=== block 1 ===
Fig. 1: block 1, cell sizes after repair
Scale: 4 px per um.
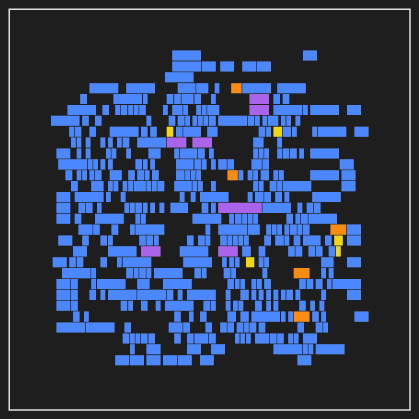

**src/rtl/seq_det_pkg.sv**
```systemverilog
// Shared types and constants for the programmable sequence-detector controller.
// Contents: controller state enum, default width constants, legal-length check.
package seq_det_pkg;

    localparam int unsigned PAT_W_DEF = 8;
    localparam int unsigned LEN_W_DEF = 4;
    localparam int unsigned CNT_W_DEF = 8;
    localparam int unsigned TO_W_DEF  = 16;

    typedef enum logic [1:0] {
        ST_IDLE  = 2'd0,
        ST_READY = 2'd1,
        ST_RUN   = 2'd2,
        ST_DONE  = 2'd3
    } state_e;

    // A pattern length is usable when it selects at least one and at most pat_w bits.
    function automatic logic len_legal(input int unsigned len, input int unsigned pat_w);
        return (len >= 1) && (len <= pat_w);
    endfunction

endpackage

```
**src/rtl/seq_window_cmp.sv**
```systemverilog
// Serial shift window with fill tracking and length-masked pattern compare.
// Ports:
//   clk, rst      clock, synchronous active-high reset
//   clr           clear window and fill (run start)
//   shift         accept serial bit x this cycle
//   x             serial bit
//   pattern       right-aligned pattern, bit [len-1] is the oldest bit
//   len           active pattern length
//   overlap       1 = keep fill after a hit, 0 = restart fill
//   hit           combinational: the bit accepted this cycle completes a match
module seq_window_cmp
    import seq_det_pkg::*;
#(
    parameter int unsigned PAT_W = PAT_W_DEF,
    parameter int unsigned LEN_W = LEN_W_DEF
) (
    input  logic             clk,
    input  logic             rst,
    input  logic             clr,
    input  logic             shift,
    input  logic             x,
    input  logic [PAT_W-1:0] pattern,
    input  logic [LEN_W-1:0] len,
    input  logic             overlap,
    output logic             hit
);

    logic [PAT_W-1:0] window_q;
    logic [PAT_W-1:0] window_d;
    logic [PAT_W-1:0] mask;
    logic [LEN_W-1:0] fill_q;
    logic [LEN_W-1:0] fill_d;

    // Low len bits of the window take part in the compare.
    always_comb begin
        mask = '0;
        for (int unsigned i = 0; i < PAT_W; i++) begin
            mask[i] = (i < 32'(len));
        end
    end

    // Hit is judged on the window and fill as they will be after this shift.
    always_comb begin
        window_d = {window_q[PAT_W-2:0], x};
        fill_d   = (fill_q == LEN_W'(PAT_W)) ? fill_q : fill_q + LEN_W'(1);
        hit      = shift && (fill_d >= len) && (((window_d ^ pattern) & mask) == '0);
    end

    always_ff @(posedge clk) begin
        if (rst || clr) begin
            window_q <= '0;
            fill_q   <= '0;
        end else if (shift) begin
            window_q <= window_d;
            fill_q   <= (hit && !overlap) ? '0 : fill_d;
        end
    end

endmodule

```
**src/rtl/seq_det_ctrl.sv**
```systemverilog
// Programmable serial sequence-detector controller: accepts a pattern config
// over valid/ready, runs detection, counts matches, ends on target or abort.
// Optional macro SEQ_DET_CTRL_TIMEOUT_EN adds TO_W, to_limit and timeout.
// Ports:
//   clk, rst                      clock, synchronous active-high reset
//   cfg_valid/cfg_ready           config handshake (ready only in IDLE)
//   cfg_pattern/len/overlap/target  config payload
//   cfg_err                       one-cycle pulse on rejected config
//   start, abort                  run control
//   x_valid, x                    serial input
//   match                         one-cycle pulse per detection
//   match_cnt                     saturating match count for the current run
//   busy, done                    RUN / DONE status levels
//   to_limit, timeout             (timeout build only) idle-cycle limit and flag
module seq_det_ctrl
    import seq_det_pkg::*;
#(
    parameter int unsigned PAT_W = PAT_W_DEF,
    parameter int unsigned LEN_W = LEN_W_DEF,
    parameter int unsigned CNT_W = CNT_W_DEF
`ifdef SEQ_DET_CTRL_TIMEOUT_EN
    ,
    parameter int unsigned TO_W  = TO_W_DEF
`endif
) (
    input  logic             clk,
    input  logic             rst,
    input  logic             cfg_valid,
    output logic             cfg_ready,
    input  logic [PAT_W-1:0] cfg_pattern,
    input  logic [LEN_W-1:0] cfg_len,
    input  logic             cfg_overlap,
    input  logic [CNT_W-1:0] cfg_target,
    output logic             cfg_err,
    input  logic             start,
    input  logic             abort,
    input  logic             x_valid,
    input  logic             x,
    output logic             match,
    output logic [CNT_W-1:0] match_cnt,
    output logic             busy,
    output logic             done
`ifdef SEQ_DET_CTRL_TIMEOUT_EN
    ,
    input  logic [TO_W-1:0]  to_limit,
    output logic             timeout
`endif
);

    state_e           state_q, state_d;
    logic [PAT_W-1:0] pat_q, pat_d;
    logic [LEN_W-1:0] len_q, len_d;
    logic             ovl_q, ovl_d;
    logic [CNT_W-1:0] tgt_q, tgt_d;
    logic [CNT_W-1:0] cnt_d;
    logic [CNT_W-1:0] cnt_inc;
    logic             match_d;
    logic             err_d;
    logic             clr;
    logic             shift;
    logic             hit;
`ifdef SEQ_DET_CTRL_TIMEOUT_EN
    logic [TO_W-1:0]  to_lim_q, to_lim_d;
    logic [TO_W-1:0]  to_cnt_q, to_cnt_d;
    logic             timeout_d;
`endif

    assign shift   = (state_q == ST_RUN) && x_valid;
    assign cnt_inc = (&match_cnt) ? match_cnt : match_cnt + CNT_W'(1);

    seq_window_cmp #(
        .PAT_W (PAT_W),
        .LEN_W (LEN_W)
    ) u_win (
        .clk     (clk),
        .rst     (rst),
        .clr     (clr),
        .shift   (shift),
        .x       (x),
        .pattern (pat_q),
        .len     (len_q),
        .overlap (ovl_q),
        .hit     (hit)
    );

    // Next-state and next-output logic; abort outranks a same-cycle hit.
    always_comb begin
        state_d = state_q;
        pat_d   = pat_q;
        len_d   = len_q;
        ovl_d   = ovl_q;
        tgt_d   = tgt_q;
        cnt_d   = match_cnt;
        match_d = 1'b0;
        err_d   = 1'b0;
        clr     = 1'b0;
`ifdef SEQ_DET_CTRL_TIMEOUT_EN
        to_lim_d  = to_lim_q;
        to_cnt_d  = to_cnt_q;
        timeout_d = timeout;
`endif
        case (state_q)
            ST_IDLE: begin
                if (cfg_valid) begin
                    if (len_legal(32'(cfg_len), PAT_W)) begin
                        pat_d   = cfg_pattern;
                        len_d   = cfg_len;
                        ovl_d   = cfg_overlap;
                        tgt_d   = cfg_target;
`ifdef SEQ_DET_CTRL_TIMEOUT_EN
                        to_lim_d = to_limit;
`endif
                        state_d = ST_READY;
                    end else begin
                        err_d = 1'b1;
                    end
                end
            end
            ST_READY, ST_DONE: begin
                if (abort) begin
                    pat_d   = '0;
                    len_d   = '0;
                    ovl_d   = 1'b0;
                    tgt_d   = '0;
`ifdef SEQ_DET_CTRL_TIMEOUT_EN
                    to_lim_d  = '0;
                    timeout_d = 1'b0;
`endif
                    state_d = ST_IDLE;
                end else if (start) begin
                    cnt_d   = '0;
                    clr     = 1'b1;
`ifdef SEQ_DET_CTRL_TIMEOUT_EN
                    to_cnt_d  = '0;
                    timeout_d = 1'b0;
`endif
                    state_d = ST_RUN;
                end
            end
            ST_RUN: begin
`ifdef SEQ_DET_CTRL_TIMEOUT_EN
                to_cnt_d = hit ? '0 : to_cnt_q + TO_W'(1);
`endif
                if (abort) begin
                    state_d = ST_DONE;
                end else if (hit) begin
                    match_d = 1'b1;
                    cnt_d   = cnt_inc;
                    if ((tgt_q != '0) && (cnt_inc == tgt_q)) begin
                        state_d = ST_DONE;
                    end
                end
`ifdef SEQ_DET_CTRL_TIMEOUT_EN
                else if ((to_lim_q != '0) && (to_cnt_q == to_lim_q)) begin
                    timeout_d = 1'b1;
                    state_d   = ST_DONE;
                end
`endif
            end
            default: state_d = ST_IDLE;
        endcase
    end

    // State, stored config and registered outputs.
    always_ff @(posedge clk) begin
        if (rst) begin
            state_q   <= ST_IDLE;
            pat_q     <= '0;
            len_q     <= '0;
            ovl_q     <= 1'b0;
            tgt_q     <= '0;
            match_cnt <= '0;
            match     <= 1'b0;
            cfg_err   <= 1'b0;
            cfg_ready <= 1'b1;
            busy      <= 1'b0;
            done      <= 1'b0;
`ifdef SEQ_DET_CTRL_TIMEOUT_EN
            to_lim_q  <= '0;
            to_cnt_q  <= '0;
            timeout   <= 1'b0;
`endif
        end else begin
            state_q   <= state_d;
            pat_q     <= pat_d;
            len_q     <= len_d;
            ovl_q     <= ovl_d;
            tgt_q     <= tgt_d;
            match_cnt <= cnt_d;
            match     <= match_d;
            cfg_err   <= err_d;
            cfg_ready <= (state_d == ST_IDLE);
            busy      <= (state_d == ST_RUN);
            done      <= (state_d == ST_DONE);
`ifdef SEQ_DET_CTRL_TIMEOUT_EN
            to_lim_q  <= to_lim_d;
            to_cnt_q  <= to_cnt_d;
            timeout   <= timeout_d;
`endif
        end
    end

endmodule

```
**config.mk**
```make
export PLATFORM = sky130hd
export DESIGN_NAME = seq_det_ctrl
export DESIGN_NICKNAME = d
export VERILOG_FILES = /design/src/rtl/seq_det_pkg.sv /design/src/rtl/seq_window_cmp.sv /design/src/rtl/seq_det_ctrl.sv
export SDC_FILE = /design/constraint.sdc
export NUM_CORES = 1
export LEC_CHECK = 0
export ABC_AREA = 1
export CAP_MARGIN = 15
export CORE_MARGIN = 10
export CORE_UTILIZATION = 40
export CTS_BUF_LIST = sky130_fd_sc_hd__clkbuf_8
export DETAILED_ROUTE_END_ITERATION = 16
export PLACE_DENSITY_LB_ADDON = 0.2
export SYNTH_ARGS = -nofsm -noshare
export SYNTH_HDL_FRONTEND = slang
export SYNTH_SLANG_ARGS = --single-unit
```
**constraint.sdc**
```tcl
create_clock -name clk -period 4.77 [get_ports clk]
set_clock_uncertainty 0.15 [all_clocks]
set_input_delay 0.954 -clock clk [delete_from_list [all_inputs] [get_ports clk]]
set_output_delay 0.954 -clock clk [all_outputs]
set_load 0.02 [all_outputs]
```
=== block 2 ===
File: src/rtl/serial_word_deserializer.sv
`default_nettype none
// +----------------------------------------------------------------------------+
// | Module   : serial_word_deserializer                                        |
// | Purpose  : Receive end of a shift-register serial link. Samples serial_in  |
// |            on strobed cycles, assembles WIDTH-bit words (MSB- or LSB-first |
// |            chosen per word) and presents them on a valid/ready interface.  |
// | Ports    : clk, reset (async, active-high)                                 |
// |            serial_in, bit_valid, msb_first, sync   - serial side inputs    |
// |            word_ready, clr_overrun                 - consumer side inputs  |
// |            word_data[WIDTH-1:0], word_valid        - parallel word out     |
// |            overrun (sticky), bit_count[4:0]        - status                |
// |            parity_err                              - PARITY_CHECK_EN only  |
// | Config   : `define PARITY_CHECK_EN adds a trailing even-parity bit per     |
// |            word and the parity_err output.                                 |
// | Revision : 1.0 - initial release                                           |
// +----------------------------------------------------------------------------+
module serial_word_deserializer #(
  parameter int WIDTH = 16
) (
  input  logic             clk,
  input  logic             reset,
  input  logic             serial_in,
  input  logic             bit_valid,
  input  logic             msb_first,
  input  logic             sync,
  input  logic             word_ready,
  input  logic             clr_overrun,
  output logic [WIDTH-1:0] word_data,
  output logic             word_valid,
  output logic             overrun,
`ifdef PARITY_CHECK_EN
  output logic             parity_err,
`endif
  output logic [4:0]       bit_count
);

  typedef enum logic [1:0] {
    S_IDLE = 2'd0,
    S_RECV = 2'd1,
    S_PAR  = 2'd2
  } state_t;

  localparam logic [4:0] LAST_CNT = 5'(WIDTH - 1);
`ifdef PARITY_CHECK_EN
  // Count reported while waiting for the parity bit (wraps to 0 for WIDTH=32).
  localparam logic [4:0] PAR_CNT  = 5'(WIDTH % 32);
`endif

  state_t           state_q, state_d;
  logic [WIDTH-1:0] sr_q, sr_d;
  logic             order_q, order_d;
  logic [4:0]       cnt_q, cnt_d;
  logic [WIDTH-1:0] data_q, data_d;
  logic             valid_q, valid_d;
  logic             ovr_q, ovr_d;
`ifdef PARITY_CHECK_EN
  logic             perr_q, perr_d;
`endif

  logic             complete;
  logic [WIDTH-1:0] done_word;
  logic [WIDTH-1:0] shifted;
  logic             use_msb;

  // The first bit of a word uses the live msb_first; later bits use the latch.
  assign use_msb = (state_q == S_IDLE) ? msb_first : order_q;
  assign shifted = use_msb ? {sr_q[WIDTH-2:0], serial_in}
                           : {serial_in, sr_q[WIDTH-1:1]};

  always_comb begin
    state_d   = state_q;
    sr_d      = sr_q;
    order_d   = order_q;
    cnt_d     = cnt_q;
    data_d    = data_q;
    valid_d   = valid_q;
    ovr_d     = ovr_q;
`ifdef PARITY_CHECK_EN
    perr_d    = perr_q;
`endif
    complete  = 1'b0;
    done_word = shifted;

    if (valid_q && word_ready) valid_d = 1'b0;
    if (clr_overrun)           ovr_d   = 1'b0;

    // sync dominates a coincident strobe: that bit is dropped with the partial word.
    if (sync) begin
      state_d = S_IDLE;
      cnt_d   = 5'd0;
      sr_d    = '0;
    end else if (bit_valid) begin
      case (state_q)
        S_IDLE: begin
          order_d = msb_first;
          sr_d    = shifted;
          cnt_d   = 5'd1;
          state_d = S_RECV;
        end
        S_RECV: begin
          sr_d = shifted;
          if (cnt_q == LAST_CNT) begin
`ifdef PARITY_CHECK_EN
            state_d = S_PAR;
            cnt_d   = PAR_CNT;
`else
            complete = 1'b1;
            state_d  = S_IDLE;
            cnt_d    = 5'd0;
`endif
          end else begin
            cnt_d = cnt_q + 5'd1;
          end
        end
`ifdef PARITY_CHECK_EN
        S_PAR: begin
          complete  = 1'b1;
          done_word = sr_q;
          perr_d    = ^{sr_q, serial_in};
          state_d   = S_IDLE;
          cnt_d     = 5'd0;
        end
`endif
        default: begin
          state_d = S_IDLE;
          cnt_d   = 5'd0;
        end
      endcase
    end

    // A completing word always loads; it is only an overrun if the previous
    // word is still pending and not being accepted on this same edge.
    if (complete) begin
      data_d  = done_word;
      valid_d = 1'b1;
      if (valid_q && !word_ready) ovr_d = 1'b1;
    end
  end

  always_ff @(posedge clk or posedge reset) begin
    if (reset) begin
      state_q <= S_IDLE;
      sr_q    <= '0;
      order_q <= 1'b1;
      cnt_q   <= 5'd0;
      data_q  <= '0;
      valid_q <= 1'b0;
      ovr_q   <= 1'b0;
`ifdef PARITY_CHECK_EN
      perr_q  <= 1'b0;
`endif
    end else begin
      state_q <= state_d;
      sr_q    <= sr_d;
      order_q <= order_d;
      cnt_q   <= cnt_d;
      data_q  <= data_d;
      valid_q <= valid_d;
      ovr_q   <= ovr_d;
`ifdef PARITY_CHECK_EN
      perr_q  <= perr_d;
`endif
    end
  end

  assign word_data  = data_q;
  assign word_valid = valid_q;
  assign overrun    = ovr_q;
  assign bit_count  = cnt_q;
`ifdef PARITY_CHECK_EN
  assign parity_err = perr_q;
`endif

endmodule
`default_nettype wire
File: config.mk
export PLATFORM = sky130hd
export DESIGN_NAME = serial_word_deserializer
export DESIGN_NICKNAME = d
export VERILOG_FILES = /design/src/rtl/serial_word_deserializer.sv
export SDC_FILE = /design/constraint.sdc
export NUM_CORES = 1
export LEC_CHECK = 0
export CAP_MARGIN = 40
export CORE_MARGIN = 2
export CORE_UTILIZATION = 40
export CTS_BUF_LIST = sky130_fd_sc_hd__clkbuf_16
export CTS_CLUSTER_SIZE = 28
export DETAILED_ROUTE_END_ITERATION = 10
export SYNTH_ARGS = -nofsm -noshare
export SYNTH_HDL_FRONTEND = slang
export SYNTH_SLANG_ARGS = --single-unit
File: constraint.sdc
create_clock -name clk -period 2.04 [get_ports clk]
set_input_delay 0.612 -clock clk [delete_from_list [all_inputs] [get_ports clk]]
set_output_delay 0.612 -clock clk [all_outputs]
set_load 0.02 [all_outputs]
=== block 3 ===
File: src/rtl/output_classifier.sv
// Output layer: serial signed MAC over N_IN x N_OUT weights, saturating requantise, argmax class.
// Define OUTPUT_CLASSIFIER_BIAS_EN to add per-neuron bias registers at wt_addr N_IN*N_OUT upward.
module output_classifier #(
  parameter int DATA_W = 10,
  parameter int N_IN   = 5,
  parameter int N_OUT  = 3,
  parameter int FRAC   = 5
) (
  input  logic                      Clock,
  input  logic                      Rst,
  input  logic                      wt_we,
  input  logic [4:0]                wt_addr,
  input  logic [DATA_W-1:0]         wt_data,
  input  logic                      in_valid,
  output logic                      in_ready,
  input  logic [N_IN*DATA_W-1:0]    in_val,
  output logic                      out_valid,
  input  logic                      out_ready,
  output logic [N_OUT*DATA_W-1:0]   out_val,
  output logic [1:0]                out_class
);
  localparam int ACC_W  = 24;
  localparam int NW     = N_IN * N_OUT;
  localparam int I_W    = (N_IN > 1) ? $clog2(N_IN) : 1;
  localparam int J_W    = (N_OUT > 1) ? $clog2(N_OUT) : 1;
  localparam int W_W    = (NW > 1) ? $clog2(NW) : 1;
  localparam int SAT_HI = 2**(DATA_W-1) - 1;
  localparam logic signed [ACC_W-1:0] SAT_MAX = ACC_W'(SAT_HI);
  localparam logic signed [ACC_W-1:0] SAT_MIN = ACC_W'(-SAT_HI - 1);

  typedef enum logic [1:0] {IDLE, MAC, FINAL, HOLD} state_t;

  state_t                   state_q, state_d;
  logic [I_W-1:0]           i_q, i_d;
  logic [J_W-1:0]           j_q, j_d;
  logic [W_W-1:0]           widx_q, widx_d;
  logic signed [ACC_W-1:0]  acc_q, acc_d;
  logic signed [DATA_W-1:0] in_q  [N_IN];
  logic signed [DATA_W-1:0] in_d  [N_IN];
  logic signed [DATA_W-1:0] wt_q  [NW];
  logic signed [DATA_W-1:0] wt_d  [NW];
  logic signed [DATA_W-1:0] res_q [N_OUT];
  logic signed [DATA_W-1:0] res_d [N_OUT];
  logic [1:0]               class_q, class_d;
  logic                     pend_q, pend_d;
  logic [4:0]               pend_addr_q, pend_addr_d;
  logic [DATA_W-1:0]        pend_data_q, pend_data_d;
`ifdef OUTPUT_CLASSIFIER_BIAS_EN
  logic signed [DATA_W-1:0] bias_q [N_OUT];
  logic signed [DATA_W-1:0] bias_d [N_OUT];
`endif

  logic                       accept;
  logic                       wr_en;
  logic [4:0]                 wr_addr;
  logic [DATA_W-1:0]          wr_data;
  logic signed [2*DATA_W-1:0] prod;
  logic signed [ACC_W-1:0]    acc_next;
  logic signed [ACC_W-1:0]    bias_term;
  logic signed [ACC_W-1:0]    shifted;
  logic signed [DATA_W-1:0]   sat;
  logic signed [DATA_W-1:0]   best_val;
  logic [1:0]                 best_idx;

  assign in_ready  = (state_q == IDLE);
  assign out_valid = (state_q == HOLD);
  assign accept    = in_valid && in_ready;
  assign out_class = class_q;

  always_comb begin
    prod     = (2*DATA_W)'(in_q[i_q]) * (2*DATA_W)'(wt_q[widx_q]);
    acc_next = ((i_q == '0) ? '0 : acc_q) + ACC_W'(prod);
    bias_term = '0;
`ifdef OUTPUT_CLASSIFIER_BIAS_EN
    bias_term = ACC_W'(bias_q[j_q]) <<< FRAC;
`endif
    shifted = (acc_next + bias_term) >>> FRAC;
    if (shifted > SAT_MAX)      sat = SAT_MAX[DATA_W-1:0];
    else if (shifted < SAT_MIN) sat = SAT_MIN[DATA_W-1:0];
    else                        sat = shifted[DATA_W-1:0];
  end

  always_comb begin
    best_val = res_q[0];
    best_idx = '0;
    for (int unsigned k = 1; k < N_OUT; k++) begin
      if (res_q[k] > best_val) begin
        best_val = res_q[k];
        best_idx = 2'(k);
      end
    end
  end

  always_comb begin
    out_val = '0;
    for (int unsigned k = 0; k < N_OUT; k++) out_val[k*DATA_W +: DATA_W] = res_q[k];
  end

  // A write arriving on the accept cycle is parked and committed on HOLD exit,
  // so the vector just captured still sees the old weight set.
  always_comb begin
    state_d     = state_q;
    i_d         = i_q;
    j_d         = j_q;
    widx_d      = widx_q;
    acc_d       = acc_q;
    in_d        = in_q;
    res_d       = res_q;
    class_d     = class_q;
    pend_d      = pend_q;
    pend_addr_d = pend_addr_q;
    pend_data_d = pend_data_q;
    wr_en       = 1'b0;
    wr_addr     = wt_addr;
    wr_data     = wt_data;
    unique case (state_q)
      IDLE: begin
        wr_en = wt_we && !accept;
        if (accept) begin
          for (int unsigned k = 0; k < N_IN; k++) in_d[k] = in_val[k*DATA_W +: DATA_W];
          i_d         = '0;
          j_d         = '0;
          widx_d      = '0;
          pend_d      = wt_we;
          pend_addr_d = wt_addr;
          pend_data_d = wt_data;
          state_d     = MAC;
        end
      end
      MAC: begin
        acc_d  = acc_next;
        widx_d = widx_q + W_W'(1);
        if (i_q == I_W'(N_IN-1)) begin
          i_d        = '0;
          res_d[j_q] = sat;
          if (j_q == J_W'(N_OUT-1)) state_d = FINAL;
          else                      j_d = j_q + J_W'(1);
        end else begin
          i_d = i_q + I_W'(1);
        end
      end
      FINAL: begin
        class_d = best_idx;
        state_d = HOLD;
      end
      HOLD: begin
        if (out_ready) begin
          state_d = IDLE;
          if (pend_q) begin
            wr_en   = 1'b1;
            wr_addr = pend_addr_q;
            wr_data = pend_data_q;
            pend_d  = 1'b0;
          end
        end
      end
      default: state_d = IDLE;
    endcase
  end

  always_comb begin
    wt_d = wt_q;
    for (int unsigned k = 0; k < NW; k++)
      if (wr_en && wr_addr == 5'(k)) wt_d[k] = wr_data;
`ifdef OUTPUT_CLASSIFIER_BIAS_EN
    bias_d = bias_q;
    for (int unsigned k = 0; k < N_OUT; k++)
      if (wr_en && wr_addr == 5'(NW + k)) bias_d[k] = wr_data;
`endif
  end

  always_ff @(posedge Clock or negedge Rst) begin
    if (!Rst) begin
      state_q     <= IDLE;
      i_q         <= '0;
      j_q         <= '0;
      widx_q      <= '0;
      acc_q       <= '0;
      in_q        <= '{default: '0};
      wt_q        <= '{default: '0};
      res_q       <= '{default: '0};
      class_q     <= '0;
      pend_q      <= 1'b0;
      pend_addr_q <= '0;
      pend_data_q <= '0;
`ifdef OUTPUT_CLASSIFIER_BIAS_EN
      bias_q      <= '{default: '0};
`endif
    end else begin
      state_q     <= state_d;
      i_q         <= i_d;
      j_q         <= j_d;
      widx_q      <= widx_d;
      acc_q       <= acc_d;
      in_q        <= in_d;
      wt_q        <= wt_d;
      res_q       <= res_d;
      class_q     <= class_d;
      pend_q      <= pend_d;
      pend_addr_q <= pend_addr_d;
      pend_data_q <= pend_data_d;
`ifdef OUTPUT_CLASSIFIER_BIAS_EN
      bias_q      <= bias_d;
`endif
    end
  end
endmodule

File: config.mk
export PLATFORM = sky130hd
export DESIGN_NAME = output_classifier
export DESIGN_NICKNAME = d
export VERILOG_FILES = /design/src/rtl/output_classifier.sv
export SDC_FILE = /design/constraint.sdc
export NUM_CORES = 1
export LEC_CHECK = 0
export CAP_MARGIN = 40
export CELL_PAD_IN_SITES_DETAIL_PLACEMENT = 1
export CELL_PAD_IN_SITES_GLOBAL_PLACEMENT = 1
export CORE_MARGIN = 3
export CORE_UTILIZATION = 45
export DETAILED_ROUTE_END_ITERATION = 16
export PLACE_DENSITY_LB_ADDON = 0.08
export SYNTH_ARGS = -nofsm -noshare
export SYNTH_HDL_FRONTEND = slang
export SYNTH_SLANG_ARGS = --single-unit
File: constraint.sdc
create_clock -name Clock -period 28.8 [get_ports Clock]
set_input_delay 7.2 -clock Clock [delete_from_list [all_inputs] [get_ports Clock]]
set_output_delay 7.2 -clock Clock [all_outputs]
set_load 0.01 [all_outputs]
Fig. 2: block 2, routing congestion map
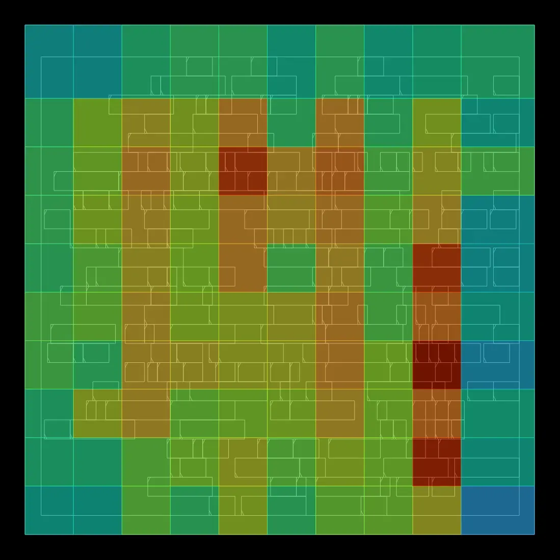
final core utilization: 55.3%
global-route track usage on met3: 4.72%
busiest layer in global routing: met2
overall routing resource usage: 16.5%

==> qor.yml, block 2 <==
timing.critical_path.max_delay_family: "buffers and inverters"
floorplan.core_area_mm2: 0.00444
warnings: 26
die_height_um: 72.5
yosysWarnings: 0
ff_count: 41
number_of_top_level_pins: 31
nets: 214
met2_length_mm: 1.76
detail_route.iter0.violations: 89
setup.worst_path.start: "bit_count[2]"
placedInstanceArea_mm2: 0.00227
maxSlewViolCount: 0
number_of_antenna_violations_at_the_first_check_in_global_routing: 0
cp_data_required_time_ns: 1.43
holdPathStages: 2
ant_cells: 0
postSynthAreaPerCell_um2: 11.3
grt_pass1_wl_mm: 6.67
synth_area_leader_cell: "sky130_fd_sc_hd__dfrtp_1"
post_synth_instance_area_mm2: 0.00188
slew-limit-headroom_pct: 67.4
min_period_ns: 1.97
max_slew.worst_pin.slew_ns: 0.489
holdCritPathClass: "flip-flop to flip-flop"
area.share.combinational_pct: 29.1
worst_setup_path_start_kind: "flip-flop"
synth_stat.cells: 167
ys_dominant_reg_cell: "sky130_fd_sc_hd__dfrtp_1"
netlist_top_cells_area: "sky130_fd_sc_hd__dfrtp_1 (53%), sky130_fd_sc_hd__mux2i_1 (16%), sky130_fd_sc_hd__a211oi_1 (6.4%)"
io_buffer_count: 30
route.met3.wl_um: 141
cp_num_buf_inv: 1
worstRegToRegCells: 4
report.final.hold_viol_count: 0
rows: 24
outcome: "completed"
synth-seq-cells: 41
final-seq-area_mm2: 0.00103
critical_path.reg2reg.endpoint: "word_data[1]"
yosys.area_share.adder_pct: 0.666
synth.cellmix.simpleShare_pct: 9.59
cts-buffers-inserted: 5
register_share_of_the_cell_area_pct: 41.8
final.clkbuf_count: 5
area_growth_syn_to_layout_pct: 30.8
unrepaired_setup_endpoints_after_global_routing: "no"
clock_skew_ns: 0.00408
post_synth_num_cell_types: 30
vias_per_cell: 5.03
whs_ns: 0.517
synth-edff-count: 0
layout.area.comb_um2: 716
cts_tree: "yes"
ctsRootBufferMaster: "sky130_fd_sc_hd__clkbuf_16"
post-cts-setup-buffers: 0
dr.pass1.iters: 4
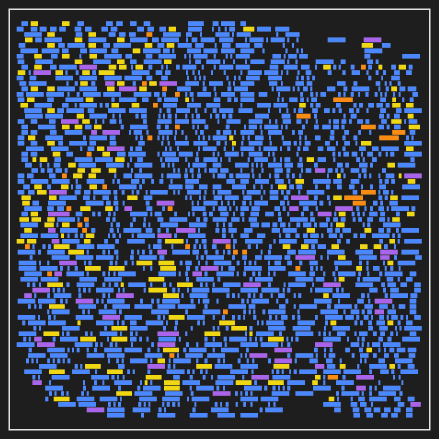
Fig. 3. Cell sizes after repair (block 3).
Scale: 2 px per um.
Key: blue = x1 and smaller [cells 1683, share 86%, most used dfrtp_1]; orange = x3 and x4 [cells 34, share 1.7%, most used buf_4]; yellow = x2 [cells 174, share 8.9%, most used mux2_2]; purple = x6 and larger [cells 59, share 3.0%, most used clkbuf_16]
Non-Filler Cell Area, Final: 0.0215 mm2
synth-to-layout area growth: 15.4%
Signal buffers: 136

==> qor.yml, block 3 <==
outcome: "completed"
timing.max_cap.violations: 0
unrepaired_setup_endpoints_after_global_routing: "no"
io_buffer_count: 103
yosysMostFrequentCell: "sky130_fd_sc_hd__dfrtp_1"
number_of_top_level_pins: 104
path_depth: 38
final-seq-area_mm2: 0.00708
nets: 2188
min_period_ns: 10.81
ctsRootBufferMaster: "sky130_fd_sc_hd__clkbuf_16"
maxSlewViolCount: 0
non_clock_buffer_area_share_pct: 6.35
n_tap_cell: 525
report.final.hold_viol_count: 0
cts_tree: "yes"
detail_route.iter0.violations: 602
top_layer: "met4"
yosysSeqAreaShare_pct: 38.0
synth.mux.area_fraction_pct: 12.1
reg_to_reg_start: "widx_q[0]"
layout.area.comb_mm2: 0.0106
synth_stat.cells: 1846
clock_sinks: 283
nonClockInverterCount: 160
synth_area_leader_cell: "sky130_fd_sc_hd__dfrtp_1"
fp_util_pct: 46.2
dieWidth_um: 209
holdCritPathClass: "flip-flop to flip-flop"
fin_cells: 2475
synth.cellmix.simpleShare_pct: 11.9
mapped_nets: 2110
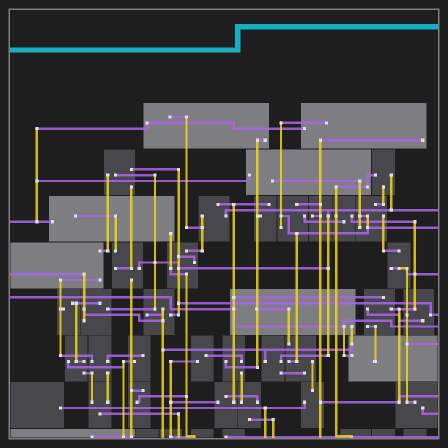
Fig. 4. Close-up of the layout (block 1).
Window x 12 to 37, y 62 to 87 um. Cells in grey, sequential cells in the stronger grey; small squares are vias.
Key: cyan = M3; purple = M1; yellow = M2
Netlist names of flops here include u_win.window_q (7). 37 logic cells have their middle in the window. Sequential cells in the window: 7. Most frequent: nand2_1 (12), a21oi_1 (7), dfxtp_1 (7).

## Picture notes: Fig. 1
Key: yellow = x2 [cells 5, share 1.2%, most used nand2_2]; orange = x3 and x4 [cells 5, share 1.2%]; blue = x1 and smaller [cells 402, share 96%, most used nand2_1]; purple = x6 and larger [cells 7, share 1.7%, most used clkbuf_8]
Signal buffers: 42
setup ws final: 1.54 ns
Non-Filler Cell Area, Final: 0.00311 mm2
synth-to-layout area growth: 22.0%

==> qor.yml, block 1 <==
nonClockInverterCount: 45
floorplan.die_area_mm2: 0.00996
setup.reg_to_reg.worst_slack_ns: 1.54
grt_pass1_wl_mm: 11.1
post-cts-setup-buffers: 0
yosys.stat.chipArea_mm2: 0.00255
critical_path.reg2reg.endpoint: "match_cnt[1]"
report.final.hold_viol_count: 0
worstRegToRegCells: 12
setup_viol: 0
rows: 29
maxSlewViolCount: 0
crit_path_max_incr_delay_ns: 0.61
number_of_antenna_violations_at_the_first_check_in_global_routing: 0
outcome: "completed"
gr-total-overflow: 0
ctsResizeCount: 0
holdPathStages: 2
most_used_logic_cell_in_the_final_layout: "sky130_fd_sc_hd__nand2_1"
cp_data_required_time_ns: 4.86
vias_per_cell: 5.02
worstPathArrival_ns: 3.32
warnings: 27

=== block 4 ===
Fig. 5: block 4, metal 1
Scale: 4 px per um.
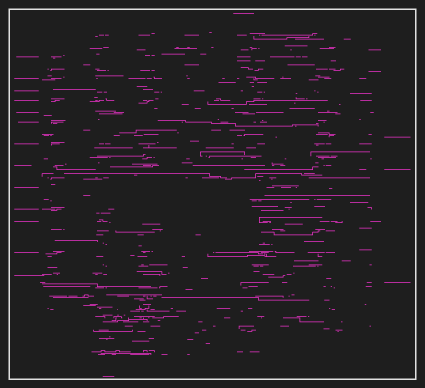

File: src/rtl/register_pipe.sv
// register_pipe: elastic valid/ready pipeline of STAGES registers, WIDTH bits each
//
// Parameters:
//   WIDTH   data bits per stage (>=1)
//   STAGES  number of register stages (1..15)
// Ports:
//   clk        rising-edge clock
//   rst        synchronous reset, active low
//   flush      drops all in-flight data on the next edge
//   in_valid   upstream word present on in_data
//   in_ready   pipe accepts in_data this cycle (combinational from out_ready)
//   in_data    input word
//   out_valid  last stage holds a word
//   out_ready  downstream accepts out_data this cycle
//   out_data   last-stage word
//   occupancy  number of stages holding valid data
// Build option:
//   REGISTER_PIPE_DATA_CLEAR_EN  when defined, reset, flush and emptying stages
//   zero the data registers so out_data reads 0 while out_valid is low.
module register_pipe #(
   parameter int WIDTH  = 32,
   parameter int STAGES = 3
) (
   input  logic             clk,
   input  logic             rst,
   input  logic             flush,
   input  logic             in_valid,
   output logic             in_ready,
   input  logic [WIDTH-1:0] in_data,
   output logic             out_valid,
   input  logic             out_ready,
   output logic [WIDTH-1:0] out_data,
   output logic [3:0]       occupancy
);
   logic [STAGES-1:0] v, a, ld, sv, v_nxt;
   logic [WIDTH-1:0]  d  [STAGES];
   logic [WIDTH-1:0]  sd [STAGES];
   logic              in_xfer;
   logic              acc;
   logic [3:0]        cnt;
   // a stage advances if the one after it advances or is empty
   always_comb begin
      a = '0;
      acc = out_ready;
      a[STAGES-1] = acc;
      for (int i = STAGES-2; i >= 0; i--) begin
         acc = acc | ~v[i+1];
         a[i] = acc;
      end
   end
   assign ld       = ~v | a;
   assign in_ready = ld[0] & ~flush;
   assign in_xfer  = in_valid & in_ready;
   // source of each stage: stage 0 takes the input transfer, others their predecessor
   always_comb begin
      sv[0] = in_xfer;
      sd[0] = in_data;
      for (int i = 1; i < STAGES; i++) begin
         sv[i] = v[i-1];
         sd[i] = d[i-1];
      end
   end
   assign v_nxt = (ld & sv) | (~ld & v);
   always_comb begin
      cnt = '0;
      for (int i = 0; i < STAGES; i++) cnt = cnt + {3'b000, v_nxt[i]};
   end
   always_ff @(posedge clk) begin
      if (!rst) begin
         v <= '0;
         occupancy <= '0;
      end else if (flush) begin
         v <= '0;
         occupancy <= '0;
      end else begin
         v <= v_nxt;
         occupancy <= cnt;
      end
   end
`ifdef REGISTER_PIPE_DATA_CLEAR_EN
   always_ff @(posedge clk) begin
      for (int i = 0; i < STAGES; i++) begin
         if (!rst || flush) d[i] <= '0;
         else if (ld[i]) d[i] <= sv[i] ? sd[i] : '0;
      end
   end
`else
   // no reset on data; an emptying stage keeps its stale word
   always_ff @(posedge clk) begin
      for (int i = 0; i < STAGES; i++) begin
         if (ld[i] && sv[i]) d[i] <= sd[i];
      end
   end
`endif
   assign out_valid = v[STAGES-1];
   assign out_data  = d[STAGES-1];
endmodule

File: config.mk
export PLATFORM = sky130hd
export DESIGN_NAME = register_pipe
export DESIGN_NICKNAME = d
export VERILOG_FILES = /design/src/rtl/register_pipe.sv
export SDC_FILE = /design/constraint.sdc
export NUM_CORES = 1
export LEC_CHECK = 0
export ABC_AREA = 1
export CORE_ASPECT_RATIO = 0.9
export CORE_MARGIN = 5
export CORE_UTILIZATION = 45
export CTS_BUF_LIST = sky130_fd_sc_hd__clkbuf_4
export CTS_CLUSTER_SIZE = 24
export DETAILED_ROUTE_END_ITERATION = 8
export MAX_ROUTING_LAYER = met4
export PLACE_DENSITY = 0.81
export SKIP_CTS_REPAIR_TIMING = 1
export SYNTH_ARGS = -nofsm -noshare
export SYNTH_HDL_FRONTEND = slang
export SYNTH_SLANG_ARGS = --single-unit
export TNS_END_PERCENT = 100
File: constraint.sdc
create_clock -name clk -period 4.7 [get_ports clk]
set_input_delay 1.175 -clock clk [delete_from_list [all_inputs] [get_ports clk]]
set_output_delay 1.175 -clock clk [all_outputs]
set_load 0.1 [all_outputs]
=== block 5 ===
--- src/rtl/fifo_ctrl.sv ---
// Circular FIFO controller for an external 8x12 dual-pointer memory.
// Clears the memory after reset, then runs a push/pop client interface.
module fifo_ctrl #(
    parameter int DATA_WIDTH = 12,
    parameter int ADDR_WIDTH = 3,
    parameter int AF_THRESH  = 6,
    parameter int AE_THRESH  = 2
) (
    input  logic                  clk,
    input  logic                  reset,
    input  logic                  push,
    input  logic                  pop,
    input  logic [DATA_WIDTH-1:0] din,
    input  logic [DATA_WIDTH-1:0] q,
    output logic [DATA_WIDTH-1:0] data,
    output logic [ADDR_WIDTH-1:0] wr_ptr,
    output logic [ADDR_WIDTH-1:0] rd_ptr,
    output logic                  write,
    output logic                  read,
    output logic [DATA_WIDTH-1:0] dout,
    output logic                  dout_valid,
    output logic [ADDR_WIDTH:0]   count,
    output logic                  full,
    output logic                  empty,
    output logic                  almost_full,
    output logic                  almost_empty,
    output logic                  busy,
    output logic                  overflow,
    output logic                  underflow
);

    localparam int DEPTH = 1 << ADDR_WIDTH;
    localparam logic [ADDR_WIDTH:0] DEPTH_C = (ADDR_WIDTH+1)'(DEPTH);
    localparam logic [ADDR_WIDTH:0] AF_C    = (ADDR_WIDTH+1)'(AF_THRESH);
    localparam logic [ADDR_WIDTH:0] AE_C    = (ADDR_WIDTH+1)'(AE_THRESH);

    localparam logic [0:0] S_INIT = 1'b0;
    localparam logic [0:0] S_RUN  = 1'b1;

    logic [0:0]            state;
    logic [ADDR_WIDTH-1:0] init_cnt;
    logic [ADDR_WIDTH-1:0] wptr;
    logic [ADDR_WIDTH-1:0] rptr;
    logic [ADDR_WIDTH:0]   cnt;
    logic                  in_run;
    logic                  pop_acc;
    logic                  push_acc;

    assign in_run = (state == S_RUN);

    assign count        = cnt;
    assign full         = in_run && (cnt == DEPTH_C);
    assign empty        = !in_run || (cnt == '0);
    assign almost_full  = (cnt >= AF_C);
    assign almost_empty = (cnt <= AE_C);
    assign busy         = !in_run;

    // A pop frees a slot in the same cycle, so push at full is legal with it.
    assign pop_acc  = in_run && pop && !empty;
    assign push_acc = in_run && push && (!full || pop_acc);

    // Memory port mux: zero-fill sweep during INIT, client traffic in RUN.
    always_comb begin
        write  = push_acc;
        data   = din;
        wr_ptr = wptr;
        read   = pop_acc;
        rd_ptr = rptr;
        if (!in_run) begin
            write  = 1'b1;
            data   = '0;
            wr_ptr = init_cnt;
            read   = 1'b0;
        end
    end

    // Popped word comes straight from the memory's registered output.
    assign dout = dout_valid ? q : '0;

    // INIT sweep sequencing; leaves INIT after writing the last address.
    always_ff @(posedge clk) begin
        if (reset) begin
            state    <= S_INIT;
            init_cnt <= '0;
        end else if (!in_run) begin
            init_cnt <= init_cnt + 1'b1;
            if (&init_cnt) begin
                state <= S_RUN;
            end
        end
    end

    // Pointer and occupancy bookkeeping for accepted transfers.
    always_ff @(posedge clk) begin
        if (reset) begin
            wptr <= '0;
            rptr <= '0;
            cnt  <= '0;
        end else begin
            if (push_acc) begin
                wptr <= wptr + 1'b1;
            end
            if (pop_acc) begin
                rptr <= rptr + 1'b1;
            end
            if (push_acc && !pop_acc) begin
                cnt <= cnt + 1'b1;
            end else if (pop_acc && !push_acc) begin
                cnt <= cnt - 1'b1;
            end
        end
    end

    // Read-data qualifier: one pulse per accepted pop, a cycle later.
    always_ff @(posedge clk) begin
        if (reset) begin
            dout_valid <= 1'b0;
        end else begin
            dout_valid <= pop_acc;
        end
    end

    // Sticky error flags for rejected requests while running.
    always_ff @(posedge clk) begin
        if (reset) begin
            overflow  <= 1'b0;
            underflow <= 1'b0;
        end else if (in_run) begin
            if (push && full && !pop_acc) begin
                overflow <= 1'b1;
            end
            if (pop && empty) begin
                underflow <= 1'b1;
            end
        end
    end

endmodule

--- config.mk ---
export PLATFORM = sky130hd
export DESIGN_NAME = fifo_ctrl
export DESIGN_NICKNAME = d
export VERILOG_FILES = /design/src/rtl/fifo_ctrl.sv
export SDC_FILE = /design/constraint.sdc
export NUM_CORES = 1
export LEC_CHECK = 0
export ABC_AREA = 1
export ABC_CLOCK_PERIOD_IN_PS = 6500
export CORE_MARGIN = 2
export CORE_UTILIZATION = 39
export DETAILED_ROUTE_END_ITERATION = 12
export PLACE_DENSITY = 0.87
export SLEW_MARGIN = 20
export SYNTH_ARGS = -nofsm -noshare
export SYNTH_HDL_FRONTEND = slang
export SYNTH_SLANG_ARGS = --single-unit
--- constraint.sdc ---
create_clock -name clk -period 6.5 [get_ports clk]
set_clock_uncertainty 0.1 [all_clocks]
set_input_delay 1.3 -clock clk [delete_from_list [all_inputs] [get_ports clk]]
set_output_delay 1.3 -clock clk [all_outputs]
set_load 0.02 [all_outputs]
=== block 6 ===
--- src/rtl/calc_seq_pkg.sv ---
// calc_seq_pkg: shared types and constants for the calculator sequencer.
//   state_e       : sequencer state encoding (exposed on state_o)
//   OP_*          : datapath opcode values driven on fpu_op
//   FLG_*         : bit positions inside the 5-bit fpu_flags / flags vectors
//   opcode_ok()   : a switch word is a legal opcode when only bits [1:0] may be set
package calc_seq_pkg;

  typedef enum logic [2:0] {
    ST_IDLE  = 3'd0,
    ST_GOT_A = 3'd1,
    ST_GOT_B = 3'd2,
    ST_ISSUE = 3'd3,
    ST_WAIT  = 3'd4,
    ST_DONE  = 3'd5
  } state_e;

  localparam logic [1:0] OP_ADD = 2'b00;
  localparam logic [1:0] OP_SUB = 2'b01;
  localparam logic [1:0] OP_MUL = 2'b10;
  localparam logic [1:0] OP_DIV = 2'b11;

  localparam int FLG_UNDERFLOW = 4;
  localparam int FLG_OVERFLOW  = 3;
  localparam int FLG_INEXACT   = 2;
  localparam int FLG_EXCEPTION = 1;
  localparam int FLG_INVALID   = 0;

  function automatic logic opcode_ok(input logic [15:0] sw);
    return (sw[15:2] == 14'd0);
  endfunction

endpackage

--- src/rtl/calc_seq_debounce.sv ---
// calc_seq_debounce: level filter for the push-button input.
//   clk, rst  : rising-edge clock, synchronous active-high reset
//   i_level   : raw button level
//   o_level   : filtered level; follows i_level only after it has held the
//               new value for DEBOUNCE_CYCLES consecutive cycles
// The filtered level resets high so a button held through reset is not
// mistaken for a fresh press.
module calc_seq_debounce #(
  parameter int DEBOUNCE_CYCLES = 4
) (
  input  logic clk,
  input  logic rst,
  input  logic i_level,
  output logic o_level
);

  localparam int CW = $clog2(DEBOUNCE_CYCLES + 1);

  logic [CW-1:0] r_cnt;
  logic          r_level;

  // Counter tracks how long the input has disagreed with the output; any
  // cycle of agreement restarts the count, so a short glitch never flips it.
  always_ff @(posedge clk) begin
    if (rst) begin
      r_level <= 1'b1;
      r_cnt   <= '0;
    end else if (i_level == r_level) begin
      r_cnt   <= '0;
    end else if (r_cnt == CW'(DEBOUNCE_CYCLES - 1)) begin
      r_level <= i_level;
      r_cnt   <= '0;
    end else begin
      r_cnt   <= r_cnt + 1'b1;
    end
  end

  assign o_level = r_level;

endmodule

--- src/rtl/calc_seq_ctrl.sv ---
// calc_seq_ctrl: push-button sequencer feeding an external FP datapath.
// Three presses load operand A, operand B and the opcode; the op is then
// launched with a one-cycle fpu_start and the result (or timeout) latched.
//   clk, rst          : rising-edge clock, synchronous active-high reset
//   enable            : push-button level, a rising edge is a press
//   switches[15:0]    : operand / opcode entry
//   fpu_ready         : datapath result valid (only looked at in WAIT)
//   fpu_sum[15:0]     : datapath result
//   fpu_flags[4:0]    : {underflow, overflow, inexact, exception, invalid}
//   opa, opb, fpu_op  : operands and opcode to the datapath
//   fpu_start         : launch pulse, high only in ISSUE
//   result, flags     : latched result and flags
//   result_valid, busy, timeout, op_err : status
//   state_o[2:0]      : current state encoding
// Build option: define CALC_SEQ_DEBOUNCE_EN to insert the debounce filter
// (calc_seq_debounce) on enable; otherwise enable is edge-detected raw and
// DEBOUNCE_CYCLES has no effect.
module calc_seq_ctrl
  import calc_seq_pkg::*;
#(
  parameter int TIMEOUT_CYCLES  = 64,
  parameter int DEBOUNCE_CYCLES = 4
) (
  input  logic        clk,
  input  logic        rst,
  input  logic        enable,
  input  logic [15:0] switches,
  input  logic        fpu_ready,
  input  logic [15:0] fpu_sum,
  input  logic [4:0]  fpu_flags,
  output logic [15:0] opa,
  output logic [15:0] opb,
  output logic [1:0]  fpu_op,
  output logic        fpu_start,
  output logic [15:0] result,
  output logic [4:0]  flags,
  output logic        result_valid,
  output logic        busy,
  output logic        timeout,
  output logic        op_err,
  output logic [2:0]  state_o
);

  localparam int CW = $clog2(TIMEOUT_CYCLES + 1);

  // ---------------------------------------------------------------- press
  logic w_level;

`ifdef CALC_SEQ_DEBOUNCE_EN
  calc_seq_debounce #(
    .DEBOUNCE_CYCLES (DEBOUNCE_CYCLES)
  ) u_debounce (
    .clk     (clk),
    .rst     (rst),
    .i_level (enable),
    .o_level (w_level)
  );
`else
  assign w_level = enable;
`endif

  // enable_q resets high: a button already down when reset releases must be
  // let go before it can count as a press.
  logic r_enable_q;
  logic w_press;

  always_ff @(posedge clk) begin
    if (rst) r_enable_q <= 1'b1;
    else     r_enable_q <= w_level;
  end

  assign w_press = w_level & ~r_enable_q;

  // ---------------------------------------------------------------- FSM
  state_e        r_state, w_state_nxt;
  logic [15:0]   r_opa, w_opa_nxt;
  logic [15:0]   r_opb, w_opb_nxt;
  logic [1:0]    r_op, w_op_nxt;
  logic [15:0]   r_result, w_result_nxt;
  logic [4:0]    r_flags, w_flags_nxt;
  logic          r_valid, w_valid_nxt;
  logic          r_timeout, w_timeout_nxt;
  logic          r_op_err, w_op_err_nxt;
  logic [CW-1:0] r_cnt, w_cnt_nxt;
  logic [CW-1:0] w_cnt_inc;

  assign w_cnt_inc = r_cnt + 1'b1;

  always_ff @(posedge clk) begin
    if (rst) begin
      r_state   <= ST_IDLE;
      r_opa     <= '0;
      r_opb     <= '0;
      r_op      <= OP_ADD;
      r_result  <= '0;
      r_flags   <= '0;
      r_valid   <= 1'b0;
      r_timeout <= 1'b0;
      r_op_err  <= 1'b0;
      r_cnt     <= '0;
    end else begin
      r_state   <= w_state_nxt;
      r_opa     <= w_opa_nxt;
      r_opb     <= w_opb_nxt;
      r_op      <= w_op_nxt;
      r_result  <= w_result_nxt;
      r_flags   <= w_flags_nxt;
      r_valid   <= w_valid_nxt;
      r_timeout <= w_timeout_nxt;
      r_op_err  <= w_op_err_nxt;
      r_cnt     <= w_cnt_nxt;
    end
  end

  always_comb begin
    w_state_nxt   = r_state;
    w_opa_nxt     = r_opa;
    w_opb_nxt     = r_opb;
    w_op_nxt      = r_op;
    w_result_nxt  = r_result;
    w_flags_nxt   = r_flags;
    w_valid_nxt   = r_valid;
    w_timeout_nxt = r_timeout;
    w_op_err_nxt  = r_op_err;
    // Counter is zero everywhere except while waiting, so every WAIT entry
    // starts from 0.
    w_cnt_nxt     = '0;

    case (r_state)
      ST_IDLE, ST_DONE: begin
        if (w_press) begin
          w_opa_nxt     = switches;
          w_result_nxt  = '0;
          w_flags_nxt   = '0;
          w_valid_nxt   = 1'b0;
          w_timeout_nxt = 1'b0;
          w_op_err_nxt  = 1'b0;
          w_state_nxt   = ST_GOT_A;
        end
      end
      ST_GOT_A: begin
        if (w_press) begin
          w_opb_nxt   = switches;
          w_state_nxt = ST_GOT_B;
        end
      end
      ST_GOT_B: begin
        if (w_press) begin
          if (opcode_ok(switches)) begin
            w_op_nxt    = switches[1:0];
            w_state_nxt = ST_ISSUE;
          end else begin
            w_op_err_nxt = 1'b1;
            w_result_nxt = '0;
            w_flags_nxt  = '0;
            w_state_nxt  = ST_DONE;
          end
        end
      end
      // Any fpu_ready seen here belongs to nothing we launched; ignore it.
      ST_ISSUE: w_state_nxt = ST_WAIT;
      ST_WAIT: begin
        // fpu_ready is tested first so it beats a same-cycle expiry.
        if (fpu_ready) begin
          w_result_nxt = fpu_sum;
          w_flags_nxt  = fpu_flags;
          w_valid_nxt  = 1'b1;
          w_state_nxt  = ST_DONE;
        end else if (w_cnt_inc == CW'(TIMEOUT_CYCLES)) begin
          w_timeout_nxt = 1'b1;
          w_result_nxt  = '0;
          w_flags_nxt   = '0;
          w_state_nxt   = ST_DONE;
        end else begin
          w_cnt_nxt = w_cnt_inc;
        end
      end
      default: w_state_nxt = ST_IDLE;
    endcase
  end

  // ---------------------------------------------------------------- outputs
  assign opa          = r_opa;
  assign opb          = r_opb;
  assign fpu_op       = r_op;
  assign result       = r_result;
  assign flags        = r_flags;
  assign result_valid = r_valid;
  assign timeout      = r_timeout;
  assign op_err       = r_op_err;
  assign fpu_start    = (r_state == ST_ISSUE);
  assign busy         = (r_state == ST_ISSUE) || (r_state == ST_WAIT);
  assign state_o      = r_state;

endmodule

--- config.mk ---
export PLATFORM = sky130hd
export DESIGN_NAME = calc_seq_ctrl
export DESIGN_NICKNAME = d
export VERILOG_FILES = /design/src/rtl/calc_seq_pkg.sv /design/src/rtl/calc_seq_debounce.sv /design/src/rtl/calc_seq_ctrl.sv
export SDC_FILE = /design/constraint.sdc
export NUM_CORES = 1
export LEC_CHECK = 0
export CAP_MARGIN = 20
export CORE_ASPECT_RATIO = 0.9
export CORE_MARGIN = 2
export CORE_UTILIZATION = 43
export DETAILED_ROUTE_END_ITERATION = 16
export GPL_TIMING_DRIVEN = 0
export PLACE_DENSITY_LB_ADDON = 0.12
export SYNTH_ARGS = -nofsm -noshare
export SYNTH_HDL_FRONTEND = slang
export SYNTH_SLANG_ARGS = --single-unit
--- constraint.sdc ---
create_clock -name clk -period 2.1 [get_ports clk]
set_input_delay 0.21 -clock clk [delete_from_list [all_inputs] [get_ports clk]]
set_output_delay 0.21 -clock clk [all_outputs]
set_load 0.02 [all_outputs]
=== block 7 ===
[config.mk]
export PLATFORM = sky130hd
export DESIGN_NAME = tmds_period_sequencer
export DESIGN_NICKNAME = d
export VERILOG_FILES = /design/src/rtl/hdmi_timing_pkg.sv /design/src/rtl/hv_counter.sv /design/src/rtl/tmds_period_sequencer.sv
export SDC_FILE = /design/constraint.sdc
export NUM_CORES = 1
export LEC_CHECK = 0
export ABC_CLOCK_PERIOD_IN_PS = 3500
export CAP_MARGIN = 30
export CORE_MARGIN = 2
export CORE_UTILIZATION = 51
export DETAILED_ROUTE_END_ITERATION = 7
export PLACE_DENSITY = 0.88
export RECOVER_POWER = 50
export SKIP_LAST_GASP = 1
export SLEW_MARGIN = 25
export SYNTH_ARGS = -nofsm -noshare
export SYNTH_HDL_FRONTEND = slang
export SYNTH_SLANG_ARGS = --single-unit
[constraint.sdc]
create_clock -name clk_in -period 3.5 [get_ports clk_in]
set_clock_uncertainty 0.15 [all_clocks]
set_input_delay 0.7 -clock clk_in [delete_from_list [all_inputs] [get_ports clk_in]]
set_output_delay 0.7 -clock clk_in [all_outputs]
set_load 0.02 [all_outputs]
[src/rtl/hdmi_timing_pkg.sv]
// Shared timing types and constants for the TMDS period sequencer and lane mux.
// Latency: n/a (types and constants only).
// Backpressure: none; the raster is free-running and never stalls.
//
// Contents:
//   period_t            - what the TMDS lanes transmit in a given pixel cycle
//   CTL_VIDEO_PREAMBLE  - {CTL3,CTL2,CTL1,CTL0} announcing a video data period
//   GB_VIDEO_LANE0/1/2  - 10-bit video guard-band words substituted by the lane mux

package hdmi_timing_pkg;

    typedef enum logic [1:0] {
        PER_CONTROL  = 2'd0,
        PER_PREAMBLE = 2'd1,
        PER_GUARD    = 2'd2,
        PER_VIDEO    = 2'd3
    } period_t;

    // CTL0=1, others 0: video data period follows.
    localparam logic [3:0] CTL_VIDEO_PREAMBLE = 4'b0001;

    // Video guard-band characters. Lanes 0 and 2 share a word; lane 1 is its complement.
    localparam logic [9:0] GB_VIDEO_LANE0 = 10'b1011001100;
    localparam logic [9:0] GB_VIDEO_LANE1 = 10'b0100110011;
    localparam logic [9:0] GB_VIDEO_LANE2 = 10'b1011001100;

endpackage

[src/rtl/hv_counter.sv]
// Raster position counters with wrap, look-ahead next_active flag and new_frame pulse.
// Latency: hcount/vcount/new_frame registered (1 cycle); *_nxt outputs are the values loaded at the next edge.
// Backpressure: none; advances every clock cycle.
//
// Ports:
//   clk_in, rst_in        pixel clock, synchronous active-high reset
//   hcount_out/vcount_out current registered raster position
//   hcount_nxt_out/...    position that will be shown next cycle, so that the parent can
//                         register decoded flags aligned with hcount_out/vcount_out
//   next_active_nxt_out   the line after vcount_nxt is an active line
//   new_frame_nxt_out     next position is (0,0)
//   new_frame_out         registered pulse, high while (0,0) is shown

module hv_counter #(
    parameter int H_ACTIVE = 1280,
    parameter int H_TOTAL  = 1650,
    parameter int V_ACTIVE = 720,
    parameter int V_TOTAL  = 750
) (
    input  logic        clk_in,
    input  logic        rst_in,
    output logic [10:0] hcount_out,
    output logic [9:0]  vcount_out,
    output logic [10:0] hcount_nxt_out,
    output logic [9:0]  vcount_nxt_out,
    output logic        next_active_nxt_out,
    output logic        new_frame_nxt_out,
    output logic        new_frame_out
);

    localparam logic [10:0] H_LAST     = 11'(H_TOTAL - 1);
    localparam logic [10:0] H_RST      = 11'(H_ACTIVE);
    localparam logic [9:0]  V_LAST     = 10'(V_TOTAL - 1);
    localparam logic [9:0]  V_LAST_ACT = 10'(V_ACTIVE - 1);

    logic [10:0] hcount_q, hcount_d;
    logic [9:0]  vcount_q, vcount_d;
    logic        new_frame_q, new_frame_d;
    logic        next_active_d;

    always_comb begin
        hcount_d = hcount_q + 11'd1;
        vcount_d = vcount_q;
        if (hcount_q == H_LAST) begin
            hcount_d = 11'd0;
            vcount_d = (vcount_q == V_LAST) ? 10'd0 : vcount_q + 10'd1;
        end
        new_frame_d = (hcount_d == 11'd0) && (vcount_d == 10'd0);
        // The last blanking line counts because the line after it is line 0.
        next_active_d = (vcount_d == V_LAST) || (vcount_d < V_LAST_ACT);
    end

    // Reset parks the raster in the blanking of the last line, ahead of the
    // preamble, so the first frame after reset is framed like any other.
    always_ff @(posedge clk_in) begin
        if (rst_in) begin
            hcount_q    <= H_RST;
            vcount_q    <= V_LAST;
            new_frame_q <= 1'b0;
        end else begin
            hcount_q    <= hcount_d;
            vcount_q    <= vcount_d;
            new_frame_q <= new_frame_d;
        end
    end

    assign hcount_out          = hcount_q;
    assign vcount_out          = vcount_q;
    assign hcount_nxt_out      = rst_in ? H_RST  : hcount_d;
    assign vcount_nxt_out      = rst_in ? V_LAST : vcount_d;
    assign next_active_nxt_out = rst_in ? 1'b1   : next_active_d;
    assign new_frame_nxt_out   = rst_in ? 1'b0   : new_frame_d;
    assign new_frame_out       = new_frame_q;

endmodule

[src/rtl/tmds_period_sequencer.sv]
// Raster timing generator and HDMI/DVI period scheduler for the three TMDS encoder lanes.
// Latency: all outputs registered and mutually aligned with hcount_out/vcount_out.
// Backpressure: none; free-running at the pixel clock.
//
// Ports:
//   clk_in, rst_in       pixel clock, synchronous active-high reset
//   hcount_out/vcount_out raster position
//   hsync_out/vsync_out  active-high syncs (vsync is line based, changes at hcount 0)
//   ve_out               active video, to every encoder ve_in
//   guard_out            video guard-band cycle, lane mux substitutes the guard word
//   ctl_out              {CTL3..CTL0} for the control_in of lanes 1 and 2
//   period_out           period_t of the current cycle
//   new_frame_out        1-cycle pulse while (0,0) is shown
//   frame_count_out      frames started since reset, wraps 255 -> 0

module tmds_period_sequencer
    import hdmi_timing_pkg::*;
#(
    parameter int H_ACTIVE  = 1280,
    parameter int H_FP      = 110,
    parameter int H_SYNC    = 40,
    parameter int H_BP      = 220,
    parameter int V_ACTIVE  = 720,
    parameter int V_FP      = 5,
    parameter int V_SYNC    = 5,
    parameter int V_BP      = 20,
    parameter bit HDMI_MODE = 1'b1
) (
    input  logic        clk_in,
    input  logic        rst_in,
    output logic [10:0] hcount_out,
    output logic [9:0]  vcount_out,
    output logic        hsync_out,
    output logic        vsync_out,
    output logic        ve_out,
    output logic        guard_out,
    output logic [3:0]  ctl_out,
    output logic [1:0]  period_out,
    output logic        new_frame_out,
    output logic [7:0]  frame_count_out
);

    localparam int H_TOTAL = H_ACTIVE + H_FP + H_SYNC + H_BP;
    localparam int V_TOTAL = V_ACTIVE + V_FP + V_SYNC + V_BP;

    localparam logic [10:0] H_ACT     = 11'(H_ACTIVE);
    localparam logic [10:0] HS_START  = 11'(H_ACTIVE + H_FP);
    localparam logic [10:0] HS_END    = 11'(H_ACTIVE + H_FP + H_SYNC);
    // Preamble is 8 cycles, guard band is the final 2 cycles of the line.
    localparam logic [10:0] PRE_START = 11'(H_TOTAL - 10);
    localparam logic [10:0] PRE_END   = 11'(H_TOTAL - 3);
    localparam logic [10:0] GB_START  = 11'(H_TOTAL - 2);
    localparam logic [9:0]  V_ACT     = 10'(V_ACTIVE);
    localparam logic [9:0]  VS_START  = 10'(V_ACTIVE + V_FP);
    localparam logic [9:0]  VS_END    = 10'(V_ACTIVE + V_FP + V_SYNC);

    logic [10:0] hcount_nxt;
    logic [9:0]  vcount_nxt;
    logic        next_active_nxt;
    logic        new_frame_nxt;

    hv_counter #(
        .H_ACTIVE (H_ACTIVE),
        .H_TOTAL  (H_TOTAL),
        .V_ACTIVE (V_ACTIVE),
        .V_TOTAL  (V_TOTAL)
    ) u_hv_counter (
        .clk_in              (clk_in),
        .rst_in              (rst_in),
        .hcount_out          (hcount_out),
        .vcount_out          (vcount_out),
        .hcount_nxt_out      (hcount_nxt),
        .vcount_nxt_out      (vcount_nxt),
        .next_active_nxt_out (next_active_nxt),
        .new_frame_nxt_out   (new_frame_nxt),
        .new_frame_out       (new_frame_out)
    );

    logic        hsync_q, hsync_d;
    logic        vsync_q, vsync_d;
    logic        ve_q, ve_d;
    logic        guard_q, guard_d;
    logic        preamble_d;
    logic [3:0]  ctl_q, ctl_d;
    period_t     period_q, period_d;
    logic [7:0]  frame_count_q, frame_count_d;

    // Everything is decoded from the position about to be loaded, so the
    // registered flags line up with the registered counters.
    always_comb begin
        hsync_d    = (hcount_nxt >= HS_START) && (hcount_nxt < HS_END);
        vsync_d    = (vcount_nxt >= VS_START) && (vcount_nxt < VS_END);
        ve_d       = (hcount_nxt < H_ACT) && (vcount_nxt < V_ACT);
        preamble_d = HDMI_MODE && next_active_nxt &&
                     (hcount_nxt >= PRE_START) && (hcount_nxt <= PRE_END);
        guard_d    = HDMI_MODE && next_active_nxt && (hcount_nxt >= GB_START);

        period_d = PER_CONTROL;
        if (guard_d) begin
            period_d = PER_GUARD;
        end else if (preamble_d) begin
            period_d = PER_PREAMBLE;
        end else if (ve_d) begin
            period_d = PER_VIDEO;
        end

        ctl_d         = preamble_d ? CTL_VIDEO_PREAMBLE : 4'b0000;
        frame_count_d = frame_count_q + {7'd0, new_frame_nxt};
    end

    always_ff @(posedge clk_in) begin
        if (rst_in) begin
            hsync_q       <= 1'b0;
            vsync_q       <= 1'b0;
            ve_q          <= 1'b0;
            guard_q       <= 1'b0;
            ctl_q         <= 4'b0000;
            period_q      <= PER_CONTROL;
            frame_count_q <= 8'd0;
        end else begin
            hsync_q       <= hsync_d;
            vsync_q       <= vsync_d;
            ve_q          <= ve_d;
            guard_q       <= guard_d;
            ctl_q         <= ctl_d;
            period_q      <= period_d;
            frame_count_q <= frame_count_d;
        end
    end

    assign hsync_out       = hsync_q;
    assign vsync_out       = vsync_q;
    assign ve_out          = ve_q;
    assign guard_out       = guard_q;
    assign ctl_out         = ctl_q;
    assign period_out      = period_q;
    assign frame_count_out = frame_count_q;

endmodule

Fig. 6: block 5, metal 1
Scale: 8 px per um.
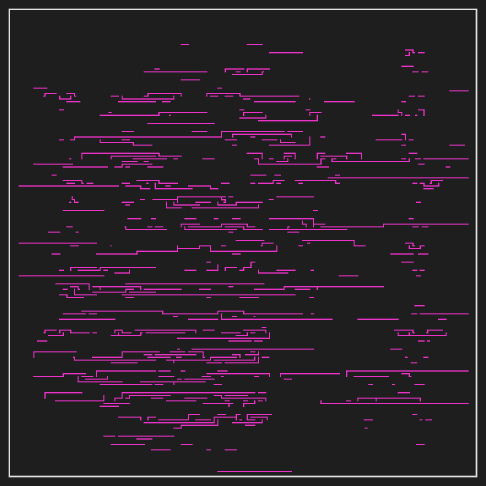
229 nets have wire on it. The layer holds 44% of the routed length.

==> qor.yml, block 5 <==
outcome: "completed"
number_of_top_level_pins: 72
setup.worst_path.start: "pop"
clockNetworkPower_mw: 0.0541
largest_register_ff_count: 4
count_of_antenna_violating_nets_left_after_detailed_routing: 0
ctsResizeCount: 0
ff_count: 17
power_leakage_nw: 0.987
min_period_ns: 4.30
cts-buffers-inserted: 3
unrepaired_setup_endpoints_after_global_routing: "no"
cp_num_buf_inv: 3
area.share.combinational_pct: 32.5
non_filler_cell_area_final_mm2: 0.00189
final_critical_path_setup_slack_ns: 2.20
power_frac_comb_pct: 18.1
yosys.area_share.adder_pct: 9.39
ant_cells: 0
holdPathStages: 2
netSwitchingPower_mw: 0.0462
timing.critical_path.max_delay_family: "buffers and inverters"
ys_top_cells_by_count: "sky130_fd_sc_hd__nand2_1 (47), sky130_fd_sc_hd__inv_1 (39), sky130_fd_sc_hd__nor2_1 (18), sky130_fd_sc_hd__dfxtp_1 (17), sky130_fd_sc_hd__o21ai_0 (8)"
cts_tree: "yes"
post-cts-setup-buffers: 0
ctsRootBufferMaster: "sky130_fd_sc_hd__clkbuf_4"
gr-total-overflow: 0
worst_path_most_repeated_cell: "sky130_fd_sc_hd__nand2_4"
met1_length_mm: 1.20
global_route_track_usage_on_met3_pct: 6.47
end_of_the_critical_path: "write"
syn_inst: 176
asyncSetResetFlopFracSynth_pct: 0
fin_cells: 277
p_seq_share_pct: 54.7
met2_length_mm: 1.16
clk_latency_late_pin_ns: 0.28
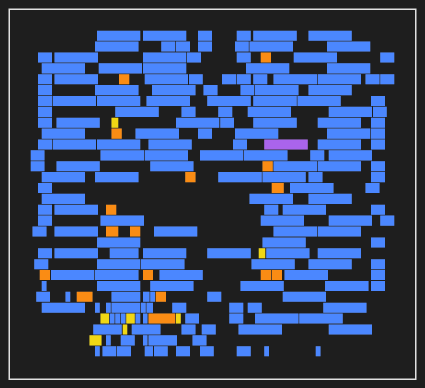
Fig. 7. Cell sizes after repair (block 4).
Scale: 4 px per um.
Key: purple = x6 and larger [cells 1, share 0.46%, most used bufinv_16]; yellow = x2 [cells 7, share 3.2%]; blue = x1 and smaller [cells 192, share 89%, most used edfxtp_1]; orange = x3 and x4 [cells 16, share 7.4%, most used clkbuf_4]

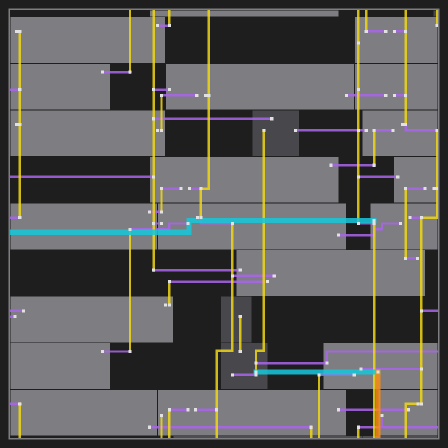
Fig. 8. Close-up of the layout (block 4).
Window x 13 to 38, y 57 to 82 um. Cells in grey, sequential cells in the stronger grey; small squares are vias.
Key: purple = M1; cyan = M3; yellow = M2; orange = M4
Netlist names of flops here include d (13). Most frequent: edfxtp_1 (13), clkbuf_4 (2), clkinv_2 (1). Sequential cells in the window: 13. 16 logic cells have their middle in the window.

## Picture notes: Fig. 5
The longest straight run is 36.3 um. The layer holds 37% of the routed length.
GR met1 Demand/Resource: 10.3%
via count: 1343

==> qor.yml, block 4 <==
crit_path_cell_trace: "clkdlybuf4s50_1, inv_2, nand4_1, nand2_1, inv_1, buf_4"
crit_path_max_incr_delay_ns: 0.47
yosys.stat.chipArea_mm2: 0.00337
maxSlewViolCount: 0
clock_skew_ns: 0.0124
clock_sinks: 101
global_route_track_usage_on_met3_pct: 2.97
path_class: "input pin to output port"
power_leakage_nw: 1.37
ys_top_cells_by_count: "sky130_fd_sc_hd__edfxtp_1 (96), sky130_fd_sc_hd__buf_4 (34), sky130_fd_sc_hd__inv_1 (7), sky130_fd_sc_hd__dfxtp_1 (5)"
end_kind: "output port"
fin_cells: 312
io_buffer_count: 72
reg_to_reg_start: "v[2]"
area.share.combinational_pct: 2.95
area_growth_syn_to_layout_pct: 22.1
top_area_cell_class: "flip-flops and latches"
largest_register_ff_count: 96
switching_portion_of_total_power_pct: 19.7
max_slew.worst_pin.slew_ns: 0.997
route.met3.wl_um: 235
number_of_antenna_violations_at_the_first_check_in_global_routing: 0
grt_pass1_wl_mm: 6.43
filler_cell_count: 582
clock_path_buffers: 2
outcome: "completed"
asyncSetResetFlopFracSynth_pct: 0
register_share_of_the_cell_area_pct: 72.5
final_routed_wirelength_across_all_metal_layers_mm: 4.20
regMostFlops: "d"
syn_inst: 161
cts-buffers-inserted: 9
synthDominantCellAreaShare_pct: 85.5
routedWlPerCell_um: 13.5
final.clkbuf_count: 9
power_frac_comb_pct: 4.1
timing.critical_path.max_delay_family: "buffers and inverters"
min_period_ns: 3.49
gr-total-overflow: 0
grt.total_usage_pct: 9.86
final_critical_path_setup_slack_ns: 1.21
unrepaired_setup_endpoints_after_global_routing: "no"
num-multi-input-gates: 18
floorplan.die_area_mm2: 0.00932
total_power_mw: 1.49
netlist_logic_family_top: "buffers and inverters"
worstPathArrival_ns: 2.31
ctsRootBufferMaster: "sky130_fd_sc_hd__clkbuf_4"
most_used_logic_cell_in_the_final_layout: "sky130_fd_sc_hd__edfxtp_1"
setup.worst_path.start: "out_ready"
yosysMostFrequentCell: "sky130_fd_sc_hd__edfxtp_1"
power_combinational_mw: 0.0607
synth-edff-count: 96
met1_length_mm: 1.56
die_height_um: 92.1
share_clk_of_total_power_pct: 28.0
holdPathStages: 0
worst-path-max-fanout: 4
netlist_top_cells_area: "sky130_fd_sc_hd__edfxtp_1 (86%), sky130_fd_sc_hd__buf_4 (7.6%), sky130_fd_sc_hd__dfxtp_1 (3.0%)"
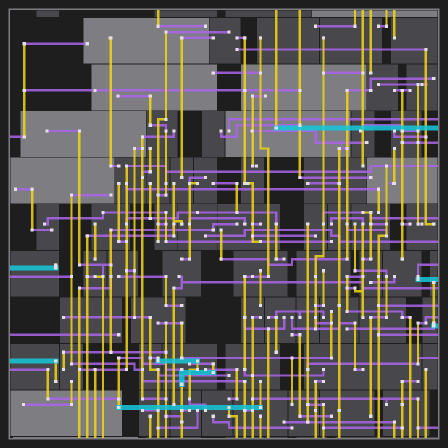
Fig. 9. Close-up of the layout (block 7).
Window x 4 to 29, y 38 to 63 um. Cells in grey, sequential cells in the stronger grey; small squares are vias.
Key: yellow = M2; cyan = M3; purple = M1
62 logic cells have their middle in the window. Netlist names of flops here include u_hv_counter.hcount_out (6). Most frequent: dfxtp_1 (8), clkdlybuf4s50_1 (7). Sequential cells in the window: 8.

==> qor.yml, block 7 <==
ys_dominant_reg_cell: "sky130_fd_sc_hd__dfxtp_1"
worst_ir_drop_vdd_mv: 0.311
maxSlewViolCount: 0
placement.setup.worst_slack_ns: 0.144
timing.max_cap.violations: 0
top_layer: "met4"
top_usage_layer: "met2"
ff_count: 37
report.final.hold_viol_count: 0
reg_to_reg_start: "u_hv_counter.vcount_out[3]"
grt.total_usage_pct: 23.0
top_area_cell_class: "multi-input combinational cells"
met2_length_mm: 2.44
layout.area.comb_mm2: 0.00123
dr.pass1.iters: 4
area_growth_syn_to_layout_pct: 25.6
drc_errors: 0
cpMaxStageDelayCell: "sky130_fd_sc_hd__dfxtp_1"
floorplan.die_area_mm2: 0.00458
post_synth_instance_area_mm2: 0.00207
postSynthAreaPerCell_um2: 8.31
layout_top_cells: "sky130_fd_sc_hd__clkdlybuf4s50_1 (38), sky130_fd_sc_hd__dfxtp_1 (35), sky130_fd_sc_hd__nand2_1 (22), sky130_fd_sc_hd__nor2_1 (22), sky130_fd_sc_hd__nand3_1 (18)"
asyncSetResetFlopFracSynth_pct: 0
route.met3.wl_um: 291
yosysWarnings: 0
worstRegToRegCells: 12
clock_buf_inv_share_pct: 3.08
largest_register_ff_count: 11
p_seq_share_pct: 57.5
min_period_ns: 3.29
path_class: "flip-flop to flip-flop"
end_kind: "flip-flop"
outcome: "completed"
final.clkbuf_count: 8
die_height_um: 67.7
ys_top_cells_by_count: "sky130_fd_sc_hd__dfxtp_1 (37), sky130_fd_sc_hd__nand2_1 (22), sky130_fd_sc_hd__nor2_1 (22), sky130_fd_sc_hd__nand3_1 (18), sky130_fd_sc_hd__a21oi_1 (15)"
synthDominantCellAreaShare_pct: 35.8
io_buffer_count: 38
first_global_vias: 1771
nets: 298
routedWlPerCell_um: 14.3
setup_viol: 0
syn_inst: 249
yosysSeqAreaShare_pct: 35.8
clockNetworkPower_mw: 0.281
timing.critical_path.max_delay_family: "simple AND/OR/NAND/NOR gates"
grt_use_met2_pct: 37.7
register_share_of_the_cell_area_pct: 28.6
power_frac_comb_pct: 4.6
netSwitchingPower_mw: 0.165
n_tap_cell: 50
global_placement_routability_congestion: 0.906
cts_tree: "yes"
share_clk_of_total_power_pct: 37.9
synth_stat.cells: 249
hold_path_end: "frame_count_out[7]"
slew-limit-headroom_pct: 64.6
filler_cell_count: 338
worst_path_most_repeated_cell: "sky130_fd_sc_hd__ha_1"
worstPathArrival_ns: 3.31
warnings: 28
synth-xor-area-share_pct: 6.35
power_combinational_mw: 0.0343
holdPathStages: 2
max_freq_mhz: 304
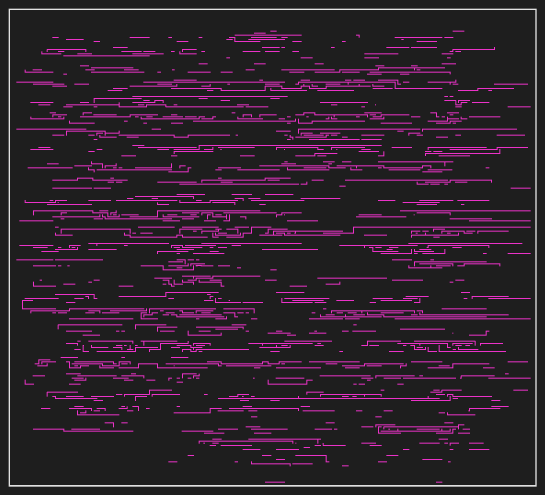
Fig. 10. Metal 1 (block 6).
Scale: 6 px per um.
The layer carries 3240 um of wire. The layer holds 47% of the routed length. The longest straight run is 36.8 um. The wires run mostly horizontal. 423 nets have wire on it.

==> qor.yml, block 6 <==
synth.mux.area_fraction_pct: 6.67
outcome: "completed"
dieWidth_um: 87.5
filler_cell_count: 523
ant_cells: 0
floorplan.core_area_mm2: 0.00608
fin_setup_tns_ns: 0
power_frac_comb_pct: 8.8
worst_setup_path_start_kind: "flip-flop"
number_of_antenna_violations_at_the_first_check_in_global_routing: 0
setup.worst_path.start: "r_cnt[0]"
syn_inst: 313
io_buffer_count: 102
placement.setup.worst_slack_ns: -0.0731
yosys.stat.chipArea_mm2: 0.00270
synth_compound_gate_area_share_pct: 11.0
ys_dominant_reg_cell: "sky130_fd_sc_hd__dfxtp_1"
top_area_cell_class: "flip-flops and latches"
worst_ir_drop_vdd_mv: 0.474
first_global_vias: 2305
pwr.group.sequential_mw: 1.33
postSynthAreaPerCell_um2: 8.63
clk_latency_late_pin_ns: 0.35
detail_route.iter0.violations: 86
register_share_of_the_cell_area_pct: 34.5
synth-edff-count: 0
nets: 468
worst-path-max-fanout: 10
layout_top_cells: "sky130_fd_sc_hd__clkdlybuf4s50_1 (100), sky130_fd_sc_hd__dfxtp_1 (69), sky130_fd_sc_hd__nand2_1 (60)"

=== block 8 ===
Fig. 11: block 8, close-up of the layout
Window x 34 to 59, y 127 to 152 um. Cells in grey, sequential cells in the stronger grey; small squares are vias.
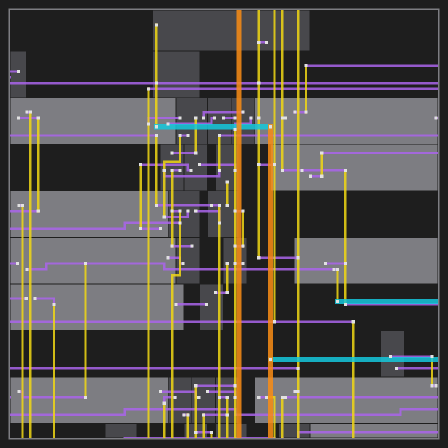

$ cat src/rtl/mem_bank_rw_if.sv
// mem_bank_rw_if: request/response bus for the mem_bank_rw register bank.
// master = bus initiator, slave = memory bank.
interface mem_bank_rw_if #(
    parameter int DATA_WIDTH = 32,
    parameter int ADDR_WIDTH = 3
);
    logic                    Req_Valid;
    logic                    Req_Ready;
    logic                    R_W;
    logic [ADDR_WIDTH-1:0]   Addr;
    logic [DATA_WIDTH-1:0]   Din;
    logic [DATA_WIDTH/8-1:0] Be;
    logic                    Rsp_Valid;
    logic [DATA_WIDTH-1:0]   Dout;
    logic                    Err;
    logic                    Init_Done;

    modport master (
        output Req_Valid, R_W, Addr, Din, Be,
        input  Req_Ready, Rsp_Valid, Dout, Err, Init_Done
    );

    modport slave (
        input  Req_Valid, R_W, Addr, Din, Be,
        output Req_Ready, Rsp_Valid, Dout, Err, Init_Done
    );
endinterface

$ cat src/rtl/mem_bank_rw.sv
// mem_bank_rw: register-bank memory, valid/ready requests, byte-enable writes.
// MEM_BANK_BYPASS_EN: buffered array writes with read-after-write forwarding.
module mem_bank_rw #(
    parameter int DATA_WIDTH = 32,
    parameter int ADDR_WIDTH = 3,
    parameter int DEPTH      = 8
) (
    input  logic         Clk,
    input  logic         Reset,
    mem_bank_rw_if.slave bus
);
    localparam int NB = DATA_WIDTH / 8;
    localparam logic [31:0] DEPTH_U = 32'(DEPTH);
    localparam logic [ADDR_WIDTH-1:0] LAST = ADDR_WIDTH'(DEPTH - 1);

    typedef enum logic {S_INIT, S_IDLE} state_t;

    state_t                r_state;
    state_t                w_next;
    logic [ADDR_WIDTH-1:0] r_ptr;
    logic                  r_init_done;
    logic                  r_rsp_valid;
    logic                  r_err;
    logic [DATA_WIDTH-1:0] r_dout;
    logic [DATA_WIDTH-1:0] r_mem [DEPTH];

    logic                  w_ready;
    logic                  w_init_we;
    logic                  w_accept;
    logic                  w_in_range;
    logic                  w_wr;
    logic [DATA_WIDTH-1:0] w_old;
    logic [DATA_WIDTH-1:0] w_rdata;

    function automatic logic [DATA_WIDTH-1:0] merge(
        input logic [DATA_WIDTH-1:0] old_v,
        input logic [DATA_WIDTH-1:0] new_v,
        input logic [NB-1:0]         be
    );
        logic [DATA_WIDTH-1:0] res;
        res = old_v;
        for (int i = 0; i < NB; i++) begin
            if (be[i]) res[8*i +: 8] = new_v[8*i +: 8];
        end
        return res;
    endfunction

    assign w_accept   = bus.Req_Valid && w_ready;
    assign w_in_range = (32'(bus.Addr) < DEPTH_U);
    assign w_wr       = w_accept && bus.R_W && w_in_range;
    assign w_old      = w_in_range ? r_mem[bus.Addr] : '0;

    // State register, init pointer and init-done flag
    always_ff @(posedge Clk) begin
        if (!Reset) begin
            r_state     <= S_INIT;
            r_ptr       <= '0;
            r_init_done <= 1'b0;
        end else begin
            r_state     <= w_next;
            r_init_done <= (w_next == S_IDLE);
            if (w_init_we) r_ptr <= r_ptr + ADDR_WIDTH'(1);
        end
    end

    // Next state: sweep all entries in INIT, then accept requests in IDLE
    always_comb begin
        w_next    = r_state;
        w_ready   = 1'b0;
        w_init_we = 1'b0;
        unique case (r_state)
            S_INIT: begin
                w_init_we = 1'b1;
                if (r_ptr == LAST) w_next = S_IDLE;
            end
            S_IDLE: begin
                w_ready = 1'b1;
            end
        endcase
    end

`ifdef MEM_BANK_BYPASS_EN
    logic                  r_wb_valid;
    logic [ADDR_WIDTH-1:0] r_wb_addr;
    logic [DATA_WIDTH-1:0] r_wb_data;
    logic [NB-1:0]         r_wb_be;

    // Hold an accepted write for one cycle before it lands in the array
    always_ff @(posedge Clk) begin
        if (!Reset) begin
            r_wb_valid <= 1'b0;
            r_wb_addr  <= '0;
            r_wb_data  <= '0;
            r_wb_be    <= '0;
        end else begin
            r_wb_valid <= w_wr;
            r_wb_addr  <= bus.Addr;
            r_wb_data  <= bus.Din;
            r_wb_be    <= bus.Be;
        end
    end

    assign w_rdata = (r_wb_valid && r_wb_addr == bus.Addr)
                   ? merge(w_old, r_wb_data, r_wb_be)
                   : w_old;

    // Array update: init clears, otherwise commit the buffered write
    always_ff @(posedge Clk) begin
        if (Reset) begin
            if (w_init_we) begin
                r_mem[r_ptr] <= '0;
            end else if (r_wb_valid) begin
                r_mem[r_wb_addr] <= merge(r_mem[r_wb_addr],
                                          r_wb_data, r_wb_be);
            end
        end
    end
`else
    assign w_rdata = w_old;

    // Array update: init clears, otherwise write accepted data at once
    always_ff @(posedge Clk) begin
        if (Reset) begin
            if (w_init_we) begin
                r_mem[r_ptr] <= '0;
            end else if (w_wr) begin
                r_mem[bus.Addr] <= merge(w_old, bus.Din, bus.Be);
            end
        end
    end
`endif

    // Registered response; write responses leave Dout alone
    always_ff @(posedge Clk) begin
        if (!Reset) begin
            r_rsp_valid <= 1'b0;
            r_err       <= 1'b0;
            r_dout      <= '0;
        end else begin
            r_rsp_valid <= w_accept;
            r_err       <= w_accept && !w_in_range;
            if (w_accept && !bus.R_W) begin
                r_dout <= w_in_range ? w_rdata : '0;
            end
        end
    end

    assign bus.Req_Ready = w_ready;
    assign bus.Rsp_Valid = r_rsp_valid;
    assign bus.Dout      = r_dout;
    assign bus.Err       = r_err;
    assign bus.Init_Done = r_init_done;
endmodule

$ cat src/flat_wrapper.sv
// flat-port wrapper written by rule: the top's interface ports become plain ports
module mem_bank_rw_flat 
#(
    parameter int DATA_WIDTH = 32,
    parameter int ADDR_WIDTH = 3,
    parameter int DEPTH      = 8
)
  (Clk, Reset, bus_Req_Valid, bus_R_W, bus_Addr, bus_Din, bus_Be, bus_Req_Ready, bus_Rsp_Valid, bus_Dout, bus_Err, bus_Init_Done);
  mem_bank_rw_if #(.DATA_WIDTH(DATA_WIDTH), .ADDR_WIDTH(ADDR_WIDTH)) bus_i ();
  input  logic Clk;
  input  logic Reset;
  input wire logic [$bits(bus_i.Req_Valid)-1:0] bus_Req_Valid;
  input wire logic [$bits(bus_i.R_W)-1:0] bus_R_W;
  input wire logic [$bits(bus_i.Addr)-1:0] bus_Addr;
  input wire logic [$bits(bus_i.Din)-1:0] bus_Din;
  input wire logic [$bits(bus_i.Be)-1:0] bus_Be;
  output wire logic [$bits(bus_i.Req_Ready)-1:0] bus_Req_Ready;
  output wire logic [$bits(bus_i.Rsp_Valid)-1:0] bus_Rsp_Valid;
  output wire logic [$bits(bus_i.Dout)-1:0] bus_Dout;
  output wire logic [$bits(bus_i.Err)-1:0] bus_Err;
  output wire logic [$bits(bus_i.Init_Done)-1:0] bus_Init_Done;
  assign bus_i.Req_Valid = bus_Req_Valid;
  assign bus_i.R_W = bus_R_W;
  assign bus_i.Addr = bus_Addr;
  assign bus_i.Din = bus_Din;
  assign bus_i.Be = bus_Be;
  assign bus_Req_Ready = bus_i.Req_Ready;
  assign bus_Rsp_Valid = bus_i.Rsp_Valid;
  assign bus_Dout = bus_i.Dout;
  assign bus_Err = bus_i.Err;
  assign bus_Init_Done = bus_i.Init_Done;
  mem_bank_rw #(.DATA_WIDTH(DATA_WIDTH), .ADDR_WIDTH(ADDR_WIDTH), .DEPTH(DEPTH)) u_core (.Clk(Clk), .Reset(Reset), .bus(bus_i));
endmodule
$ cat config.mk
export PLATFORM = sky130hd
export DESIGN_NAME = mem_bank_rw_flat
export DESIGN_NICKNAME = d
export VERILOG_FILES = /design/src/rtl/mem_bank_rw_if.sv /design/src/rtl/mem_bank_rw.sv /design/src/flat_wrapper.sv
export SDC_FILE = /design/constraint.sdc
export NUM_CORES = 1
export LEC_CHECK = 0
export ABC_AREA = 1
export CORE_MARGIN = 4
export CORE_UTILIZATION = 40
export DETAILED_ROUTE_END_ITERATION = 7
export HOLD_SLACK_MARGIN = 0.02
export SLEW_MARGIN = 0
export SYNTH_ARGS = -nofsm -noshare
export SYNTH_HDL_FRONTEND = slang
export SYNTH_SLANG_ARGS = --single-unit
$ cat constraint.sdc
create_clock -name Clk -period 5.55 [get_ports Clk]
set_input_delay 1.11 -clock Clk [delete_from_list [all_inputs] [get_ports Clk]]
set_output_delay 1.11 -clock Clk [all_outputs]
set_load 0.01 [all_outputs]
=== block 9 ===
`src/rtl/pin_entry_ctrl.sv`:
```
`default_nettype none
// ============================================================================
// Module   : pin_entry_ctrl
// Brief    : Keypad front end for the lock checker. Assembles a 4-digit BCD
//            PIN, strobes enter, samples access/alarm, and drives the
//            unlocked/lockout status with consecutive-failure tracking.
// Revision : 1.0 - initial release
// ============================================================================
module pin_entry_ctrl #(
  parameter int unsigned ENTRY_TIMEOUT  = 1000,
  parameter int unsigned RESP_WAIT      = 2,
  parameter int unsigned UNLOCK_CYCLES  = 500,
  parameter int unsigned MAX_FAILS      = 3,
  parameter int unsigned LOCKOUT_CYCLES = 5000
) (
  input  logic        clk,
  input  logic        reset,
  input  logic        key_valid,
  input  logic [3:0]  key_code,
  input  logic        access,
  input  logic        alarm,
  output logic [15:0] inpin,
  output logic        enter,
  output logic [2:0]  digit_cnt,
  output logic        unlocked,
  output logic        lockout,
  output logic        key_err
);

  // Each timer only needs to reach PARAM-1; a 1-bit floor keeps PARAM=1 legal.
  localparam int IDLE_W = (ENTRY_TIMEOUT  > 1) ? $clog2(ENTRY_TIMEOUT)  : 1;
  localparam int RESP_W = (RESP_WAIT      > 1) ? $clog2(RESP_WAIT)      : 1;
  localparam int OPEN_W = (UNLOCK_CYCLES  > 1) ? $clog2(UNLOCK_CYCLES)  : 1;
  localparam int LOCK_W = (LOCKOUT_CYCLES > 1) ? $clog2(LOCKOUT_CYCLES) : 1;
  localparam int FAIL_W = $clog2(MAX_FAILS + 1);

  localparam logic [IDLE_W-1:0] c_idle_last = IDLE_W'(ENTRY_TIMEOUT - 1);
  localparam logic [RESP_W-1:0] c_resp_last = RESP_W'(RESP_WAIT - 1);
  localparam logic [OPEN_W-1:0] c_open_last = OPEN_W'(UNLOCK_CYCLES - 1);
  localparam logic [LOCK_W-1:0] c_lock_last = LOCK_W'(LOCKOUT_CYCLES - 1);
  localparam logic [FAIL_W-1:0] c_fail_last = FAIL_W'(MAX_FAILS - 1);

  typedef enum logic [2:0] {
    S_IDLE  = 3'd0,
    S_ENTRY = 3'd1,
    S_WAIT  = 3'd2,
    S_OPEN  = 3'd3,
    S_LOCK  = 3'd4
  } state_t;

  state_t             r_state;
  logic [15:0]        r_inpin;
  logic [2:0]         r_digit_cnt;
  logic               r_enter;
  logic               r_unlocked;
  logic               r_lockout;
  logic               r_key_err;
  logic [IDLE_W-1:0]  r_idle_cnt;
  logic [RESP_W-1:0]  r_resp_cnt;
  logic [OPEN_W-1:0]  r_open_cnt;
  logic [LOCK_W-1:0]  r_lock_cnt;
  logic [FAIL_W-1:0]  r_fail_cnt;

  logic w_digit;
  logic w_clear;
  logic w_submit;
  logic w_illegal;

  // Key classification, qualified by the strobe.
  assign w_digit   = key_valid && (key_code <= 4'd9);
  assign w_clear   = key_valid && (key_code == 4'hA);
  assign w_submit  = key_valid && (key_code == 4'hB);
  assign w_illegal = key_valid && (key_code >= 4'hC);

  // Entry/response/status state machine; all outputs registered here.
  always_ff @(posedge clk or negedge reset) begin
    if (!reset) begin
      r_state     <= S_IDLE;
      r_inpin     <= '0;
      r_digit_cnt <= '0;
      r_enter     <= 1'b0;
      r_unlocked  <= 1'b0;
      r_lockout   <= 1'b0;
      r_key_err   <= 1'b0;
      r_idle_cnt  <= '0;
      r_resp_cnt  <= '0;
      r_open_cnt  <= '0;
      r_lock_cnt  <= '0;
      r_fail_cnt  <= '0;
    end else begin
      r_enter   <= 1'b0;
      r_key_err <= 1'b0;
      case (r_state)
        S_IDLE: begin
          if (w_digit) begin
            r_inpin     <= {12'h000, key_code};
            r_digit_cnt <= 3'd1;
            r_idle_cnt  <= '0;
            r_state     <= S_ENTRY;
          end else if (w_illegal) begin
            r_key_err <= 1'b1;
          end
        end
        S_ENTRY: begin
          if (key_valid) begin
            // Any key restarts the idle timer, including one on the expiry cycle.
            r_idle_cnt <= '0;
            if (w_digit) begin
              if (r_digit_cnt < 3'd4) begin
                r_inpin     <= {r_inpin[11:0], key_code};
                r_digit_cnt <= r_digit_cnt + 3'd1;
              end else begin
                r_key_err <= 1'b1;
              end
            end else if (w_submit) begin
              if (r_digit_cnt == 3'd4) begin
                r_enter    <= 1'b1;
                r_resp_cnt <= '0;
                r_state    <= S_WAIT;
              end else begin
                r_key_err <= 1'b1;
              end
            end else if (w_clear) begin
              r_inpin     <= '0;
              r_digit_cnt <= '0;
              r_state     <= S_IDLE;
            end else begin
              r_key_err <= 1'b1;
            end
          end else if (r_idle_cnt == c_idle_last) begin
            r_inpin     <= '0;
            r_digit_cnt <= '0;
            r_state     <= S_IDLE;
          end else begin
            r_idle_cnt <= r_idle_cnt + IDLE_W'(1);
          end
        end
        S_WAIT: begin
          if (r_resp_cnt == c_resp_last) begin
            if (access) begin
              r_fail_cnt <= '0;
              r_unlocked <= 1'b1;
              r_open_cnt <= '0;
              r_state    <= S_OPEN;
            end else if (alarm || (r_fail_cnt == c_fail_last)) begin
              r_lockout   <= 1'b1;
              r_inpin     <= '0;
              r_digit_cnt <= '0;
              r_lock_cnt  <= '0;
              r_state     <= S_LOCK;
            end else begin
              r_fail_cnt  <= r_fail_cnt + FAIL_W'(1);
              r_inpin     <= '0;
              r_digit_cnt <= '0;
              r_state     <= S_IDLE;
            end
          end else begin
            r_resp_cnt <= r_resp_cnt + RESP_W'(1);
          end
        end
        S_OPEN: begin
          if (w_clear || (r_open_cnt == c_open_last)) begin
            r_unlocked  <= 1'b0;
            r_inpin     <= '0;
            r_digit_cnt <= '0;
            r_state     <= S_IDLE;
          end else begin
            r_open_cnt <= r_open_cnt + OPEN_W'(1);
          end
        end
        S_LOCK: begin
          if (r_lock_cnt == c_lock_last) begin
            r_lockout  <= 1'b0;
            r_fail_cnt <= '0;
            r_state    <= S_IDLE;
          end else begin
            r_lock_cnt <= r_lock_cnt + LOCK_W'(1);
          end
        end
        default: begin
          r_state <= S_IDLE;
        end
      endcase
    end
  end

  assign inpin     = r_inpin;
  assign enter     = r_enter;
  assign digit_cnt = r_digit_cnt;
  assign unlocked  = r_unlocked;
  assign lockout   = r_lockout;
  assign key_err   = r_key_err;

endmodule
`default_nettype wire

```
`config.mk`:
```
export PLATFORM = sky130hd
export DESIGN_NAME = pin_entry_ctrl
export DESIGN_NICKNAME = d
export VERILOG_FILES = /design/src/rtl/pin_entry_ctrl.sv
export SDC_FILE = /design/constraint.sdc
export NUM_CORES = 1
export LEC_CHECK = 0
export ABC_AREA = 1
export CORE_MARGIN = 4
export CORE_UTILIZATION = 55
export DETAILED_ROUTE_END_ITERATION = 6
export GPL_ROUTABILITY_DRIVEN = 1
export PLACE_DENSITY = 0.77
export SLEW_MARGIN = 15
export SYNTH_ARGS = -nofsm -noshare
export SYNTH_HDL_FRONTEND = slang
export SYNTH_SLANG_ARGS = --single-unit
export TNS_END_PERCENT = 20
```
`constraint.sdc`:
```
create_clock -name clk -period 2.25 [get_ports clk]
set_input_delay 0.3375 -clock clk [delete_from_list [all_inputs] [get_ports clk]]
set_output_delay 0.3375 -clock clk [all_outputs]
set_load 0.01 [all_outputs]
```
Fig. 12: block 8, routing congestion map
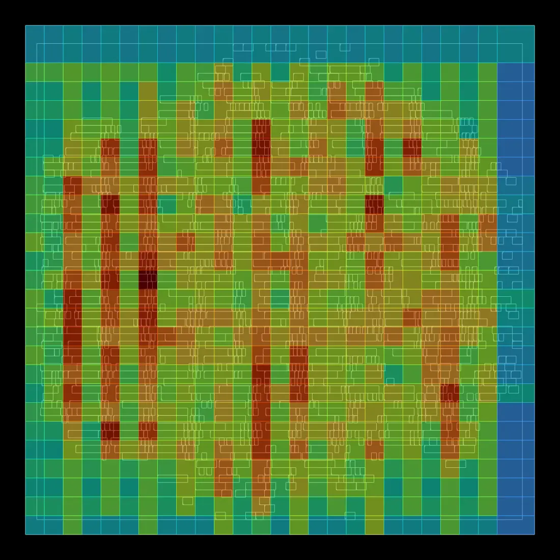
busiest layer in global routing: met2
overall routing resource usage: 16.7%
GR met1 Demand/Resource: 22.6%
final core utilization: 47.8%
global routing usage on met2: 28.4%

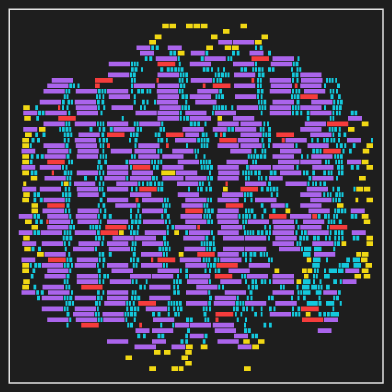
Fig. 13. Placed cells, one colour a class (block 8).
Scale: 2 px per um.
Key: red = clock drivers and dummy loads [cells 53, share of their area 6.8%]; yellow = remaining buffers and delay cells [cells 94, share of their area 6.3%]; cyan = remaining logic cells [cells 915, share of their area 28%]; purple = registers [cells 293, share of their area 59%]
FP Rows: 64
register share of the cell area: 57.0%

## Picture notes: Fig. 11
Key: purple = M1; cyan = M3; yellow = M2; orange = M4
Most frequent: edfxtp_1 (9), inv_1 (8), nand2_1 (5). 27 logic cells have their middle in the window. Sequential cells in the window: 9. Netlist names of flops here include u_core.r_mem (9).

==> qor.yml, block 8 <==
outcome: "completed"
cts.clk_slew.worst_paths_ns: 0.06
synth.mux.area_fraction_pct: 0
clk_latency_late_pin_ns: 0.54
num-multi-input-gates: 646
worst-path-max-fanout: 36
post_synth_instance_area_mm2: 0.0127
synth-seq-cells: 293
reg_to_reg_start: "u_core.r_state"
post_synth_num_cell_types: 23
postSynthAreaPerCell_um2: 9.93
vias_per_cell: 4.82
p_seq_share_pct: 51.4
yosysSeqAreaShare_pct: 66.4
nets: 1378
area.share.combinational_pct: 20.2
final-seq-area_mm2: 0.00843
ctsRootBufferMaster: "sky130_fd_sc_hd__clkbuf_16"
hold_buffers: 0
end_kind: "flip-flop"
post-cts-setup-buffers: 0
global_route_track_usage_on_met3_pct: 2.20
power_combinational_mw: 0.317
path_class: "input pin to flip-flop"
cts_htree_levels: 1
clockNetworkPower_mw: 1.99
cell_internal_pwr_mw: 3.71
yosysMostFrequentCell: "sky130_fd_sc_hd__nand2_1"
dominant_power_group: "sequential cells"
final_critical_path_setup_slack_ns: 2.04
mapped_nets: 1323
synthDominantCellAreaShare_pct: 60.6
route.met3.wl_mm: 1.62
final_routed_wirelength_across_all_metal_layers_mm: 29.1
yosys.area_share.adder_pct: 0.197
layout.area.comb_mm2: 0.00298
nonClockInverterCount: 269
largest_net_degree_at_the_start_of_global_routing: 74
final.clkbuf_count: 32
largest_register_ff_count: 256
layout_top_cells: "sky130_fd_sc_hd__nand2_1 (295), sky130_fd_sc_hd__inv_1 (263), sky130_fd_sc_hd__edfxtp_1 (256)"
placement.setup.worst_slack_ns: 1.46
report.final.hold_viol_count: 0
worstPathArrival_ns: 3.77
detail_route.iter0.violations: 617
die_height_um: 186
most_used_logic_cell_in_the_final_layout: "sky130_fd_sc_hd__nand2_1"
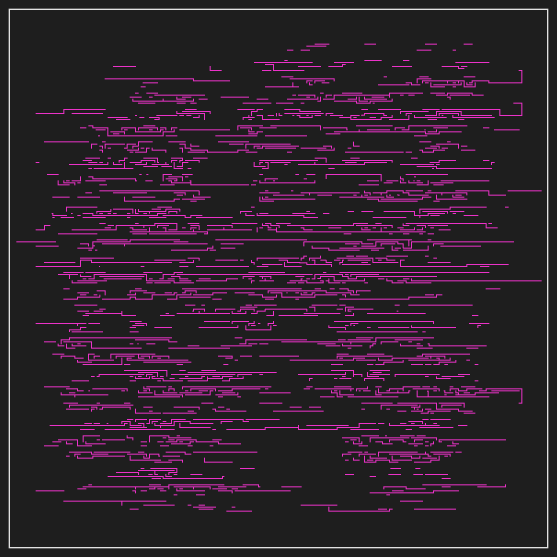
Fig. 14. Metal 1 (block 9).
Scale: 6 px per um.
516 nets have wire on it. The layer holds 48% of the routed length. The longest straight run is 24.8 um. The layer carries 3770 um of wire.

==> qor.yml, block 9 <==
outcome: "finished with violations"
violations: "negative hold slack"
synth_area_leader_cell: "sky130_fd_sc_hd__dfrtp_1"
whs_ns: -0.00657
most_used_logic_cell_in_the_final_layout: "sky130_fd_sc_hd__nand2_1"
floorplan.core_area_mm2: 0.00639
post_synth_num_cell_types: 32
cell_internal_pwr_mw: 2.30
syn_inst: 504
detailroute.via_count: 3331
worst-path-max-fanout: 19
met2_length_mm: 3.53
finish.utilization_pct: 65.6
route.met3.wl_um: 447
top_usage_layer: "met2"
fp_util_pct: 57.2
ff_count: 61
cts.clk_slew.worst_paths_ns: 0.07
area.share.combinational_pct: 41.7
number_of_top_level_pins: 32
max_slew.worst_pin.slew_ns: 0.612
dieWidth_um: 89.5
end_of_the_critical_path: "digit_cnt[0]"
dr.pass1.iters: 5
pwr.group.sequential_mw: 1.59
fraction_of_final_layout_cells_with_drive_strength_greater_than_1_pct: 7.47
clock_skew_ns: 0.0141
p_seq_share_pct: 41.1
min_period_ns: 1.91
io_buffer_count: 31
clockNetworkPower_mw: 0.833
post-cts-setup-buffers: 0
num-multi-input-gates: 360
report.final.hold_viol_count: 14
floorplan.die_area_mm2: 0.00801
grt_use_met2_pct: 34.4
global_route_track_usage_on_met3_pct: 4.88
cts_tree: "yes"
met1_length_mm: 3.77
warnings: 27

==> layout pictures side by side <==
Cell sizes after repair.
Plate I
Scale: 4 px per um.
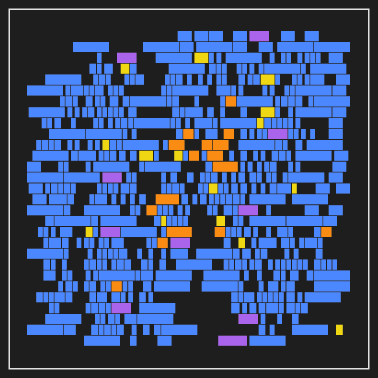
Plate II
Scale: 2 px per um.
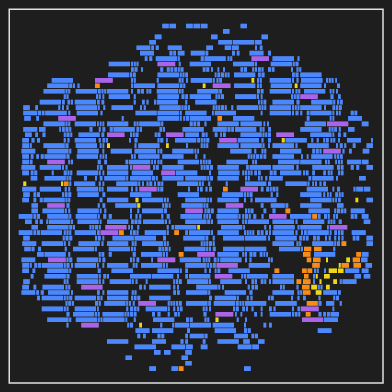
- Plate I = block 9
- Plate II = block 8

Key to Plate I:
Key: yellow = x2 [cells 15, share 2.7%]; purple = x6 and larger [cells 10, share 1.8%, most used clkbuf_8]; blue = x1 and smaller [cells 508, share 93%, most used nand2_1]; orange = x3 and x4 [cells 16, share 2.9%, most used buf_4]


=== block 10 ===
Fig. 15: block 10, cell sizes after repair
Scale: 4 px per um.
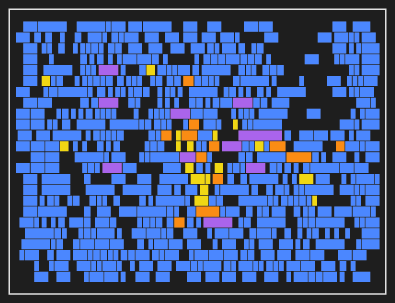

$ cat config.mk
export PLATFORM = sky130hd
export DESIGN_NAME = alu_control_unit_flat
export DESIGN_NICKNAME = d
export VERILOG_FILES = /design/src/rtl/alu_control_unit_if.sv /design/src/rtl/alu_control_unit.sv /design/src/flat_wrapper.sv
export SDC_FILE = /design/constraint.sdc
export NUM_CORES = 1
export LEC_CHECK = 0
export ABC_AREA = 1
export CAP_MARGIN = 20
export CORE_ASPECT_RATIO = 0.75
export CORE_UTILIZATION = 41
export CTS_CLUSTER_DIAMETER = 50
export DETAILED_ROUTE_END_ITERATION = 12
export HOLD_SLACK_MARGIN = 0.12
export PLACE_DENSITY = 0.84
export SLEW_MARGIN = 10
export SYNTH_ARGS = -nofsm -noshare
export SYNTH_HDL_FRONTEND = slang
export SYNTH_SLANG_ARGS = --single-unit
$ cat constraint.sdc
create_clock -name clk -period 4.45 [get_ports clk]
set_input_delay 1.335 -clock clk [delete_from_list [all_inputs] [get_ports clk]]
set_output_delay 1.335 -clock clk [all_outputs]
set_load 0.01 [all_outputs]
$ cat src/rtl/alu_control_unit_if.sv
// Memory, ALU and register-file bus of the sequencer.
// master = alu_control_unit, slave = the memory/ALU/register-file environment.
interface alu_control_unit_if;
  logic        mem_req;
  logic        mem_we;
  logic [15:0] mem_addr;
  logic [15:0] mem_wdata;
  logic [15:0] mem_rdata;
  logic        mem_ack;
  logic [3:0]  alu_opcode;
  logic [15:0] alu_result;
  logic        alu_zero;
  logic [3:0]  rf_raddr1;
  logic [3:0]  rf_raddr2;
  logic [15:0] rf_rdata1;
  logic [15:0] rf_rdata2;
  logic        rf_we;
  logic [3:0]  rf_waddr;
  logic [15:0] rf_wdata;

  modport master (
    output mem_req, mem_we, mem_addr, mem_wdata,
    input  mem_rdata, mem_ack,
    output alu_opcode,
    input  alu_result, alu_zero,
    output rf_raddr1, rf_raddr2,
    input  rf_rdata1, rf_rdata2,
    output rf_we, rf_waddr, rf_wdata
  );

  modport slave (
    input  mem_req, mem_we, mem_addr, mem_wdata,
    output mem_rdata, mem_ack,
    input  alu_opcode,
    output alu_result, alu_zero,
    input  rf_raddr1, rf_raddr2,
    output rf_rdata1, rf_rdata2,
    input  rf_we, rf_waddr, rf_wdata
  );
endinterface

$ cat src/rtl/alu_control_unit.sv
// Multi-cycle fetch/decode/execute sequencer for the 16-bit Von Neumann core.
// Owns PC, IR and the zero flag; all bus outputs are decoded from those registers.
module alu_control_unit #(
  parameter logic [15:0] RESET_PC = 16'h0000
) (
  input  logic                clk,
  input  logic                rst_n,
  alu_control_unit_if.master  bus,
  output logic [15:0]         pc,
  output logic                halted
);

  typedef enum logic [2:0] {
    S_FETCH,
    S_DECODE,
    S_EXECUTE,
    S_MEM,
    S_HALT
  } state_t;

  state_t      r_state;
  logic [15:0] r_pc;
  logic [15:0] r_ir;
  logic        r_zflag;

  logic [3:0]  w_op;
  logic [3:0]  w_rd;
  logic [3:0]  w_rs1;
  logic [3:0]  w_rs2;
  logic        w_isAlu;
  logic        w_isLoad;
  logic        w_isStore;
  logic        w_isJz;
  logic        w_isHalt;
  logic        w_irValid;

  assign w_op      = r_ir[15:12];
  assign w_rd      = r_ir[11:8];
  assign w_rs1     = r_ir[7:4];
  assign w_rs2     = r_ir[3:0];
  assign w_isAlu   = (w_op >= 4'd1) && (w_op <= 4'd6);
  assign w_isLoad  = (w_op == 4'd7);
  assign w_isStore = (w_op == 4'd8);
  assign w_isJz    = (w_op == 4'd9);
  assign w_isHalt  = (w_op == 4'hF);

  always_ff @(posedge clk) begin
    if (!rst_n) begin
      r_state <= S_FETCH;
      r_pc    <= RESET_PC;
      r_ir    <= 16'h0000;
      r_zflag <= 1'b0;
    end else begin
      case (r_state)
        S_FETCH: begin
          if (bus.mem_ack) begin
            r_ir    <= bus.mem_rdata;
            r_pc    <= r_pc + 16'd1;
            r_state <= S_DECODE;
          end
        end
        S_DECODE: r_state <= S_EXECUTE;
        S_EXECUTE: begin
          if (w_isAlu) begin
            r_zflag <= bus.alu_zero;
            r_state <= S_FETCH;
          end else if (w_isLoad || w_isStore) begin
            r_state <= S_MEM;
          end else if (w_isJz) begin
            if (r_zflag) begin
              r_pc <= bus.rf_rdata1;
            end
            r_state <= S_FETCH;
          end else if (w_isHalt) begin
            r_state <= S_HALT;
          end else begin
            r_state <= S_FETCH;
          end
        end
        S_MEM: begin
          if (bus.mem_ack) begin
            r_state <= S_FETCH;
          end
        end
        S_HALT:  r_state <= S_HALT;
        default: r_state <= S_FETCH;
      endcase
    end
  end

  // Outputs are forced quiet while reset is held so nothing leaks out of the reset cycle.
  assign w_irValid = rst_n && ((r_state == S_DECODE) || (r_state == S_EXECUTE) || (r_state == S_MEM));

  assign bus.rf_raddr1  = w_irValid ? w_rs1 : 4'h0;
  assign bus.rf_raddr2  = w_irValid ? w_rs2 : 4'h0;
  assign bus.alu_opcode = w_irValid ? w_op  : 4'h0;
  assign halted         = rst_n && (r_state == S_HALT);
  assign pc             = r_pc;

  always_comb begin
    bus.mem_req   = 1'b0;
    bus.mem_we    = 1'b0;
    bus.mem_addr  = 16'h0000;
    bus.mem_wdata = 16'h0000;
    if (rst_n) begin
      if (r_state == S_FETCH) begin
        bus.mem_req  = 1'b1;
        bus.mem_addr = r_pc;
      end else if (r_state == S_MEM) begin
        bus.mem_req   = 1'b1;
        bus.mem_we    = w_isStore;
        bus.mem_addr  = bus.rf_rdata1;
        bus.mem_wdata = w_isStore ? bus.rf_rdata2 : 16'h0000;
      end
    end
  end

  always_comb begin
    bus.rf_we    = 1'b0;
    bus.rf_waddr = 4'h0;
    bus.rf_wdata = 16'h0000;
    if (rst_n) begin
      if ((r_state == S_EXECUTE) && w_isAlu) begin
        bus.rf_we    = 1'b1;
        bus.rf_waddr = w_rd;
        bus.rf_wdata = bus.alu_result;
      end else if ((r_state == S_MEM) && w_isLoad && bus.mem_ack) begin
        bus.rf_we    = 1'b1;
        bus.rf_waddr = w_rd;
        bus.rf_wdata = bus.mem_rdata;
      end
    end
  end

endmodule

$ cat src/flat_wrapper.sv
// flat-port wrapper written by rule: the top's interface ports become plain ports
module alu_control_unit_flat 
#(
  parameter logic [15:0] RESET_PC = 16'h0000
)
  (clk, rst_n, pc, halted, bus_mem_req, bus_mem_we, bus_mem_addr, bus_mem_wdata, bus_mem_rdata, bus_mem_ack, bus_alu_opcode, bus_alu_result, bus_alu_zero, bus_rf_raddr1, bus_rf_raddr2, bus_rf_rdata1, bus_rf_rdata2, bus_rf_we, bus_rf_waddr, bus_rf_wdata);
  alu_control_unit_if bus_i ();
  input  logic clk;
  input  logic rst_n;
  output logic [15:0] pc;
  output logic halted;
  output wire logic [$bits(bus_i.mem_req)-1:0] bus_mem_req;
  output wire logic [$bits(bus_i.mem_we)-1:0] bus_mem_we;
  output wire logic [$bits(bus_i.mem_addr)-1:0] bus_mem_addr;
  output wire logic [$bits(bus_i.mem_wdata)-1:0] bus_mem_wdata;
  input wire logic [$bits(bus_i.mem_rdata)-1:0] bus_mem_rdata;
  input wire logic [$bits(bus_i.mem_ack)-1:0] bus_mem_ack;
  output wire logic [$bits(bus_i.alu_opcode)-1:0] bus_alu_opcode;
  input wire logic [$bits(bus_i.alu_result)-1:0] bus_alu_result;
  input wire logic [$bits(bus_i.alu_zero)-1:0] bus_alu_zero;
  output wire logic [$bits(bus_i.rf_raddr1)-1:0] bus_rf_raddr1;
  output wire logic [$bits(bus_i.rf_raddr2)-1:0] bus_rf_raddr2;
  input wire logic [$bits(bus_i.rf_rdata1)-1:0] bus_rf_rdata1;
  input wire logic [$bits(bus_i.rf_rdata2)-1:0] bus_rf_rdata2;
  output wire logic [$bits(bus_i.rf_we)-1:0] bus_rf_we;
  output wire logic [$bits(bus_i.rf_waddr)-1:0] bus_rf_waddr;
  output wire logic [$bits(bus_i.rf_wdata)-1:0] bus_rf_wdata;
  assign bus_mem_req = bus_i.mem_req;
  assign bus_mem_we = bus_i.mem_we;
  assign bus_mem_addr = bus_i.mem_addr;
  assign bus_mem_wdata = bus_i.mem_wdata;
  assign bus_i.mem_rdata = bus_mem_rdata;
  assign bus_i.mem_ack = bus_mem_ack;
  assign bus_alu_opcode = bus_i.alu_opcode;
  assign bus_i.alu_result = bus_alu_result;
  assign bus_i.alu_zero = bus_alu_zero;
  assign bus_rf_raddr1 = bus_i.rf_raddr1;
  assign bus_rf_raddr2 = bus_i.rf_raddr2;
  assign bus_i.rf_rdata1 = bus_rf_rdata1;
  assign bus_i.rf_rdata2 = bus_rf_rdata2;
  assign bus_rf_we = bus_i.rf_we;
  assign bus_rf_waddr = bus_i.rf_waddr;
  assign bus_rf_wdata = bus_i.rf_wdata;
  alu_control_unit #(.RESET_PC(RESET_PC)) u_core (.clk(clk), .rst_n(rst_n), .bus(bus_i), .pc(pc), .halted(halted));
endmodule
=== block 11 ===
$ cat src/rtl/axis_pkg.sv
// Shared types for the AXI-Stream master stage: FSM state encoding and the
// default beat record carried through the skid buffer.
package axis_pkg;

    localparam int AXIS_DATA_W = 32;

    typedef enum logic [0:0] {
        IDLE = 1'b0,
        XFER = 1'b1
    } axis_state_e;

    typedef struct packed {
        logic [AXIS_DATA_W-1:0] data;
        logic                   last;
    } axis_beat_t;

endpackage

$ cat src/rtl/axis_skid_buf.sv
// Two-entry register slice (output register plus one spare entry).
//
// Handshake: a transfer happens on a rising edge where valid and ready are both
// high; valid never waits on ready, and once valid is high the payload holds
// until it is accepted. in_rdy is a register, so out_rdy has no combinational
// path to in_rdy.
module axis_skid_buf
    import axis_pkg::*;
#(
    parameter type T = axis_beat_t
) (
    input  logic clk,
    input  logic rst,
    input  logic clear,
    input  logic in_vld,
    input  T     in_data,
    output logic in_rdy,
    output logic out_vld,
    output T     out_data,
    input  logic out_rdy
);

    logic [1:0] cnt_q;
    logic [1:0] cnt_d;
    logic       rdy_q;
    T           out_q;
    T           spare_q;
    logic       push;
    logic       pop;

    assign push     = in_vld & rdy_q;
    assign pop      = (cnt_q != 2'd0) & out_rdy;
    assign in_rdy   = rdy_q;
    assign out_vld  = (cnt_q != 2'd0);
    assign out_data = out_q;

    // Next occupancy: simultaneous push and pop leave it unchanged.
    always_comb begin
        cnt_d = cnt_q;
        if (push && !pop) begin
            cnt_d = cnt_q + 2'd1;
        end else if (!push && pop) begin
            cnt_d = cnt_q - 2'd1;
        end
    end

    // Occupancy and registered ready; ready stays low for the first cycle after reset/clear.
    always_ff @(posedge clk or posedge rst) begin
        if (rst) begin
            cnt_q <= 2'd0;
            rdy_q <= 1'b0;
        end else if (clear) begin
            cnt_q <= 2'd0;
            rdy_q <= 1'b0;
        end else begin
            cnt_q <= cnt_d;
            rdy_q <= (cnt_d <= 2'd1);
        end
    end

    // Data path: the output register refills from the spare first so order is preserved.
    always_ff @(posedge clk or posedge rst) begin
        if (rst) begin
            out_q   <= '0;
            spare_q <= '0;
        end else if (clear) begin
            out_q   <= '0;
            spare_q <= '0;
        end else begin
            if (pop) begin
                if (cnt_q == 2'd2) begin
                    out_q <= spare_q;
                end else if (push) begin
                    out_q <= in_data;
                end
            end else if (push && (cnt_q == 2'd0)) begin
                out_q <= in_data;
            end
            if (push && !pop && (cnt_q == 2'd1)) begin
                spare_q <= in_data;
            end
        end
    end

endmodule

$ cat src/rtl/axis_master_stage.sv
// AXI-Stream master stage: pops words from the FIFO read port, tags packet
// ends (programmed length or fifo_last) and drives AXIS through a 2-entry
// skid buffer. Optional macro AXIS_PKT_STATS_EN adds pkt_count/beat_count.
module axis_master_stage
    import axis_pkg::*;
#(
    parameter int DATA_W = 32,
    parameter int LEN_W  = 16
) (
    input  logic              clk,
    input  logic              rst,
    input  logic              clear,
    input  logic              fifo_rd_vld,
    input  logic [DATA_W-1:0] fifo_data,
    input  logic              fifo_last,
    output logic              fifo_rd_rdy,
    input  logic [LEN_W-1:0]  pkt_len,
    output logic              m_axis_tvalid,
    output logic [DATA_W-1:0] m_axis_tdata,
    output logic              m_axis_tlast,
    input  logic              m_axis_tready,
    output logic              busy,
`ifdef AXIS_PKT_STATS_EN
    output logic [31:0]       pkt_count,
    output logic [31:0]       beat_count,
`endif
    output axis_state_e       state_dbg,
    output logic              pkt_done
);

    typedef struct packed {
        logic [DATA_W-1:0] data;
        logic              last;
    } beat_t;

    axis_state_e      state_q;
    axis_state_e      state_d;
    logic [LEN_W-1:0] len_q;
    logic [LEN_W-1:0] len_d;
    logic [LEN_W-1:0] cnt_q;
    logic [LEN_W-1:0] cnt_d;
    logic [LEN_W-1:0] len_eff;
    logic [LEN_W-1:0] cnt_eff;
    logic             pop;
    logic             last_tag;
    logic             out_hs;
    logic             pkt_done_q;
    beat_t            in_beat;
    beat_t            out_beat;

    assign pop = fifo_rd_vld & fifo_rd_rdy;

    // In IDLE the popped word starts a packet: use the live pkt_len and beat index 0.
    assign len_eff = (state_q == IDLE) ? pkt_len : len_q;
    assign cnt_eff = (state_q == IDLE) ? '0 : cnt_q;

    // Last tag: beat count reaches the programmed length, or fifo_last when length is 0.
    always_comb begin
        last_tag = fifo_last;
        if (len_eff != '0) begin
            last_tag = (cnt_eff == (len_eff - LEN_W'(1)));
        end
    end

    // Next-state: every pop either closes the packet or advances the saturating beat count.
    always_comb begin
        state_d = state_q;
        len_d   = len_q;
        cnt_d   = cnt_q;
        if (pop) begin
            if (state_q == IDLE) begin
                len_d = pkt_len;
            end
            if (last_tag) begin
                state_d = IDLE;
                cnt_d   = '0;
            end else begin
                state_d = XFER;
                cnt_d   = (cnt_eff == '1) ? cnt_eff : (cnt_eff + LEN_W'(1));
            end
        end
    end

    // FSM, latched length and beat counter.
    always_ff @(posedge clk or posedge rst) begin
        if (rst) begin
            state_q <= IDLE;
            len_q   <= '0;
            cnt_q   <= '0;
        end else if (clear) begin
            state_q <= IDLE;
            len_q   <= '0;
            cnt_q   <= '0;
        end else begin
            state_q <= state_d;
            len_q   <= len_d;
            cnt_q   <= cnt_d;
        end
    end

    assign in_beat.data = fifo_data;
    assign in_beat.last = last_tag;

    axis_skid_buf #(
        .T (beat_t)
    ) u_skid (
        .clk      (clk),
        .rst      (rst),
        .clear    (clear),
        .in_vld   (fifo_rd_vld),
        .in_data  (in_beat),
        .in_rdy   (fifo_rd_rdy),
        .out_vld  (m_axis_tvalid),
        .out_data (out_beat),
        .out_rdy  (m_axis_tready)
    );

    assign m_axis_tdata = out_beat.data;
    assign m_axis_tlast = out_beat.last;
    assign out_hs       = m_axis_tvalid & m_axis_tready;
    assign busy         = (state_q != IDLE) | m_axis_tvalid;
    assign state_dbg    = state_q;
    assign pkt_done     = pkt_done_q;

    // Packet-done pulse on the edge after a tlast beat is accepted.
    always_ff @(posedge clk or posedge rst) begin
        if (rst) begin
            pkt_done_q <= 1'b0;
        end else if (clear) begin
            pkt_done_q <= 1'b0;
        end else begin
            pkt_done_q <= out_hs & out_beat.last;
        end
    end

`ifdef AXIS_PKT_STATS_EN
    // Free-running handshake statistics, wrapping modulo 2^32.
    always_ff @(posedge clk or posedge rst) begin
        if (rst) begin
            pkt_count  <= '0;
            beat_count <= '0;
        end else if (clear) begin
            pkt_count  <= '0;
            beat_count <= '0;
        end else if (out_hs) begin
            beat_count <= beat_count + 32'd1;
            if (out_beat.last) begin
                pkt_count <= pkt_count + 32'd1;
            end
        end
    end
`endif

endmodule

$ cat config.mk
export PLATFORM = sky130hd
export DESIGN_NAME = axis_master_stage
export DESIGN_NICKNAME = d
export VERILOG_FILES = /design/src/rtl/axis_pkg.sv /design/src/rtl/axis_skid_buf.sv /design/src/rtl/axis_master_stage.sv
export SDC_FILE = /design/constraint.sdc
export NUM_CORES = 1
export LEC_CHECK = 0
export CORE_ASPECT_RATIO = 1.5
export CORE_MARGIN = 2
export CORE_UTILIZATION = 55
export DETAILED_ROUTE_END_ITERATION = 7
export GPL_ROUTABILITY_DRIVEN = 0
export MAX_ROUTING_LAYER = met4
export PLACE_DENSITY = 0.8
export SLEW_MARGIN = 25
export SYNTH_ARGS = -nofsm -noshare
export SYNTH_HDL_FRONTEND = slang
export SYNTH_HIERARCHICAL = 1
export SYNTH_SLANG_ARGS = --single-unit
$ cat constraint.sdc
create_clock -name clk -period 4 [get_ports clk]
set_input_delay 1.2 -clock clk [delete_from_list [all_inputs] [get_ports clk]]
set_output_delay 1.2 -clock clk [all_outputs]
set_load 0.02 [all_outputs]
Fig. 16: block 11, routing congestion map
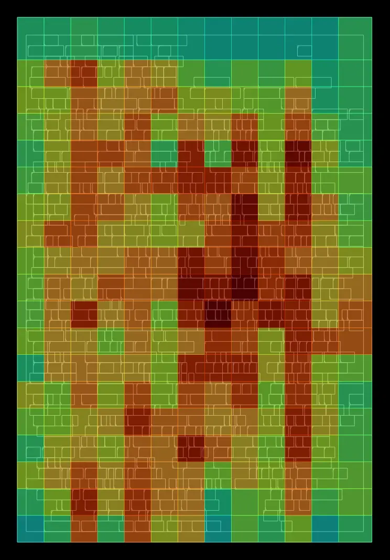
global routing usage on met2: 50.1%
routed wirelength normalized by instance count: 20.9 um
GR met1 Demand/Resource: 36.0%
busiest layer in global routing: met2

==> qor.yml, block 11 <==
netlist_logic_family_top: "AND-OR/OR-AND gates"
nNonClkBuffers: 132
synth-xor-area-share_pct: 3.61
ff_count: 103
non_clock_buffer_area_share_pct: 15.7
final_critical_path_setup_slack_ns: 0.0349
crit_path_max_incr_delay_ns: 0.59
timing.max_cap.violations: 0
count_of_antenna_violating_nets_left_after_detailed_routing: 0
critical_path.reg2reg.endpoint: "cnt_q[15]"
end_of_the_critical_path: "cnt_q[7]"
outcome: "completed"
worstRegToRegCells: 11
fin_setup_tns_ns: 0
dr.pass1.iters: 5
cpMaxStageDelayCell: "sky130_fd_sc_hd__or4_4"
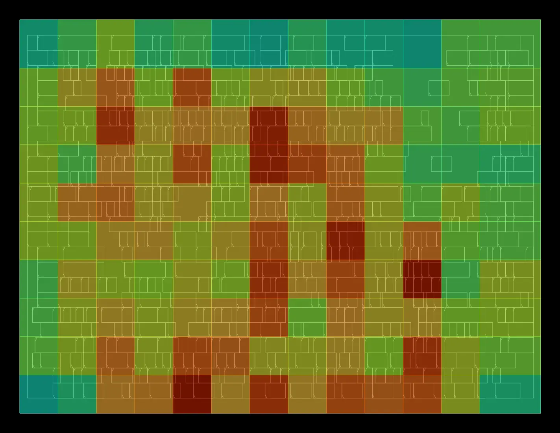
Fig. 17. Routing congestion map (block 10).
busiest layer in global routing: met2
GR met1 Demand/Resource: 34.7%

## Picture notes: Fig. 15
Key: yellow = x2 [cells 17, share 2.9%, most used inv_2]; blue = x1 and smaller [cells 545, share 93%, most used clkdlybuf4s50_1]; purple = x6 and larger [cells 10, share 1.7%, most used clkbuf_8]; orange = x3 and x4 [cells 12, share 2.1%, most used buf_4]

==> qor.yml, block 10 <==
ff_count: 36
area.share.combinational_pct: 35.0
yosys.area_share.adder_pct: 0.484
max_slew.worst_pin.slew_ns: 0.604
min_from: "u_core.r_ir[11]"
n_tap_cell: 78
timing.final.crit_share_pct: 97.9
worst_ir_drop_vdd_mv: 0.138
gr-total-overflow: 0
synth.cellmix.simpleShare_pct: 33.1
critical_path.reg2reg.endpoint: "u_core.pc[0]"
dpl.hpwl_mm: 6.93
fin_cells: 662
mapped_nets: 505
syn_inst: 436
reg_to_reg_start: "u_core.r_state[0]"
cts.clk_slew.worst_paths_ns: 0.07
finish.utilization_pct: 73.1
final_routed_wirelength_across_all_metal_layers_mm: 9.16
largest_net_degree_at_the_start_of_global_routing: 38
report.final.hold_viol_count: 0
whs_ns: 0.450
setup.worst_path.start: "bus_mem_ack"
ant_cells: 0
warnings: 26
synth-edff-count: 0
clock_skew_ns: 0.0103
cts_tree: "yes"
most_used_logic_cell_in_the_final_layout: "sky130_fd_sc_hd__clkdlybuf4s50_1"
slew-limit-headroom_pct: 59.6
maxSlewViolCount: 0
outcome: "completed"
setup.reg_to_reg.worst_slack_ns: 2.08
dp.cells: 654


## Gallery

Cell sizes after repair.
panel A
Scale: 4 px per um.
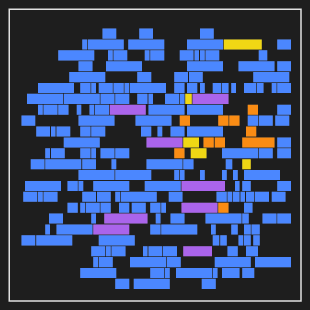
panel B
Scale: 3 px per um.
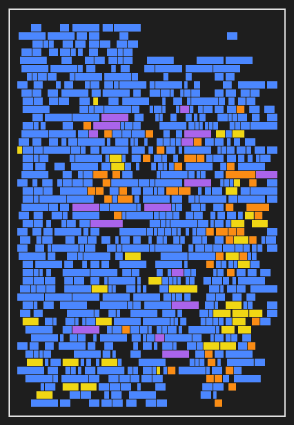
panel C
Scale: 6 px per um.
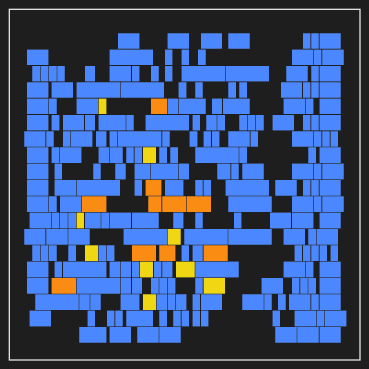
panel D
Scale: 6 px per um.
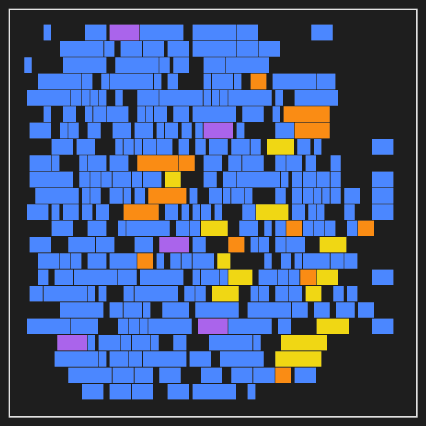
panel E
Scale: 4 px per um.
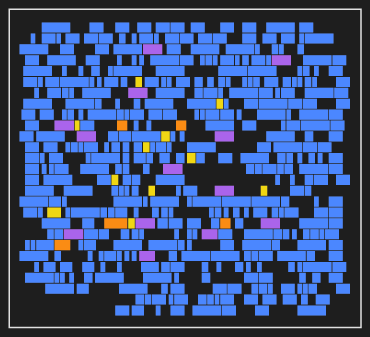
panel D: block 7
panel A: block 2
panel C: block 5
panel B: block 11
panel E: block 6
Of these, largest die: panel B
Of these, smallest die: panel C

Key to panel D:
Key: purple = x6 and larger [cells 5, share 1.7%, most used clkbuf_8]; yellow = x2 [cells 13, share 4.5%, most used nor4_2]; orange = x3 and x4 [cells 13, share 4.5%, most used buf_4]; blue = x1 and smaller [cells 260, share 89%, most used clkdlybuf4s50_1]


==> layout pictures side by side <==
Close-up of the layout.
image #1
Window x 40 to 65, y 145 to 170 um. Cells in grey, sequential cells in the stronger grey; small squares are vias.
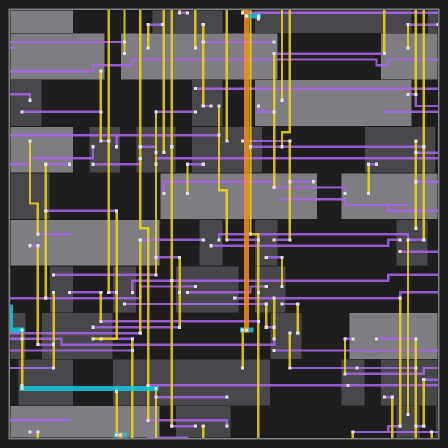
image #2
Window x 2 to 27, y 31 to 56 um. Cells in grey, sequential cells in the stronger grey; small squares are vias.
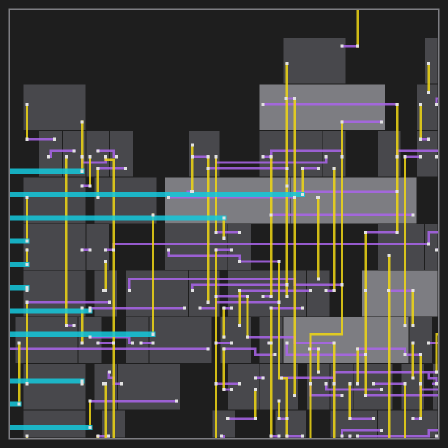
image #3
Window x 6 to 31, y 42 to 67 um. Cells in grey, sequential cells in the stronger grey; small squares are vias.
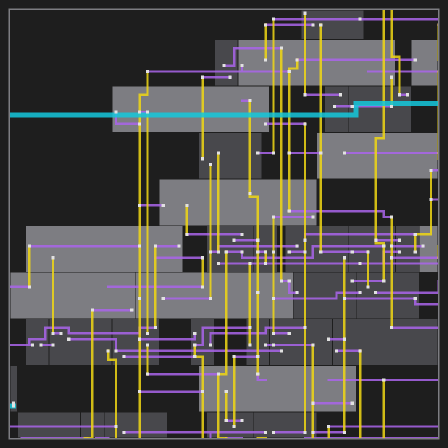
image #4
Window x 10 to 35, y 55 to 80 um. Cells in grey, sequential cells in the stronger grey; small squares are vias.
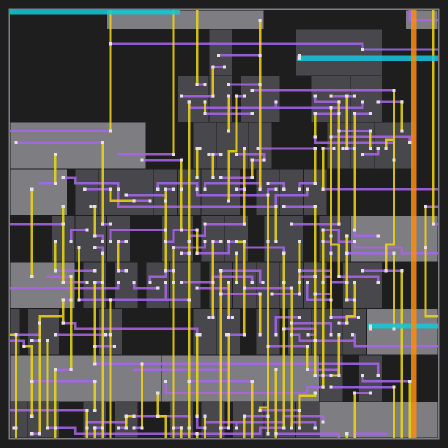
image #5
Window x 9 to 34, y 47 to 72 um. Cells in grey, sequential cells in the stronger grey; small squares are vias.
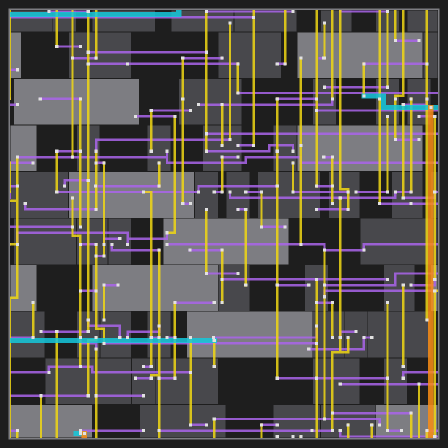
image #6
Window x 10 to 35, y 89 to 114 um. Cells in grey, sequential cells in the stronger grey; small squares are vias.
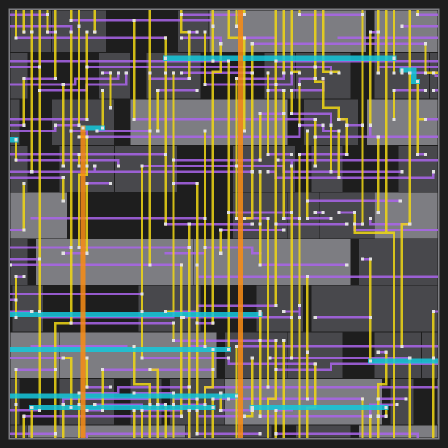
- image #4 = block 9
- image #2 = block 5
- image #6 = block 11
- image #1 = block 3
- image #5 = block 6
- image #3 = block 2

Key to image #3:
Key: yellow = M2; cyan = M3; purple = M1
Netlist names of flops here include sr_q (4), word_data (4). 32 logic cells have their middle in the window. Most frequent: mux2i_1 (8), dfrtp_1 (8). Sequential cells in the window: 8.

No activity file was given, so power comes from the tool's default toggle rates.
